# block 1

Figure 1. Routed clock nets over the placement (block 1).
Scale bar: 20 um.
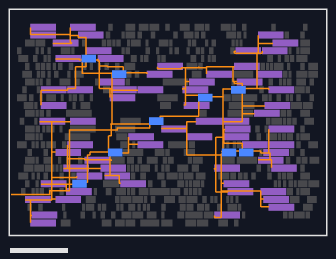

--- config.mk ---
export PLATFORM = sky130hd
export DESIGN_NAME = request_unit
export DESIGN_NICKNAME = d
export VERILOG_FILES = /design/src/rtl/cpu_types_pkg.sv /design/src/rtl/req_timer.sv /design/src/rtl/request_unit.sv
export SDC_FILE = /design/constraint.sdc
export NUM_CORES = 1
export LEC_CHECK = 0
export ABC_AREA = 1
export CAP_MARGIN = 5
export CORE_ASPECT_RATIO = 0.7
export CORE_MARGIN = 2
export CORE_UTILIZATION = 36
export DETAILED_ROUTE_END_ITERATION = 12
export PLACE_DENSITY = 0.85
export SYNTH_ARGS = -nofsm -noshare
export SYNTH_HDL_FRONTEND = slang
export SYNTH_SLANG_ARGS = --single-unit
export TNS_END_PERCENT = 20
--- constraint.sdc ---
create_clock -name CLK -period 1.1 [get_ports CLK]
set_input_delay 0.165 -clock CLK [delete_from_list [all_inputs] [get_ports CLK]]
set_output_delay 0.165 -clock CLK [all_outputs]
set_load 0.02 [all_outputs]
--- src/rtl/cpu_types_pkg.sv ---
// Shared CPU types for the memory request sequencer: FSM state encoding and
// the word type / alignment mask used by the data-side request path.
package cpu_types_pkg;

    typedef logic [31:0] word_t;

    typedef enum logic [1:0] {
        REQ_IDLE   = 2'd0,
        REQ_DATA   = 2'd1,
        REQ_HALTED = 2'd2
    } reqstate_t;

    localparam logic [1:0] REQ_ALIGN_MASK = 2'b11;

endpackage

--- src/rtl/req_timer.sv ---
// Data-phase watchdog: counts enabled cycles from a clear and flags when the
// count reaches LIMIT. Only instantiated when REQ_TIMEOUT_EN is defined.
module req_timer #(
    parameter int LIMIT = 64
) (
    input  logic CLK,
    input  logic nRST,
    input  logic clear,
    input  logic enable,
    output logic expired
);

    localparam int CW = $clog2(LIMIT + 1);

    logic [CW-1:0] count_reg;

    always_ff @(posedge CLK or negedge nRST) begin
        if (!nRST) begin
            count_reg <= '0;
        end else if (clear) begin
            count_reg <= '0;
        end else if (enable && (count_reg != CW'(LIMIT))) begin
            count_reg <= count_reg + 1'b1;
        end
    end

    assign expired = (count_reg == CW'(LIMIT));

endmodule

--- src/rtl/request_unit.sv ---
// Memory request sequencer behind the ALU: issues one dREN/dWEN per load/store,
// gates PC advance on dhit, drops misaligned ops and latches HALT.
// Optional data-phase timeout is built when REQ_TIMEOUT_EN is defined.
module request_unit
    import cpu_types_pkg::*;
#(
    parameter int ADDR_W         = 32,
    parameter int DATA_W         = 32,
    parameter int TIMEOUT_CYCLES = 64
) (
    input  logic              CLK,
    input  logic              nRST,
    input  logic              ihit,
    input  logic              dhit,
    input  logic              dmemren_in,
    input  logic              dmemwen_in,
    input  logic              halt_in,
    input  logic [ADDR_W-1:0] alu_result,
    input  logic [DATA_W-1:0] store_data,
    output logic              imemREN,
    output logic              dREN,
    output logic              dWEN,
    output logic [ADDR_W-1:0] daddr,
    output logic [DATA_W-1:0] dstore,
    output logic              pc_en,
    output logic              misalign,
    output logic              timeout_err,
    output logic              halted
);

    reqstate_t         state_reg, state_next;
    logic              dren_reg, dwen_reg;
    logic [ADDR_W-1:0] daddr_reg;
    logic [DATA_W-1:0] dstore_reg;
    logic              issue, retire, abort;
    logic              expired;
    logic              mem_op;
    logic              misaligned;

    assign mem_op     = dmemren_in | dmemwen_in;
    assign misaligned = (alu_result[1:0] & REQ_ALIGN_MASK) != 2'b00;

`ifdef REQ_TIMEOUT_EN
    logic timeout_err_reg;

    req_timer #(.LIMIT(TIMEOUT_CYCLES)) u_timer (
        .CLK     (CLK),
        .nRST    (nRST),
        .clear   (issue),
        .enable  ((state_reg == REQ_DATA) && !dhit),
        .expired (expired)
    );

    always_ff @(posedge CLK or negedge nRST) begin
        if (!nRST) begin
            timeout_err_reg <= 1'b0;
        end else if (abort) begin
            timeout_err_reg <= 1'b1;
        end
    end

    assign timeout_err = timeout_err_reg;
`else
    logic unused_cfg;
    assign unused_cfg  = TIMEOUT_CYCLES[0];
    assign expired     = 1'b0;
    assign timeout_err = 1'b0;
`endif

    always_ff @(posedge CLK or negedge nRST) begin
        if (!nRST) begin
            state_reg <= REQ_IDLE;
        end else begin
            state_reg <= state_next;
        end
    end

    // Halt outranks a memory op on the same instruction; dhit only matters in DATA.
    always_comb begin
        state_next = state_reg;
        pc_en      = 1'b0;
        misalign   = 1'b0;
        issue      = 1'b0;
        retire     = 1'b0;
        abort      = 1'b0;
        case (state_reg)
            REQ_IDLE: begin
                if (ihit) begin
                    if (halt_in) begin
                        state_next = REQ_HALTED;
                    end else if (!mem_op) begin
                        pc_en = 1'b1;
                    end else if (misaligned) begin
                        misalign = 1'b1;
                        pc_en    = 1'b1;
                    end else begin
                        issue      = 1'b1;
                        state_next = REQ_DATA;
                    end
                end
            end
            REQ_DATA: begin
                if (dhit) begin
                    pc_en      = 1'b1;
                    retire     = 1'b1;
                    state_next = REQ_IDLE;
                end else if (expired) begin
                    pc_en      = 1'b1;
                    abort      = 1'b1;
                    state_next = REQ_IDLE;
                end
            end
            default: begin
                state_next = REQ_HALTED;
            end
        endcase
    end

    // Store wins when both load and store are decoded.
    always_ff @(posedge CLK or negedge nRST) begin
        if (!nRST) begin
            dren_reg   <= 1'b0;
            dwen_reg   <= 1'b0;
            daddr_reg  <= '0;
            dstore_reg <= '0;
        end else if (issue) begin
            dren_reg   <= ~dmemwen_in;
            dwen_reg   <= dmemwen_in;
            daddr_reg  <= alu_result;
            dstore_reg <= store_data;
        end else if (retire || abort) begin
            dren_reg   <= 1'b0;
            dwen_reg   <= 1'b0;
        end
    end

    assign imemREN = (state_reg == REQ_IDLE);
    assign halted  = (state_reg == REQ_HALTED);
    assign dREN    = dren_reg;
    assign dWEN    = dwen_reg;
    assign daddr   = daddr_reg;
    assign dstore  = dstore_reg;

endmodule
# block 2

<file path="config.mk">
export PLATFORM = sky130hd
export DESIGN_NAME = sub_bytes_serial
export DESIGN_NICKNAME = d
export VERILOG_FILES = /design/src/rtl/sub_bytes_serial.sv
export SDC_FILE = /design/constraint.sdc
export NUM_CORES = 1
export LEC_CHECK = 0
export CORE_AREA = 2 2 160 193
export DETAILED_ROUTE_END_ITERATION = 16
export DIE_AREA = 0 0 162 195
export MAX_ROUTING_LAYER = met4
export PLACE_DENSITY = 0.75
export SLEW_MARGIN = 30
export SYNTH_ARGS = -nofsm -noshare
export SYNTH_HDL_FRONTEND = slang
export SYNTH_SLANG_ARGS = --single-unit
export TNS_END_PERCENT = 50
</file>
<file path="constraint.sdc">
create_clock -name clk -period 11.6 [get_ports clk]
set_clock_uncertainty 0.1 [all_clocks]
set_input_delay 2.32 -clock clk [delete_from_list [all_inputs] [get_ports clk]]
set_output_delay 2.32 -clock clk [all_outputs]
set_load 0.02 [all_outputs]
</file>
<file path="src/rtl/sub_bytes_serial.sv">
`default_nettype none
// ============================================================================
// Module   : sub_bytes_serial (with combinational s_box)
// Purpose  : Serial AES SubBytes over a 128-bit state, BYTES_PER_CYCLE S-boxes.
//            Optional fused ShiftRows when SUB_BYTES_SHIFTROWS_EN is defined.
// Revision : 1.0  initial release
// ============================================================================

module s_box (
    input  logic [7:0] in_byte,
    output logic [7:0] out_byte
);
    // Entry x lives at bits [8*(255-x) +: 8]; 255-x is simply ~x.
    localparam logic [2047:0] c_SBOX = {
        128'h637c777bf26b6fc53001672bfed7ab76,
        128'hca82c97dfa5947f0add4a2af9ca472c0,
        128'hb7fd9326363ff7cc34a5e5f171d83115,
        128'h04c723c31896059a071280e2eb27b275,
        128'h09832c1a1b6e5aa0523bd6b329e32f84,
        128'h53d100ed20fcb15b6acbbe394a4c58cf,
        128'hd0efaafb434d338545f9027f503c9fa8,
        128'h51a3408f929d38f5bcb6da2110fff3d2,
        128'hcd0c13ec5f974417c4a77e3d645d1973,
        128'h60814fdc222a908846eeb814de5e0bdb,
        128'he0323a0a4906245cc2d3ac629195e479,
        128'he7c8376d8dd54ea96c56f4ea657aae08,
        128'hba78252e1ca6b4c6e8dd741f4bbd8b8a,
        128'h703eb5664803f60e613557b986c11d9e,
        128'he1f8981169d98e949b1e87e9ce5528df,
        128'h8ca1890dbfe6426841992d0fb054bb16
    };

    assign out_byte = c_SBOX[{~in_byte, 3'b000} +: 8];
endmodule

module sub_bytes_serial #(
    parameter int BYTES_PER_CYCLE = 1
) (
    input  logic         clk,
    input  logic         rst_n,
    input  logic         in_valid,
    output logic         in_ready,
    input  logic [127:0] state_in,
    output logic         out_valid,
    input  logic         out_ready,
    output logic [127:0] state_out,
    output logic         busy
);
    localparam logic [4:0] c_STEP = 5'(BYTES_PER_CYCLE);
    localparam logic [4:0] c_LAST = 5'd16;

    typedef enum logic [1:0] {
        IDLE = 2'd0,
        RUN  = 2'd1,
        DONE = 2'd2
    } state_t;

    state_t       r_state;
    logic [4:0]   r_cnt;
    logic [127:0] r_block;
    logic [127:0] r_state_out;
    logic         r_in_ready;
    logic         r_out_valid;
    logic         r_busy;

    logic [4:0]   w_cnt_next;
    logic [3:0]   w_dst   [BYTES_PER_CYCLE];
    logic [3:0]   w_src   [BYTES_PER_CYCLE];
    logic [7:0]   w_sb_in [BYTES_PER_CYCLE];
    logic [7:0]   w_sb_out[BYTES_PER_CYCLE];

    assign w_cnt_next = r_cnt + c_STEP;

    generate
        for (genvar k = 0; k < BYTES_PER_CYCLE; k++) begin : g_lane
            // Lane k writes output byte cnt+k; the source byte depends on ShiftRows.
            assign w_dst[k] = r_cnt[3:0] + 4'(k);
`ifdef SUB_BYTES_SHIFTROWS_EN
            // out (r,c) takes in (r,(c+r) mod 4): byte index = r + 4*((c+r) mod 4)
            assign w_src[k] = {w_dst[k][3:2] + w_dst[k][1:0], w_dst[k][1:0]};
`else
            assign w_src[k] = w_dst[k];
`endif
            assign w_sb_in[k] = r_block[{~w_src[k], 3'b000} +: 8];

            s_box u_s_box (
                .in_byte  (w_sb_in[k]),
                .out_byte (w_sb_out[k])
            );
        end
    endgenerate

    always_ff @(posedge clk or negedge rst_n) begin
        if (!rst_n) begin
            r_state     <= IDLE;
            r_cnt       <= '0;
            r_block     <= '0;
            r_state_out <= '0;
            r_in_ready  <= 1'b1;
            r_out_valid <= 1'b0;
            r_busy      <= 1'b0;
        end else begin
            case (r_state)
                IDLE: begin
                    if (in_valid) begin
                        r_block    <= state_in;
                        r_cnt      <= '0;
                        r_state    <= RUN;
                        r_in_ready <= 1'b0;
                        r_busy     <= 1'b1;
                    end
                end
                RUN: begin
                    for (int k = 0; k < BYTES_PER_CYCLE; k++) begin
                        r_state_out[{~w_dst[k], 3'b000} +: 8] <= w_sb_out[k];
                    end
                    r_cnt <= w_cnt_next;
                    if (w_cnt_next == c_LAST) begin
                        r_state     <= DONE;
                        r_out_valid <= 1'b1;
                    end
                end
                DONE: begin
                    if (out_ready) begin
                        r_state     <= IDLE;
                        r_out_valid <= 1'b0;
                        r_busy      <= 1'b0;
                        r_in_ready  <= 1'b1;
                    end
                end
                default: begin
                    r_state     <= IDLE;
                    r_out_valid <= 1'b0;
                    r_busy      <= 1'b0;
                    r_in_ready  <= 1'b1;
                end
            endcase
        end
    end

    assign in_ready  = r_in_ready;
    assign out_valid = r_out_valid;
    assign busy      = r_busy;
    assign state_out = r_state_out;
endmodule

`default_nettype wire
</file>
Figure 2. Routed clock nets over the placement (block 2).
Scale bar: 50 um.
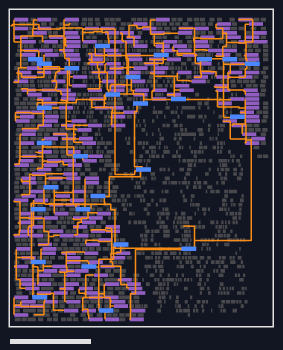
Key: blue = cells driving clock nets [count 27]; purple = flip-flops [count 266]; orange = clock wires [length 3310 um]
Position of the flops: all over the die.

==> ds_physical_params.txt, block 2 <==
Implementation parameters

Parameter                              Value

Outcome
  Result of the run    complete, no violations

Final timing
  Slew at the pin closest to its max-slew limit    1100 ps
  Final count of negative-setup-slack endpoints    0
  Final period util    58.3%
  RSZ-0062 raised after global routing    false

Die
  Overall die width    162 um
  Ports    263

Routing
  Post-DR vias/cell    6.61
  Avg WL per Cell    29.5 um

Setup path
  Critical path's largest stage delay    840 ps
  Startpoint of the worst-slack reg-to-reg timing path    r_cnt[3]$_DFFE_PN0P_
  Worst reg2reg path depth    13
  Worst path bufs/invs    4
  CP dominant cell by count    buf_4
  Reg2Reg Capture Point    state_out[119]$_DFFE_PN0P_
  Slowest stage cell on the critical path    dfrtp_1

CTS
  Clock latency (worst-skew pair)    570 ps
  Number of resized instances in the post-cts repair step    0
  Clock tree from TritonCTS    done

Placed design
  Area of placed instances    17500 um2
  Post-Place Cells    1947

Synthesis
  Net count after synthesis    1518
  Most frequently used flop master after synthesis    dfrtp_1
  Post-synth ARST share    100%
  Chip area line of the yosys report    14600 um2
  Mux share    19.0%
  Area leader share    45.4%
  Netlist Area Pre-Place    14600 um2
  Comb area leader    multiplexers

Flow run
  Max-capacitance violation count    0

Worst hold path
  Worst hold path type    flip-flop to flip-flop
  Sink of the worst hold path    state_out[104]$_DFFE_PN0P_

Finish
  Area added between synthesis and finish    26.2%
  Utilization after layout    62.4%
  Final Instance Count excl. Fillers    2000

GRT
  Total GRT Usage    38.9%
[block 2: synth_stat cells, drive strengths merged (17+ instances only)]
library cell / n
dfrtp: 265
mux2: 175
o21ai: 112
nand2: 109
nor2: 74
a21oi: 73
buf: 72
nor3: 53
clkbuf: 37
nand3: 37
a22o: 36
mux2i: 27
mux4: 24
a211oi: 22
inv: 20
o211ai: 18
ha: 17
[block 2: flip-flops by register name, summed over array words and instances (netlist names)]
signal and flops:
in_ready 1, busy 1, r_block 128, out_valid 1
r_cnt 5, r_state 2, state_out 128
[block 2: final cells by class]
cell class	instances	area, um2
clock inverter	5	82.6
antenna	2	5.00
timing repair buffer	298	2930
clock buffer	45	833
multi-input combinational	972	7360
inverter	22	82.6
fill	2392	11100
sequential	266	6660
tap	390	488
[block 2: routing by layer]
metal	vias to the layer above	wire (um)
li1	5591	-
met1	6472	20500
met2	852	28100
met3	300	5600
met4	0	4750
met5	-	0
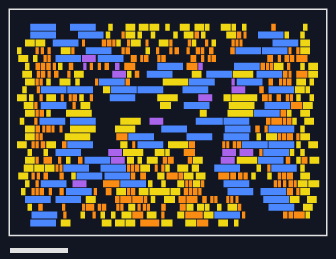
Figure 3: block 1, placed cells, one colour a class.
Scale bar: 20 um.
Key: orange = all other logic [cells 223, share of their area 25%]; purple = clock drivers and dummy loads [cells 15, share of their area 3.7%]; blue = flops [cells 68, share of their area 37%]; yellow = other buffers and delay cells [cells 173, share of their area 34%]
utilization after layout: 63.0%
core region area: 7450 um2
post-route standard cell area excluding fillers: 4690 um2
Seq/total area: 36.3%
Site Rows: 26

About Figure 1:
Key: purple = flip-flops [count 68]; orange = clock wires [length 812 um]; blue = cells driving clock nets [count 9]
There are 10 routed clock nets.

==> ds_physical_params.txt, block 1 <==
Implementation parameters

Parameter                              Value

Die
  Die Y    78.1 um
  Ports    142

Synthesis
  Synth Instances    313
  Netlist Area Pre-Place    2820 um2
  Dominant cell type by area after synthesis    dfrtp_1
  Post-synth tally of flip-flops with integrated enable    0

CTS
  Clock latency (worst-skew pair)    330 ps
  CTS root buffer    clkbuf_8

Routing
  Length of the first detailed-routing pass in iterations    6
  Number of design rule violations left after detail routing    0

Final timing
  Final count of negative-setup-slack endpoints    72
  Final Worst Setup Slack    -503 ps

Outcome
  Result of the run    finished, violations left
  Failing checks    negative setup slack

Setup path
  Type of the worst setup path    flip-flop to output port
  Maximum fanout along the worst path    3
[block 1: timing repair]
item / 4_1_cts / 5_1_grt
buffers inserted: 1 / 5
hold buffers: 1 / 0
resized: 297 / 57
cloned: 0 / 9
hold endpoints to repair: 68 / 0
setup endpoints to repair: 138 / 76
pin swaps: 2 / 4
[block 1: routing by layer]
layer / wire, um / GRT usage [%]
met5: 0 / 0
met4: 189 / 6.20
met3: 703 / 6.89
met2: 4640 / 32.5
met1: 3860 / 24.5
[block 1: worst max-delay path, cell delays in order, from the launching register on]
cell and delay, ps:
dfrtp_2 450, nor2_4 160, nand3_4 130, nor3b_4 220, buf_6 150
[block 1: cell families after synthesis]
logic type | count (synthesis) | share of synthesized area, %
AND-OR/OR-AND | 66 | 11.7
other | 1 | 0.133
buffers and inverters | 30 | 6.74
AND/OR/NAND/NOR | 148 | 21.1
flip-flops | 68 | 60.3
[block 1: final cells by class]
class	instances	area, um2
clock buffer	13	159
clock inverter	2	10.0
fill	687	2760
inverter	8	30.0
multi-input combinational	215	1100
sequential	68	1700
tap	98	123
timing repair buffer	173	1570

==> layout pictures side by side <==
M2 wires.
Cells faint in the background.
shot_01.png
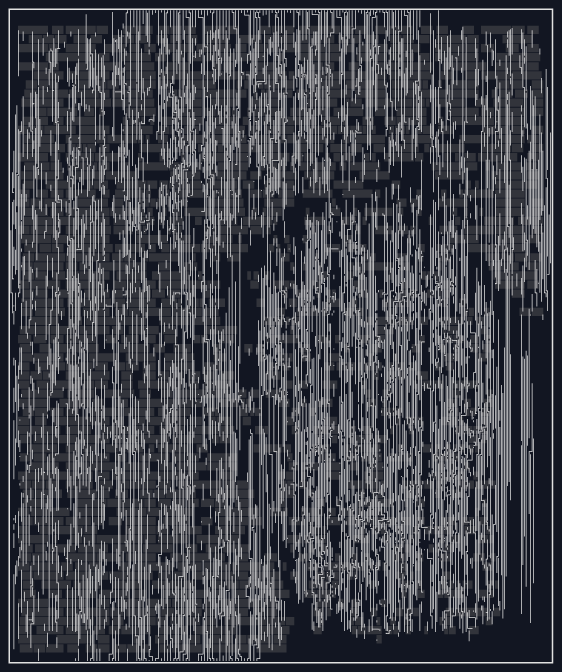
shot_02.png
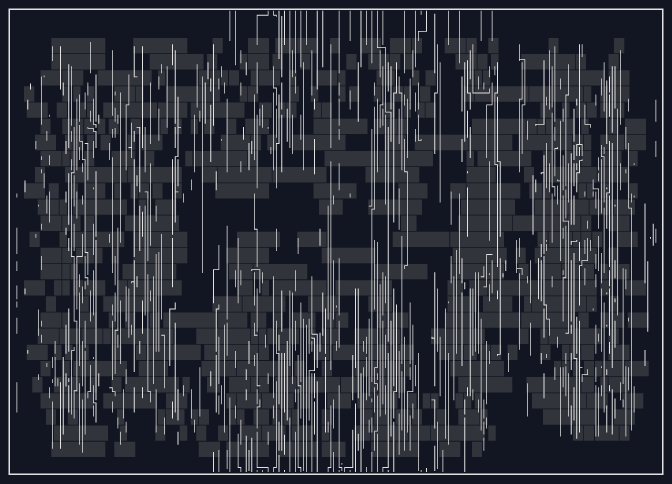
shot_01.png -> block 2
shot_02.png -> block 1

Key to shot_01.png:
The longest straight run is 91.8 um. 1543 nets have wire on it. The layer holds 48% of the routed length.


# block 3

## config.mk

```make
export PLATFORM = sky130hd
export DESIGN_NAME = bram_read_port_arbiter_flat
export DESIGN_NICKNAME = d
export VERILOG_FILES = /design/src/rtl/bram_read_port_arbiter_if.sv /design/src/rtl/bram_read_port_arbiter.sv /design/src/flat_wrapper.sv
export SDC_FILE = /design/constraint.sdc
export NUM_CORES = 1
export LEC_CHECK = 0
export CORE_MARGIN = 5
export CORE_UTILIZATION = 27
export DETAILED_ROUTE_END_ITERATION = 12
export GPL_TIMING_DRIVEN = 0
export PLACE_DENSITY = 0.86
export SKIP_CTS_REPAIR_TIMING = 1
export SYNTH_ARGS = -nofsm -noshare
export SYNTH_HDL_FRONTEND = slang
export SYNTH_SLANG_ARGS = --single-unit
```

## constraint.sdc

```tcl
create_clock -name clock -period 7.5 [get_ports clock]
set_clock_uncertainty 0.05 [all_clocks]
set_input_delay 1.5 -clock clock [delete_from_list [all_inputs] [get_ports clock]]
set_output_delay 1.5 -clock clock [all_outputs]
set_load 0.02 [all_outputs]
```

## src/rtl/bram_read_port_arbiter_if.sv

```systemverilog
// Bus bundle for bram_read_port_arbiter: requester side, BRAM port-B side,
// port-A write snoop and the response channel.
// slave  : the arbiter itself.
// master : the surrounding logic (requesters, BRAM, response consumer).
interface bram_read_port_arbiter_if #(
    parameter int RAM_WIDTH = 18,
    parameter int RAM_DEPTH = 1024,
    parameter int NUM_REQ   = 4
);
    // clogb2(RAM_DEPTH-1) and clogb2(NUM_REQ-1): bits needed to hold the value.
    localparam int ADDR_W = $clog2(RAM_DEPTH);
    localparam int ID_W   = $clog2(NUM_REQ);

    logic [NUM_REQ-1:0]        req_valid;
    logic [NUM_REQ*ADDR_W-1:0] req_addr;
    logic [NUM_REQ-1:0]        req_ready;

    logic [ADDR_W-1:0]         bram_addrb;
    logic                      bram_enb;
    logic                      bram_regceb;
    logic [RAM_WIDTH-1:0]      bram_doutb;

    logic                      wr_en;
    logic [ADDR_W-1:0]         wr_addr;
    logic [RAM_WIDTH-1:0]      wr_data;

    logic                      resp_valid;
    logic [ID_W-1:0]           resp_id;
    logic [RAM_WIDTH-1:0]      resp_data;

    modport slave (
        input  req_valid, req_addr, bram_doutb, wr_en, wr_addr, wr_data,
        output req_ready, bram_addrb, bram_enb, bram_regceb,
               resp_valid, resp_id, resp_data
    );

    modport master (
        output req_valid, req_addr, bram_doutb, wr_en, wr_addr, wr_data,
        input  req_ready, bram_addrb, bram_enb, bram_regceb,
               resp_valid, resp_id, resp_data
    );
endinterface

```

## src/rtl/bram_read_port_arbiter.sv

```systemverilog
// Round-robin arbiter sharing BRAM read port B among NUM_REQ requesters.
// One grant per cycle, fixed 2-cycle read latency, responses tagged with the
// requester index and returned in grant order.
// Optional macro BRAM_RD_FWD_EN: forwards port-A writes that land in the grant
// cycle or the following cycle into the returned data.
module bram_read_port_arbiter #(
    parameter int RAM_WIDTH = 18,
    parameter int RAM_DEPTH = 1024,
    parameter int NUM_REQ   = 4
) (
    input  logic                     clock,
    input  logic                     reset,
    bram_read_port_arbiter_if.slave  bus
);
    localparam int ADDR_W = $clog2(RAM_DEPTH);
    localparam int ID_W   = $clog2(NUM_REQ);

    // Arbitration state and read pipeline
    logic [ID_W-1:0]      rr_ptr_q, rr_ptr_d;
    logic                 s1_v_q, s1_v_d;
    logic [ID_W-1:0]      s1_id_q, s1_id_d;
    logic                 s2_v_q, s2_v_d;
    logic [ID_W-1:0]      s2_id_q, s2_id_d;

    // Combinational arbitration results
    logic                 found_s;
    logic                 gnt_any_s;
    logic [ID_W-1:0]      gnt_idx_s;
    logic [ID_W:0]        sum_s;
    logic [ID_W-1:0]      idx_s;
    logic                 hit_s;
    logic [ADDR_W-1:0]    gnt_addr_s;
    logic [NUM_REQ-1:0]   ready_s;
    logic [RAM_WIDTH-1:0] resp_data_s;

    // Round-robin search from rr_ptr upward with wrap; reset suppresses grants.
    always_comb begin
        found_s   = 1'b0;
        gnt_idx_s = '0;
        sum_s     = '0;
        idx_s     = '0;
        hit_s     = 1'b0;
        for (int k = 0; k < NUM_REQ; k++) begin
            sum_s     = {1'b0, rr_ptr_q} + (ID_W+1)'(k);
            sum_s     = (sum_s >= (ID_W+1)'(NUM_REQ)) ? (sum_s - (ID_W+1)'(NUM_REQ)) : sum_s;
            idx_s     = sum_s[ID_W-1:0];
            hit_s     = !found_s && bus.req_valid[idx_s];
            gnt_idx_s = hit_s ? idx_s : gnt_idx_s;
            found_s   = found_s | hit_s;
        end
        gnt_any_s = found_s && !reset;
    end

    // One-hot ready and the granted requester's address onto port B.
    always_comb begin
        ready_s    = '0;
        gnt_addr_s = '0;
        for (int i = 0; i < NUM_REQ; i++) begin
            ready_s[i] = gnt_any_s && (gnt_idx_s == ID_W'(i));
            gnt_addr_s = (gnt_idx_s == ID_W'(i)) ? bus.req_addr[i*ADDR_W +: ADDR_W] : gnt_addr_s;
        end
    end

    // Next-state for pointer and the two pipeline stages tracking BRAM latency.
    always_comb begin
        rr_ptr_d = rr_ptr_q;
        if (gnt_any_s) begin
            rr_ptr_d = (gnt_idx_s == ID_W'(NUM_REQ-1)) ? '0 : (gnt_idx_s + ID_W'(1));
        end else begin
            rr_ptr_d = rr_ptr_q;
        end
        s1_v_d  = gnt_any_s;
        s1_id_d = gnt_any_s ? gnt_idx_s : '0;
        s2_v_d  = s1_v_q;
        s2_id_d = s1_id_q;
    end

    // Pointer and pipeline registers; reset discards in-flight reads.
    always_ff @(posedge clock) begin
        if (reset) begin
            rr_ptr_q <= '0;
            s1_v_q   <= 1'b0;
            s1_id_q  <= '0;
            s2_v_q   <= 1'b0;
            s2_id_q  <= '0;
        end else begin
            rr_ptr_q <= rr_ptr_d;
            s1_v_q   <= s1_v_d;
            s1_id_q  <= s1_id_d;
            s2_v_q   <= s2_v_d;
            s2_id_q  <= s2_id_d;
        end
    end

`ifdef BRAM_RD_FWD_EN
    // Snoop registers carrying the newest matching port-A write with the read.
    logic [ADDR_W-1:0]    s1_addr_q, s1_addr_d;
    logic                 s1_fwd_hit_q, s1_fwd_hit_d;
    logic [RAM_WIDTH-1:0] s1_fwd_data_q, s1_fwd_data_d;
    logic                 s2_fwd_hit_q, s2_fwd_hit_d;
    logic [RAM_WIDTH-1:0] s2_fwd_data_q, s2_fwd_data_d;
    logic                 wr_match_gnt_s;
    logic                 wr_match_s1_s;

    // Capture a write hitting the granted address, or the address held in stage 1.
    always_comb begin
        wr_match_gnt_s = bus.wr_en && gnt_any_s && (bus.wr_addr == gnt_addr_s);
        wr_match_s1_s  = bus.wr_en && s1_v_q && (bus.wr_addr == s1_addr_q);
        s1_addr_d      = gnt_any_s ? gnt_addr_s : '0;
        s1_fwd_hit_d   = wr_match_gnt_s;
        s1_fwd_data_d  = wr_match_gnt_s ? bus.wr_data : '0;
        s2_fwd_hit_d   = s1_fwd_hit_q | wr_match_s1_s;
        s2_fwd_data_d  = wr_match_s1_s ? bus.wr_data : s1_fwd_data_q;
    end

    // Forwarding registers advance in lockstep with the read pipeline.
    always_ff @(posedge clock) begin
        if (reset) begin
            s1_addr_q     <= '0;
            s1_fwd_hit_q  <= 1'b0;
            s1_fwd_data_q <= '0;
            s2_fwd_hit_q  <= 1'b0;
            s2_fwd_data_q <= '0;
        end else begin
            s1_addr_q     <= s1_addr_d;
            s1_fwd_hit_q  <= s1_fwd_hit_d;
            s1_fwd_data_q <= s1_fwd_data_d;
            s2_fwd_hit_q  <= s2_fwd_hit_d;
            s2_fwd_data_q <= s2_fwd_data_d;
        end
    end

    // Forwarded write data overrides the (stale) BRAM output.
    always_comb begin
        resp_data_s = s2_fwd_hit_q ? s2_fwd_data_q : bus.bram_doutb;
    end
`else
    // Without forwarding the BRAM output register is the response data.
    always_comb begin
        resp_data_s = bus.bram_doutb;
    end
`endif

    assign bus.req_ready   = ready_s;
    assign bus.bram_enb    = gnt_any_s;
    assign bus.bram_addrb  = gnt_any_s ? gnt_addr_s : '0;
    assign bus.bram_regceb = s1_v_q;
    assign bus.resp_valid  = s2_v_q;
    assign bus.resp_id     = s2_id_q;
    assign bus.resp_data   = resp_data_s;

endmodule

```

## src/flat_wrapper.sv

```systemverilog
// flat-port wrapper written by rule: the top's interface ports become plain ports
module bram_read_port_arbiter_flat 
#(
    parameter int RAM_WIDTH = 18,
    parameter int RAM_DEPTH = 1024,
    parameter int NUM_REQ   = 4
)
  (clock, reset, bus_req_valid, bus_req_addr, bus_bram_doutb, bus_wr_en, bus_wr_addr, bus_wr_data, bus_req_ready, bus_bram_addrb, bus_bram_enb, bus_bram_regceb, bus_resp_valid, bus_resp_id, bus_resp_data);
  bram_read_port_arbiter_if #(.RAM_WIDTH(RAM_WIDTH), .RAM_DEPTH(RAM_DEPTH), .NUM_REQ(NUM_REQ)) bus_i ();
  input  logic clock;
  input  logic reset;
  input wire logic [$bits(bus_i.req_valid)-1:0] bus_req_valid;
  input wire logic [$bits(bus_i.req_addr)-1:0] bus_req_addr;
  input wire logic [$bits(bus_i.bram_doutb)-1:0] bus_bram_doutb;
  input wire logic [$bits(bus_i.wr_en)-1:0] bus_wr_en;
  input wire logic [$bits(bus_i.wr_addr)-1:0] bus_wr_addr;
  input wire logic [$bits(bus_i.wr_data)-1:0] bus_wr_data;
  output wire logic [$bits(bus_i.req_ready)-1:0] bus_req_ready;
  output wire logic [$bits(bus_i.bram_addrb)-1:0] bus_bram_addrb;
  output wire logic [$bits(bus_i.bram_enb)-1:0] bus_bram_enb;
  output wire logic [$bits(bus_i.bram_regceb)-1:0] bus_bram_regceb;
  output wire logic [$bits(bus_i.resp_valid)-1:0] bus_resp_valid;
  output wire logic [$bits(bus_i.resp_id)-1:0] bus_resp_id;
  output wire logic [$bits(bus_i.resp_data)-1:0] bus_resp_data;
  assign bus_i.req_valid = bus_req_valid;
  assign bus_i.req_addr = bus_req_addr;
  assign bus_i.bram_doutb = bus_bram_doutb;
  assign bus_i.wr_en = bus_wr_en;
  assign bus_i.wr_addr = bus_wr_addr;
  assign bus_i.wr_data = bus_wr_data;
  assign bus_req_ready = bus_i.req_ready;
  assign bus_bram_addrb = bus_i.bram_addrb;
  assign bus_bram_enb = bus_i.bram_enb;
  assign bus_bram_regceb = bus_i.bram_regceb;
  assign bus_resp_valid = bus_i.resp_valid;
  assign bus_resp_id = bus_i.resp_id;
  assign bus_resp_data = bus_i.resp_data;
  bram_read_port_arbiter #(.RAM_WIDTH(RAM_WIDTH), .RAM_DEPTH(RAM_DEPTH), .NUM_REQ(NUM_REQ)) u_core (.clock(clock), .reset(reset), .bus(bus_i));
endmodule
```

# block 4

--- config.mk ---
export PLATFORM = sky130hd
export DESIGN_NAME = line_writeback_engine
export DESIGN_NICKNAME = d
export VERILOG_FILES = /design/src/rtl/line_writeback_engine_pkg.sv /design/src/rtl/line_writeback_engine_shift_out.sv /design/src/rtl/line_writeback_engine.sv
export SDC_FILE = /design/constraint.sdc
export NUM_CORES = 1
export LEC_CHECK = 0
export CORE_MARGIN = 5
export CORE_UTILIZATION = 50
export CTS_BUF_LIST = sky130_fd_sc_hd__clkbuf_16
export DETAILED_ROUTE_END_ITERATION = 8
export PLACE_DENSITY = 0.87
export SLEW_MARGIN = 25
export SYNTH_ARGS = -nofsm -noshare
export SYNTH_HDL_FRONTEND = slang
export SYNTH_SLANG_ARGS = --single-unit
--- constraint.sdc ---
create_clock -name clk -period 3.9 [get_ports clk]
set_input_delay 0.585 -clock clk [delete_from_list [all_inputs] [get_ports clk]]
set_output_delay 0.585 -clock clk [all_outputs]
set_load 0.02 [all_outputs]
--- src/rtl/line_writeback_engine_pkg.sv ---
// line_writeback_engine_pkg: shared FSM states and burst geometry for the line writeback engine.
package line_writeback_engine_pkg;
  typedef enum logic [2:0] {IDLE, READ, CAPTURE, BURST, DONE} wb_state_t;
  localparam int NUM_BEATS = 4;
  localparam int BURST_WIDTH = 64;
  localparam int LINE_WIDTH = 256;
  localparam int BEAT_W = $clog2(NUM_BEATS);
endpackage

--- src/rtl/line_writeback_engine_shift_out.sv ---
// line_writeback_engine_shift_out: holds the captured line and selects the current burst beat.
module line_writeback_engine_shift_out
  import line_writeback_engine_pkg::*;
#(
  parameter int line_width = LINE_WIDTH,
  parameter int burst_width = BURST_WIDTH
) (
  input  logic                   clk,
  input  logic                   rst,
  input  logic                   load,
  input  logic                   busy,
  input  logic                   adv,
  input  logic [line_width-1:0]  line_in,
  output logic [burst_width-1:0] wdata,
  output logic                   last
);
  logic [line_width-1:0] line_r;
  logic [BEAT_W-1:0]     beat;
  // beat only counts while bursting, so it is back at zero whenever a new burst starts
  always_ff @(posedge clk) begin
    if (rst) begin
      line_r <= '0;
      beat   <= '0;
    end else begin
      if (load) line_r <= line_in;
      beat <= busy ? beat + BEAT_W'(adv) : '0;
    end
  end
  assign wdata = line_r[int'(beat)*burst_width +: burst_width];
  assign last  = beat == BEAT_W'(NUM_BEATS - 1);
endmodule

--- src/rtl/line_writeback_engine.sv ---
// line_writeback_engine: reads one dirty line from the cache arrays and writes it to pmem as a 4-beat burst.
module line_writeback_engine
  import line_writeback_engine_pkg::*;
#(
  parameter int s_index = 3,
  parameter int s_offset = 5,
  parameter int s_tag = 32 - s_offset - s_index,
  parameter int line_width = LINE_WIDTH,
  parameter int burst_width = BURST_WIDTH
) (
  input  logic                   clk,
  input  logic                   rst,
  input  logic                   wb_req,
  input  logic [s_index-1:0]     wb_index,
  input  logic [s_tag-1:0]       wb_tag,
  output logic                   wb_ready,
  output logic                   wb_done,
  output logic                   arr_read,
  output logic [s_index-1:0]     arr_index,
  input  logic [line_width-1:0]  arr_dataout,
  output logic [31:0]            pmem_address,
  output logic                   pmem_write,
  output logic [burst_width-1:0] pmem_wdata,
  input  logic                   pmem_resp
);
  wb_state_t          state, next;
  logic [s_index-1:0] idx_r;
  logic [s_tag-1:0]   tag_r;
  logic               last;
  always_ff @(posedge clk) begin
    if (rst) begin
      state <= IDLE;
      idx_r <= '0;
      tag_r <= '0;
    end else begin
      state <= next;
      if (state == IDLE && wb_req) begin
        idx_r <= wb_index;
        tag_r <= wb_tag;
      end
    end
  end
  always_comb begin
    next = state;
    unique case (state)
      IDLE:    next = wb_req ? READ : IDLE;
      READ:    next = CAPTURE;
      CAPTURE: next = BURST;
      BURST:   next = (pmem_resp && last) ? DONE : BURST;
      DONE:    next = IDLE;
      default: next = IDLE;
    endcase
  end
  // every output is a decode of registered state, keeping pmem_resp and wb_req off output paths
  assign wb_ready     = state == IDLE;
  assign wb_done      = state == DONE;
  assign arr_read     = state == READ;
  assign pmem_write   = state == BURST;
  assign arr_index    = idx_r;
  assign pmem_address = {tag_r, idx_r, {s_offset{1'b0}}};
  line_writeback_engine_shift_out #(
    .line_width (line_width),
    .burst_width(burst_width)
  ) u_shift (
    .clk    (clk),
    .rst    (rst),
    .load   (state == CAPTURE),
    .busy   (state == BURST),
    .adv    (pmem_resp),
    .line_in(arr_dataout),
    .wdata  (pmem_wdata),
    .last   (last)
  );
endmodule
# block 5

--- src/rtl/apu_pkg.sv ---
// Shared APU package: frame-sequencer step positions, $4017 reset-delay
// constants and the sequencer mode type.
package apu_pkg;

  // Pre-increment CPU-cycle counts at which frame steps are decoded.
  localparam logic [15:0] STEP_Q1   = 16'd7457;
  localparam logic [15:0] STEP_H1   = 16'd14913;
  localparam logic [15:0] STEP_Q3   = 16'd22371;
  localparam logic [15:0] STEP_IRQ0 = 16'd29828;
  localparam logic [15:0] STEP_4END = 16'd29829;
  localparam logic [15:0] STEP_5END = 16'd37281;

  // Sequencer reset delay after a $4017 write, chosen by CPU-cycle parity.
  localparam logic [2:0] RST_DELAY_ODD  = 3'd3;
  localparam logic [2:0] RST_DELAY_EVEN = 3'd4;

  typedef enum logic {
    MODE_4STEP = 1'b0,
    MODE_5STEP = 1'b1
  } seq_mode_e;

  // Last count of a frame; the counter wraps to 0 after it.
  function automatic logic [15:0] frame_end(input seq_mode_e m);
    return (m == MODE_5STEP) ? STEP_5END : STEP_4END;
  endfunction

endpackage

--- src/rtl/apu_frame_counter_gen2.sv ---
// APU frame sequencer ($4017). Produces the quarter-frame (e_pulse) and
// half-frame (l_pulse) strobes for the channels, plus the sticky frame IRQ.
// Ports:
//   clk, rst       - system clock, async active-high reset
//   apu_clk        - 1-clk strobe per CPU cycle
//   wren, from_cpu - $4017 write strobe and data (bit7 mode, bit6 inhibit)
//   irq_clear      - 1-clk strobe on a $4015 read
//   e_pulse        - quarter-frame strobe, 1 clk wide
//   l_pulse        - half-frame strobe, 1 clk wide
//   frame_irq      - sticky frame interrupt flag
//   mode_out       - current mode bit (1 = 5-step)
module apu_frame_counter_gen2
  import apu_pkg::*;
(
  input  logic       clk,
  input  logic       rst,
  input  logic       apu_clk,
  input  logic       wren,
  input  logic [7:0] from_cpu,
  input  logic       irq_clear,
  output logic       e_pulse,
  output logic       l_pulse,
  output logic       frame_irq,
  output logic       mode_out
);

  logic [15:0] cyc_cnt_q, cyc_cnt_d;
  logic        parity_q, parity_d;
  seq_mode_e   mode_q, mode_d;
  logic        inhibit_q, inhibit_d;
  logic        rst_pending_q, rst_pending_d;
  logic [2:0]  rst_delay_q, rst_delay_d;
  logic        wrapped_q, wrapped_d;
  logic        e_pulse_q, e_pulse_d;
  logic        l_pulse_q, l_pulse_d;
  logic        frame_irq_q, frame_irq_d;
  logic        irq_set;
  logic        reset_fire;

  // Only the mode and inhibit bits of $4017 are meaningful here.
  logic unused_cpu_bits;
  assign unused_cpu_bits = ^from_cpu[5:0];

  always_comb begin
    cyc_cnt_d     = cyc_cnt_q;
    parity_d      = parity_q;
    mode_d        = mode_q;
    inhibit_d     = inhibit_q;
    rst_pending_d = rst_pending_q;
    rst_delay_d   = rst_delay_q;
    wrapped_d     = wrapped_q;
    e_pulse_d     = 1'b0;
    l_pulse_d     = 1'b0;
    frame_irq_d   = frame_irq_q;
    irq_set       = 1'b0;
    reset_fire    = 1'b0;

    if (apu_clk) begin
      parity_d = ~parity_q;
      if (rst_pending_q) begin
        rst_delay_d = rst_delay_q - 3'd1;
        reset_fire  = (rst_delay_q == 3'd1);
      end

      if (reset_fire) begin
        // Delayed sequencer reset replaces the normal step decode this cycle.
        cyc_cnt_d     = '0;
        rst_pending_d = 1'b0;
        wrapped_d     = 1'b0;
        e_pulse_d     = (mode_q == MODE_5STEP);
        l_pulse_d     = (mode_q == MODE_5STEP);
      end else begin
        wrapped_d = (cyc_cnt_q == frame_end(mode_q));
        cyc_cnt_d = wrapped_d ? '0 : cyc_cnt_q + 16'd1;
        if (cyc_cnt_q == STEP_Q1 || cyc_cnt_q == STEP_Q3) begin
          e_pulse_d = 1'b1;
        end
        if (cyc_cnt_q == STEP_H1 || wrapped_d) begin
          e_pulse_d = 1'b1;
          l_pulse_d = 1'b1;
        end
        // The IRQ is raised on three consecutive cycles around the wrap.
        if (mode_q == MODE_4STEP &&
            (cyc_cnt_q == STEP_IRQ0 || cyc_cnt_q == STEP_4END ||
             (cyc_cnt_q == '0 && wrapped_q))) begin
          irq_set = 1'b1;
        end
      end
    end

    // A write reloads the delay after any decrement above, so the first
    // decrement of a fresh load happens on the following apu_clk.
    if (wren) begin
      mode_d        = seq_mode_e'(from_cpu[7]);
      inhibit_d     = from_cpu[6];
      rst_delay_d   = parity_q ? RST_DELAY_ODD : RST_DELAY_EVEN;
      rst_pending_d = 1'b1;
    end

    if (irq_set && !inhibit_d) begin
      frame_irq_d = 1'b1;
    end else if (irq_clear || (wren && from_cpu[6])) begin
      frame_irq_d = 1'b0;
    end
  end

  always_ff @(posedge clk or posedge rst) begin
    if (rst) begin
      cyc_cnt_q     <= '0;
      parity_q      <= 1'b0;
      mode_q        <= MODE_4STEP;
      inhibit_q     <= 1'b0;
      rst_pending_q <= 1'b0;
      rst_delay_q   <= '0;
      wrapped_q     <= 1'b0;
      e_pulse_q     <= 1'b0;
      l_pulse_q     <= 1'b0;
      frame_irq_q   <= 1'b0;
    end else begin
      cyc_cnt_q     <= cyc_cnt_d;
      parity_q      <= parity_d;
      mode_q        <= mode_d;
      inhibit_q     <= inhibit_d;
      rst_pending_q <= rst_pending_d;
      rst_delay_q   <= rst_delay_d;
      wrapped_q     <= wrapped_d;
      e_pulse_q     <= e_pulse_d;
      l_pulse_q     <= l_pulse_d;
      frame_irq_q   <= frame_irq_d;
    end
  end

  assign e_pulse   = e_pulse_q;
  assign l_pulse   = l_pulse_q;
  assign frame_irq = frame_irq_q;
  assign mode_out  = (mode_q == MODE_5STEP);

endmodule

--- config.mk ---
export PLATFORM = sky130hd
export DESIGN_NAME = apu_frame_counter_gen2
export DESIGN_NICKNAME = d
export VERILOG_FILES = /design/src/rtl/apu_pkg.sv /design/src/rtl/apu_frame_counter_gen2.sv
export SDC_FILE = /design/constraint.sdc
export NUM_CORES = 1
export LEC_CHECK = 0
export CAP_MARGIN = 40
export CORE_MARGIN = 2
export CORE_UTILIZATION = 50
export DETAILED_ROUTE_END_ITERATION = 7
export GPL_TIMING_DRIVEN = 0
export HOLD_SLACK_MARGIN = 0.12
export PLACE_DENSITY = 0.72
export SLEW_MARGIN = 20
export SYNTH_ARGS = -nofsm -noshare
export SYNTH_HDL_FRONTEND = slang
export SYNTH_SLANG_ARGS = --single-unit
--- constraint.sdc ---
create_clock -name clk -period 4.7 [get_ports clk]
set_clock_uncertainty 0.2 [all_clocks]
set_input_delay 1.175 -clock clk [delete_from_list [all_inputs] [get_ports clk]]
set_output_delay 1.175 -clock clk [all_outputs]
set_load 0.02 [all_outputs]
# block 6

**config.mk**
```make
export PLATFORM = sky130hd
export DESIGN_NAME = nanov_sequencer
export DESIGN_NICKNAME = d
export VERILOG_FILES = /design/src/rtl/nanov_pkg.sv /design/src/rtl/nanov_pass_decode.sv /design/src/rtl/nanov_sequencer.sv
export SDC_FILE = /design/constraint.sdc
export NUM_CORES = 1
export LEC_CHECK = 0
export ABC_CLOCK_PERIOD_IN_PS = 3900
export CORE_UTILIZATION = 35
export DETAILED_ROUTE_END_ITERATION = 8
export PLACE_DENSITY = 0.63
export SLEW_MARGIN = 15
export SYNTH_ARGS = -nofsm -noshare
export SYNTH_HDL_FRONTEND = slang
export SYNTH_SLANG_ARGS = --single-unit
```
**constraint.sdc**
```tcl
create_clock -name clk -period 3.9 [get_ports clk]
set_clock_uncertainty 0.2 [all_clocks]
set_input_delay 0.78 -clock clk [delete_from_list [all_inputs] [get_ports clk]]
set_output_delay 0.78 -clock clk [all_outputs]
set_load 0.05 [all_outputs]
```
**src/rtl/nanov_pkg.sv**
```systemverilog
// Shared definitions for the nanov bit-serial instruction sequencer.
// Latency: n/a (constants and types only).
// Backpressure: n/a.
package nanov_pkg;

    // RV32 major opcodes that need a second 32-clock pass
    localparam logic [6:0] OPC_OP     = 7'b0110011;
    localparam logic [6:0] OPC_OP_IMM = 7'b0010011;
    localparam logic [6:0] OPC_BRANCH = 7'b1100011;
    localparam logic [6:0] OPC_JAL    = 7'b1101111;
    localparam logic [6:0] OPC_JALR   = 7'b1100111;

    // funct3 values of the shift instructions within OP / OP-IMM
    localparam logic [2:0] F3_SLL = 3'b001;
    localparam logic [2:0] F3_SRX = 3'b101;

    // addi x0, x0, 0
    localparam logic [31:0] NOP_INSTR = 32'h0000_0013;

    typedef enum logic [1:0] {
        FETCH_FIRST = 2'd0,
        RUN         = 2'd1,
        STALL       = 2'd2
    } seq_state_t;

endpackage

```
**src/rtl/nanov_pass_decode.sv**
```systemverilog
// Maps an instruction word to its number of 32-clock passes minus one.
// Latency: purely combinational.
// Backpressure: none, no handshake.
module nanov_pass_decode
    import nanov_pkg::*;
(
    input  logic [31:0] instr,
    output logic [2:0]  passes_m1
);

    logic [6:0] opcode;
    logic [2:0] funct3;
    logic       unused_bits;

    assign opcode      = instr[6:0];
    assign funct3      = instr[14:12];
    // register fields and immediates do not affect the pass count
    assign unused_bits = ^{instr[31:15], instr[11:7]};

    // jumps, branches and shifts need a second pass; everything else one
    always_comb begin
        passes_m1 = 3'd0;
        case (opcode)
            OPC_JAL, OPC_JALR, OPC_BRANCH: passes_m1 = 3'd1;
            OPC_OP, OPC_OP_IMM: begin
                if (funct3 == F3_SLL || funct3 == F3_SRX) begin
                    passes_m1 = 3'd1;
                end
            end
            default: passes_m1 = 3'd0;
        endcase
    end

endmodule

```
**src/rtl/nanov_sequencer.sv**
```systemverilog
// Bit-serial core sequencer: fetches instructions, counts bit/pass positions, handles redirects.
// Latency: core runs 1 clk after the first fetch_ack; next word is prefetched during execution.
// Backpressure: fetch_req held until fetch_ack; core stalls at retire if the prefetch is not back.
module nanov_sequencer
    import nanov_pkg::*;
#(
    parameter logic [31:0] RESET_PC = 32'h0000_0000
) (
    input  logic        clk,
    input  logic        rst,
    output logic        fetch_req,
    output logic [31:0] fetch_addr,
    input  logic        fetch_ack,
    input  logic [31:0] fetch_data,
    output logic        core_run,
    output logic [31:0] instr,
    output logic [30:0] next_instr,
    output logic [4:0]  counter,
    output logic [2:0]  cycle,
    output logic        pc,
    input  logic        branch,
    input  logic [31:0] target
);

    seq_state_t  state;
    logic [31:0] pc_reg;
    logic [31:0] buf_dat;
    logic        buf_vld;
    logic        redir_pend;

    logic [2:0]  passes_m1;
    logic [31:0] pc_plus4;
    logic        ack_ok;
    logic        last_bit;
    logic        final_pass;
    logic        retire;
    logic        redirect;
    logic        unused_target;

    nanov_pass_decode u_pass_decode (
        .instr     (instr),
        .passes_m1 (passes_m1)
    );

    // an ack only counts against a live request; stray acks are dropped
    assign ack_ok     = fetch_req & fetch_ack;
    assign last_bit   = (counter == 5'd31);
    assign final_pass = (cycle == passes_m1);
    assign retire     = (state == RUN) & last_bit & final_pass;
    // a branch raised in the retire cycle itself still redirects
    assign redirect   = retire & (redir_pend | branch);
    assign pc_plus4   = pc_reg + 32'd4;

    assign core_run      = (state == RUN);
    assign next_instr    = buf_dat[30:0];
    assign pc            = pc_reg[counter];
    assign unused_target = ^target[1:0];

    // sequencer state machine, fetch handshake and prefetch buffer
    always_ff @(posedge clk) begin
        if (rst) begin
            state      <= FETCH_FIRST;
            pc_reg     <= RESET_PC;
            counter    <= 5'd0;
            cycle      <= 3'd0;
            instr      <= NOP_INSTR;
            buf_vld    <= 1'b0;
            buf_dat    <= 32'd0;
            redir_pend <= 1'b0;
            fetch_req  <= 1'b0;
            fetch_addr <= RESET_PC;
        end else begin
            case (state)
                FETCH_FIRST: begin
                    if (ack_ok) begin
                        instr     <= fetch_data;
                        fetch_req <= 1'b0;
                        counter   <= 5'd0;
                        cycle     <= 3'd0;
                        state     <= RUN;
                    end else if (!fetch_req) begin
                        fetch_req  <= 1'b1;
                        fetch_addr <= pc_reg;
                    end
                end

                RUN: begin
                    if (branch) begin
                        redir_pend <= 1'b1;
                    end
                    counter <= counter + 5'd1;
                    if (last_bit && !final_pass) begin
                        cycle <= cycle + 3'd1;
                    end

                    // prefetch: capture a returning word, or request the next one
                    if (ack_ok) begin
                        buf_vld   <= 1'b1;
                        buf_dat   <= fetch_data;
                        fetch_req <= 1'b0;
                    end else if (!buf_vld && !fetch_req) begin
                        fetch_req  <= 1'b1;
                        fetch_addr <= pc_plus4;
                    end

                    if (retire) begin
                        if (redirect) begin
                            // drop buffer and any in-flight fetch, refetch at target
                            pc_reg     <= {target[31:2], 2'b00};
                            buf_vld    <= 1'b0;
                            fetch_req  <= 1'b0;
                            redir_pend <= 1'b0;
                            counter    <= 5'd0;
                            cycle      <= 3'd0;
                            state      <= FETCH_FIRST;
                        end else if (buf_vld) begin
                            instr   <= buf_dat;
                            pc_reg  <= pc_plus4;
                            buf_vld <= 1'b0;
                            cycle   <= 3'd0;
                        end else if (ack_ok) begin
                            // word arrives exactly at retire: bypass the buffer
                            instr   <= fetch_data;
                            pc_reg  <= pc_plus4;
                            buf_vld <= 1'b0;
                            cycle   <= 3'd0;
                        end else begin
                            counter <= counter;
                            state   <= STALL;
                        end
                    end
                end

                STALL: begin
                    // counter/cycle frozen; retire completes when the word lands
                    if (ack_ok) begin
                        instr     <= fetch_data;
                        fetch_req <= 1'b0;
                        pc_reg    <= pc_plus4;
                        counter   <= 5'd0;
                        cycle     <= 3'd0;
                        state     <= RUN;
                    end else if (!fetch_req) begin
                        fetch_req  <= 1'b1;
                        fetch_addr <= pc_plus4;
                    end
                end

                default: state <= FETCH_FIRST;
            endcase
        end
    end

endmodule

```
Figure 4. M2 wires (block 4).
Cells faint in the background.
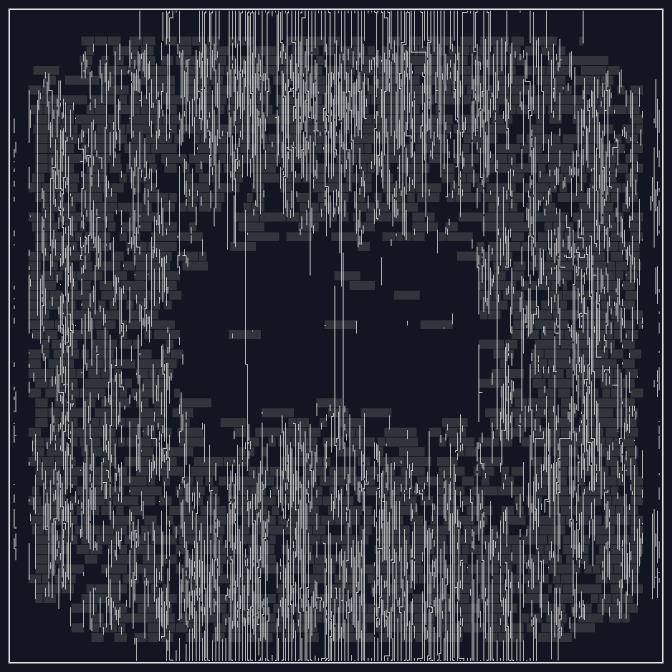
The wires run mostly vertical. The layer holds 49% of the routed length.

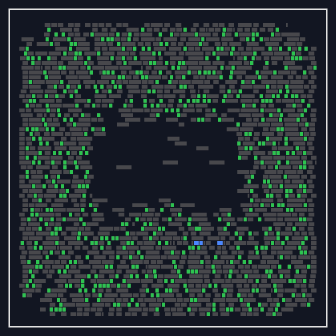
Figure 5: block 4, gate families picked out.
Key: green = NAND gates [cells 568, most used nand2b_1, where all over the die]; blue = AND and OR gates [cells 3]

==> ds_physical_params.txt, block 4 <==
Implementation parameters

Parameter                              Value

Final timing
  WHS    472 ps
  Timing-limited maximum frequency    305 MHz
  Slew at the pin closest to its max-slew limit    1040 ps
  Final count of negative-setup-slack endpoints    0
  Final Skew    5.54 ps

CTS
  Number of CTS-inserted buffers    31
  Clock sinks    288
  Total setup buffers inserted after CTS    0
  Buffers from clock root to sink, at most    3

Setup path
  Critical path's largest stage delay    690 ps
  Startpoint of the worst-slack reg-to-reg timing path    state[1]$_SDFF_PP0_
  Critical path arrival    2700 ps
  Reg2Reg Capture Point    u_shift.line_r[228]$_SDFFE_PP0P_
  Worst R2R Setup Slack    1780 ps

Outcome
  Result of the run    complete, no violations

Synthesis
  Cell variety after synth    26
  Mean cell area of the mapped netlist    11.0 um2
  Post-synth tally of flip-flops with integrated enable    0
  Area leader share    39.3%

Routing
  Number of design rule violations left after detail routing    0
  Length of the first detailed-routing pass in iterations    4
  Initial DRC Count    522
  Total routed wirelength    37000 um

Power
  Max IR drop VDD    0.321 mV

Finish
  Count of buffers not belonging to the clock network in the layout    396
  Multi-input comb cells    936
  Biggest regs    u_shift.line_r: 256 flops, tag_r: 24 flops
  Share of final-layout standard cells stronger than drive strength 1    7.46%
  Clock Network Area Fraction    5.28%
  Register name with the most flops    u_shift.line_r
  Utilization after layout    66.9%

Worst hold path
  Worst Hold Launch    u_shift.line_r[252]$_SDFFE_PP0P_
  Worst hold path type    flip-flop to flip-flop
  Worst Hold Depth    2

GRT
  Largest net degree at the start of global routing    166
  Global Route met3 Usage    5.61%
  Met1 capacity usage during global routing    25.7%
  Number of global-route vias before repair    11000

Die
  Die Y    181 um

Flow run
  Max-capacitance violation count    0
block 4: how the worst max path moves through the flow:
stage / startpoint / endpoint / slack, ps / depth (start not counted)
after global routing: u_shift.beat[0]$_SDFF_PP0_ / pmem_wdata[2] / 450 / 3
after global placement: u_shift.beat[0]$_SDFF_PP0_ / pmem_wdata[6] / 1140 / 3
final: u_shift.beat[0]$_SDFF_PP0_ / pmem_wdata[6] / 620 / 3
after CTS: u_shift.beat[0]$_SDFF_PP0_ / pmem_wdata[1] / 530 / 3
after detailed placement: u_shift.beat[0]$_SDFF_PP0_ / pmem_wdata[1] / 1130 / 3
after floorplan: u_shift.beat[0]$_SDFF_PP0_ / pmem_wdata[0] / 1910 / 3
block 4: kinds of logic (layout without fill, tap and decap cells):
family	Yosys count	in the layout	share of synthesized area, %
fa+ha+maj	1	1	0.0852
mux	347	347	29.1
buf+inv	120	452	6.50
simple gates	580	580	24.8
flops	288	288	39.3
other cells	1	11	0.0255
xor+xnor	1	1	0.0597
compound gates	2	2	0.119
block 4: report_power, final:
part / switching [uW] / internal (uW)
Sequential: 119 / 3140
Combinational: 505 / 753
Clock: 1180 / 1770
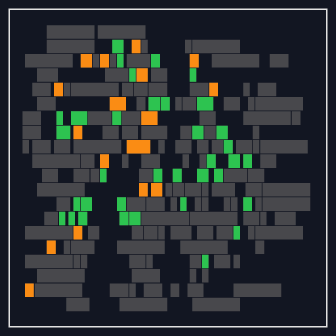
Figure 6: block 5, gate families picked out.
Key: green = NAND gates [cells 35, most used nand3_1]; orange = inverting AOI/OAI gates [cells 17, most used o21ai_0]
share of the final layout cell area in multi-input gates: 46.2%
Final Instance Count excl. Fillers: 214
most numerous logic cell after layout: dfrtp_1

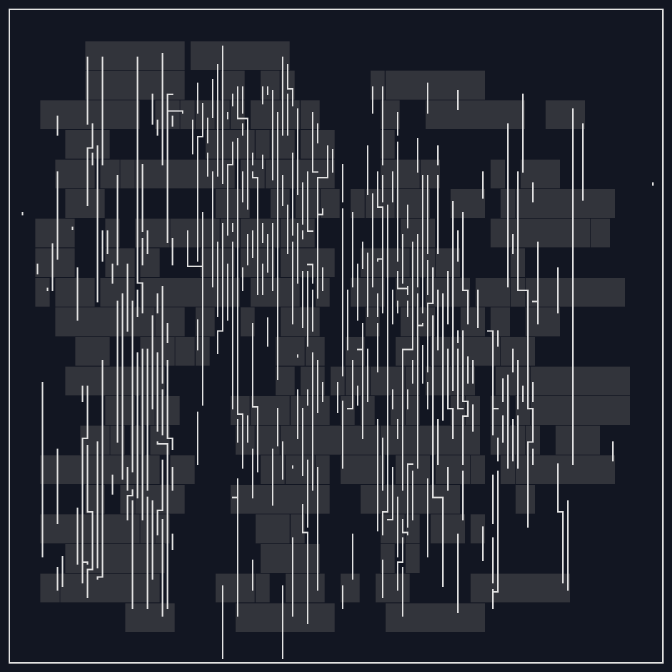
Figure 7: block 5, M2 wires.
Cells faint in the background.
The wires run mostly vertical. The layer holds 51% of the routed length. The longest straight run is 32.6 um. The layer carries 1640 um of wire.

==> ds_physical_params.txt, block 5 <==
Implementation parameters

Parameter                              Value

Power
  Power share of the clock group    15.9%
  Max IR drop VDD    0.236 mV
  Total Power    651 uW
  Comb pwr    218 uW

Synthesis
  Cell variety after synth    42
  Netlist Area Pre-Place    1570 um2
  Most frequently used flop master after synthesis    dfrtp_1
  Post-synth tally of flip-flops with integrated enable    0
  Count of yosys warnings during synthesis    0
  Mean cell area of the mapped netlist    9.37 um2
  Dominant cell type by area after synthesis    dfrtp_1
  XORs/XNORs by Area    7.83%

Finish
  Fill cells    280
  Seq/total area    38.8%
  Commonest non-fill, non-tap cells in the layout    27 x dfrtp_1, 21 x nor2_1, 13 x nand3_1
  Utilization after layout    57.9%
  Count of buffers not belonging to the clock network in the layout    19
  Largest cell class by area    logic gates
  Final-layout non-clock buffer area share    9.06%
  Post-route standard cell area excluding fillers    1740 um2

CTS
  Number of CTS-inserted buffers    3
  Total number of H-tree levels    1
  Number of resized instances in the post-cts repair step    0
  Clock latency (worst-skew pair)    330 ps

GRT
  Global Route met3 Usage    2.16%
  Met1 capacity usage during global routing    28.3%

Flow run
  Max-capacitance violation count    0

Routing
  Initial DRC Count    48
  Wire length the detailed router placed on met1    1460 um
  Vias    1249
  Routed length on met2    1640 um

Die
  Overall die width    60.0 um
  Core region area    3000 um2
  Ports    17

Setup path
  Worst-path cell chain    clkdlybuf4s50_1
  Worst reg2reg path depth    6
  Kind of end point of the critical path    output port

Placed design
  Post-Place Cells    210

Outcome
  Result of the run    complete, no violations
block 5: state kept, by name, summed over array words and instances (netlist names):
| name | flops |
|---|---|
| parity_q | 1 |
| mode_out | 1 |
| frame_irq | 1 |
| e_pulse | 1 |
| cyc_cnt_q | 16 |
| wrapped_q | 1 |
| l_pulse | 1 |
| rst_delay_q | 3 |
| rst_pending_q | 1 |
| inhibit_q | 1 |
block 5: cells by family (layout without fill, tap and decap cells):
logic type | Yosys count | in the layout
buffers and inverters | 18 | 32
and+or+nand+nor | 80 | 80
AOI/OAI and AO/OA | 22 | 22
muxes | 1 | 1
DFF | 27 | 27
adders and majority gates | 5 | 5
xor gates and xnor gates | 14 | 14
block 5: worst paths after layout:
kind,endpoint,slack [ps]
min reg2reg,parity_q$_DFFE_PP0P_,310
max reg2reg,cyc_cnt_q[11]$_DFFE_PP0P_,2570
max,mode_out,1890
min in group asynchronous,rst_delay_q[1]$_DFFE_PP0P_,950
max in group asynchronous,l_pulse$_DFF_PP0_,2880
min,parity_q$_DFFE_PP0P_,310
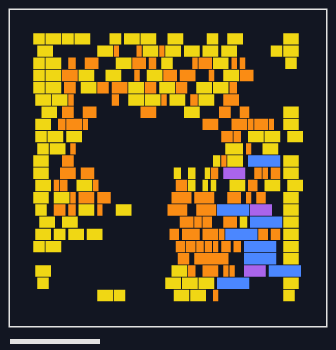
Figure 8: block 3, placed cells, one colour a class.
Scale bar: 20 um.
Key: orange = all other logic [cells 95, share of their area 35%]; purple = cells driving clock nets [cells 3, share of their area 2.2%]; blue = flops [cells 8, share of their area 8.7%]; yellow = other buffers and delay cells [cells 109, share of their area 54%]

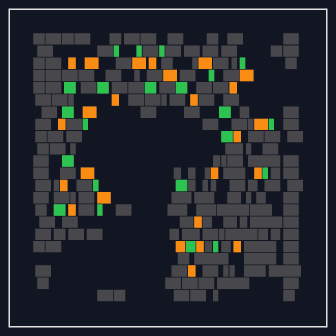
Figure 9: block 3, gate families picked out.
Key: orange = inverting AOI/OAI gates [cells 25, most used a21oi_1]; green = NAND gates [cells 22, most used nand2_1]

==> ds_physical_params.txt, block 3 <==
Implementation parameters

Parameter                              Value

Placed design
  Area of placed instances    1860 um2
  RD Place Congestion    0.811
  IO Port Bufs    82

Outcome
  Result of the run    complete, no violations

Routing
  Post-DR vias/cell    4.71
  Top metal layer carrying routed signals    met4
  Routed length on met2    1810 um
  Initial DRC Count    45
  Vias    1238
  Remaining antenna violation count    0

Setup path
  Worst path bufs/invs    3
  Maximum fanout along the worst path    10
  Critical path's largest stage delay    630 ps
  Worst path required time    5950 ps
  Startpoint Class    primary input
  Kind of end point of the critical path    output port
  Slowest stage cell on the critical path    clkdlybuf4s50_1
  CP dominant cell by count    clkdlybuf4s50_1
  Type of the worst setup path    primary input to output port
  Startpoint of the worst-slack reg-to-reg timing path    u_core.rr_ptr_q[1]$_SDFFE_PP0P_

GRT
  Number of global-route vias before repair    1282
  Global-route wire length before repair    5890 um
  Antenna violations before repair    0

Power
  Switching power total    109 uW
  Max IR drop VDD    0.0519 mV
  Reported clock group power    49.4 uW
  Combinational fraction of design power    66.6%

Finish
  Antenna fix cells    0
  Share of final-layout standard cells stronger than drive strength 1    18.6%
  Logic cell area    592 um2
  Count of buffers not belonging to the clock network in the layout    109
  Post-route standard cell area excluding fillers    1910 um2
  Multi-input comb cells    82
  Commonest non-fill, non-tap cells in the layout    82 x clkdlybuf4s50_1, 18 x buf_4, 15 x a21oi_1

Synthesis
  Flops out of synthesis    8
  Netlist Area Pre-Place    983 um2
  Dominant cell type by area after synthesis    dfxtp_1
  Yosys stat cell total    130

Worst hold path
  Sink of the worst hold path    u_core.bus.resp_id[1]$_SDFF_PP0_

Final timing
  Setup TNS    0 ps
  Timing-limited maximum frequency    169 MHz

CTS
  Buffers from clock root to sink, at most    2
  Number of CTS-inserted buffers    3

Flow run
  Max-capacitance violation count    0

Die
  Tap Count    48
## block 3: flip-flops by register name, summed over array words and instances (netlist names)
signal	cells
u_core.bus.resp_id	2
u_core.rr_ptr_q	2
u_core.bus.resp_valid	1
u_core.s1_id_q	2
u_core.bus.bram_regceb	1
## block 3: worst max-delay path by stage
stage / startpoint / endpoint / slack, ps / depth (start not counted)
after floorplan: bus_req_valid[2] / bus_bram_addrb[9] / 2790 / 7
after global placement: bus_req_valid[0] / bus_bram_addrb[7] / 1640 / 9
after detailed placement: bus_req_valid[0] / bus_bram_addrb[9] / 1560 / 9
after CTS: bus_req_valid[0] / bus_bram_addrb[9] / 1560 / 9
after global routing: bus_req_valid[0] / bus_bram_addrb[9] / 1410 / 9
final: bus_req_valid[0] / bus_bram_addrb[9] / 1590 / 9
## block 3: cells by family (layout without fill, tap and decap cells)
kind of cell / after synthesis / in the layout / synth area share, %
fa+ha+maj: 4 / 4 / 5.09
simple gates: 37 / 37 / 22.9
flops: 8 / 8 / 16.3
buf+inv: 40 / 125 / 23.5
compound gates: 39 / 39 / 30.2
mux: 2 / 2 / 2.04
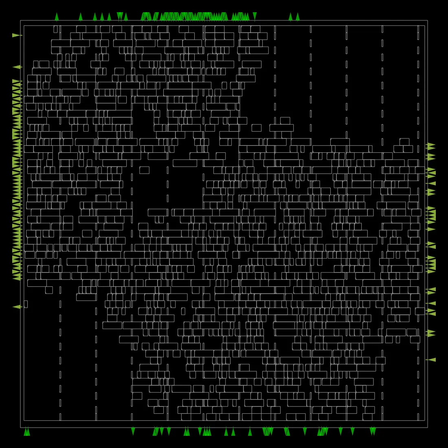
Figure 10: block 6, placement view.
Final Instance Count excl. Fillers: 1510
Site Rows: 56
Fill cells: 2397
Seq/total area: 25.7%
Tap Count: 319

==> ds_physical_params.txt, block 6 <==
Implementation parameters

Parameter                              Value

Synthesis
  Mean cell area of the mapped netlist    7.69 um2
  Comb area leader    AND-OR/OR-AND gates
  Dominant cell type by area after synthesis    dfxtp_1
  Cell variety after synth    78
  Yosys stat cell total    1094
  Adder and majority gate portion of the synthesized area    1.19%
  Netlist Area Pre-Place    8420 um2
  Post-synth ARST share    0%

Final timing
  RSZ-0062 raised after global routing    false
  Final count of negative-setup-slack endpoints    0
  Shortest period the worst path allows    3450 ps
  Timing-limited maximum frequency    290 MHz
  Final period util    88.5%
  Headroom to the max-slew limit    30.6%

Setup path
  Maximum fanout along the worst path    12
  Slowest stage cell on the critical path    mux4_2

Finish
  Utilization after layout    45.4%
  Clock Network Area Fraction    5.55%
  Count of buffers not belonging to the clock network in the layout    202
  Most numerous logic cell after layout    clkdlybuf4s50_1
  Register area    2740 um2
  Biggest regs    buf_dat: 32 flops, instr: 32 flops
  Non-clock inverter count    40

CTS
  Number of CTS-inserted buffers    17
  Total number of H-tree levels    4
  CTS root buffer    clkbuf_16
  Clock-pin slew on the worst setup and hold paths    80 ps
  Total setup buffers inserted after CTS    0
  Buffers from clock root to sink, at most    2
  Clock tree from TritonCTS    done
  Clock latency (worst-skew pair)    440 ps

Power
  Combinational fraction of design power    22.0%
  Power share of the clock group    40.5%
  Internal power consumption    2730 uW
  Switching power total    1420 uW
  Pwr Density    388 nW/um2
  Total Power    4150 uW
  Part of the power in registers    37.5%
  Seq group    1560 uW
  Leakage power    0.00341 uW
  Highest-power group    the clock network

Routing
  Initial DRC Count    760
  Avg WL per Cell    18.9 um
  Number of design rule violations left after detail routing    0
  Total routed wirelength    28500 um
  Length of the first detailed-routing pass in iterations    5

Outcome
  Result of the run    complete, no violations

GRT
  Congestion Overflow GR    0
  Largest net degree at the start of global routing    92
  Layer with the highest usage    met2

Flow run
  Number of warnings in the stage logs    31
block 6: worst max-delay path, delay by kind of cell, from the launching register on:
kind / cells / cell delay (ps)
buffers and inverters: 2 / 430
AOI/OAI and AO/OA: 1 / 190
muxes: 2 / 1070
DFF: 1 / 340
block 6: per-stage QoR:
step	instances	setup slack, ps
2_1_floorplan	1095	398
3_3_place_gp	1477	647
3_5_place_dp	1477	605
4_1_cts	1509	430
5_1_grt	1509	374
6_report	1510	447
block 6: metal layers:
metal,wire (um),part of all wire [%]
met3,2520,8.9
met4,749,2.6
met2,12900,45
met5,11,0.039
met1,12300,43
block 6: final timing paths:
path | startpoint | to | slack [ps] | cells after the start
setup / recovery | counter[0]$_SDFFE_PP0P_ | pc | 450 | 5
hold / removal | buf_dat[31]$_SDFFE_PP0P_ | buf_dat[31]$_SDFFE_PP0P_ | 260 | 2
setup reg to reg | counter[0]$_SDFFE_PP0P_ | pc_reg[10]$_SDFFE_PP0P_ | 530 | 11
hold reg to reg | buf_dat[31]$_SDFFE_PP0P_ | buf_dat[31]$_SDFFE_PP0P_ | 260 | 2


## Gallery

Gate families picked out.
picture 1
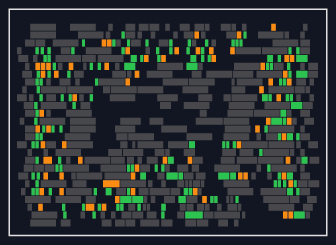
picture 2
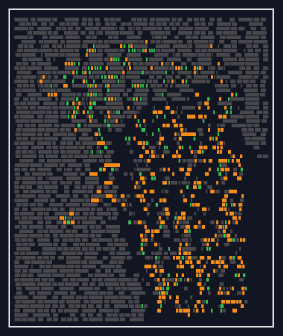
picture 3
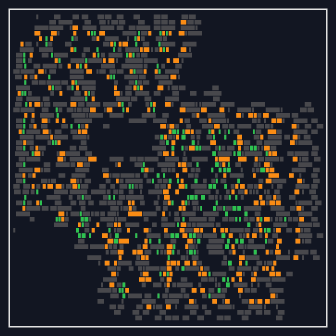
- most cells: picture 2
- fewest cells: picture 1
picture 3: block 6
picture 1: block 1
picture 2: block 2


==> notes/layouts.md <==
Pictures saved along the way, in no particular order.

Routed clock nets over the placement.
image #1
Scale bar: 20 um.
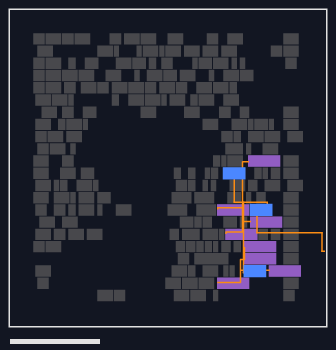
image #2
Scale bar: 50 um.
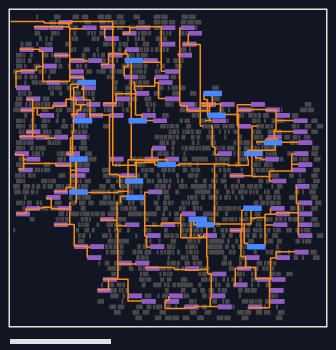
image #3
Scale bar: 20 um.
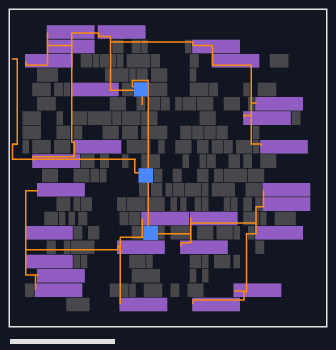
image #4
Scale bar: 50 um.
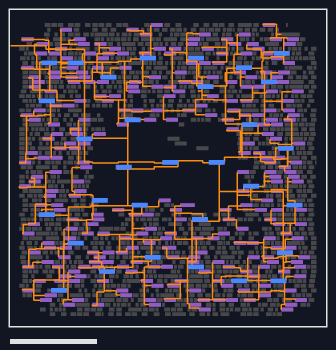
The one with the fewest sequential cells is image #1.
image #2 -> block 6
image #3 -> block 5
image #1 -> block 3
image #4 -> block 4

Key to image #4:
Key: blue = cells driving clock nets [count 31]; purple = flip-flops [count 288]; orange = clock wires [length 3610 um]
There are 32 routed clock nets. Position of the flops: all over the die.

Power is estimated from default activity; no workload was simulated.
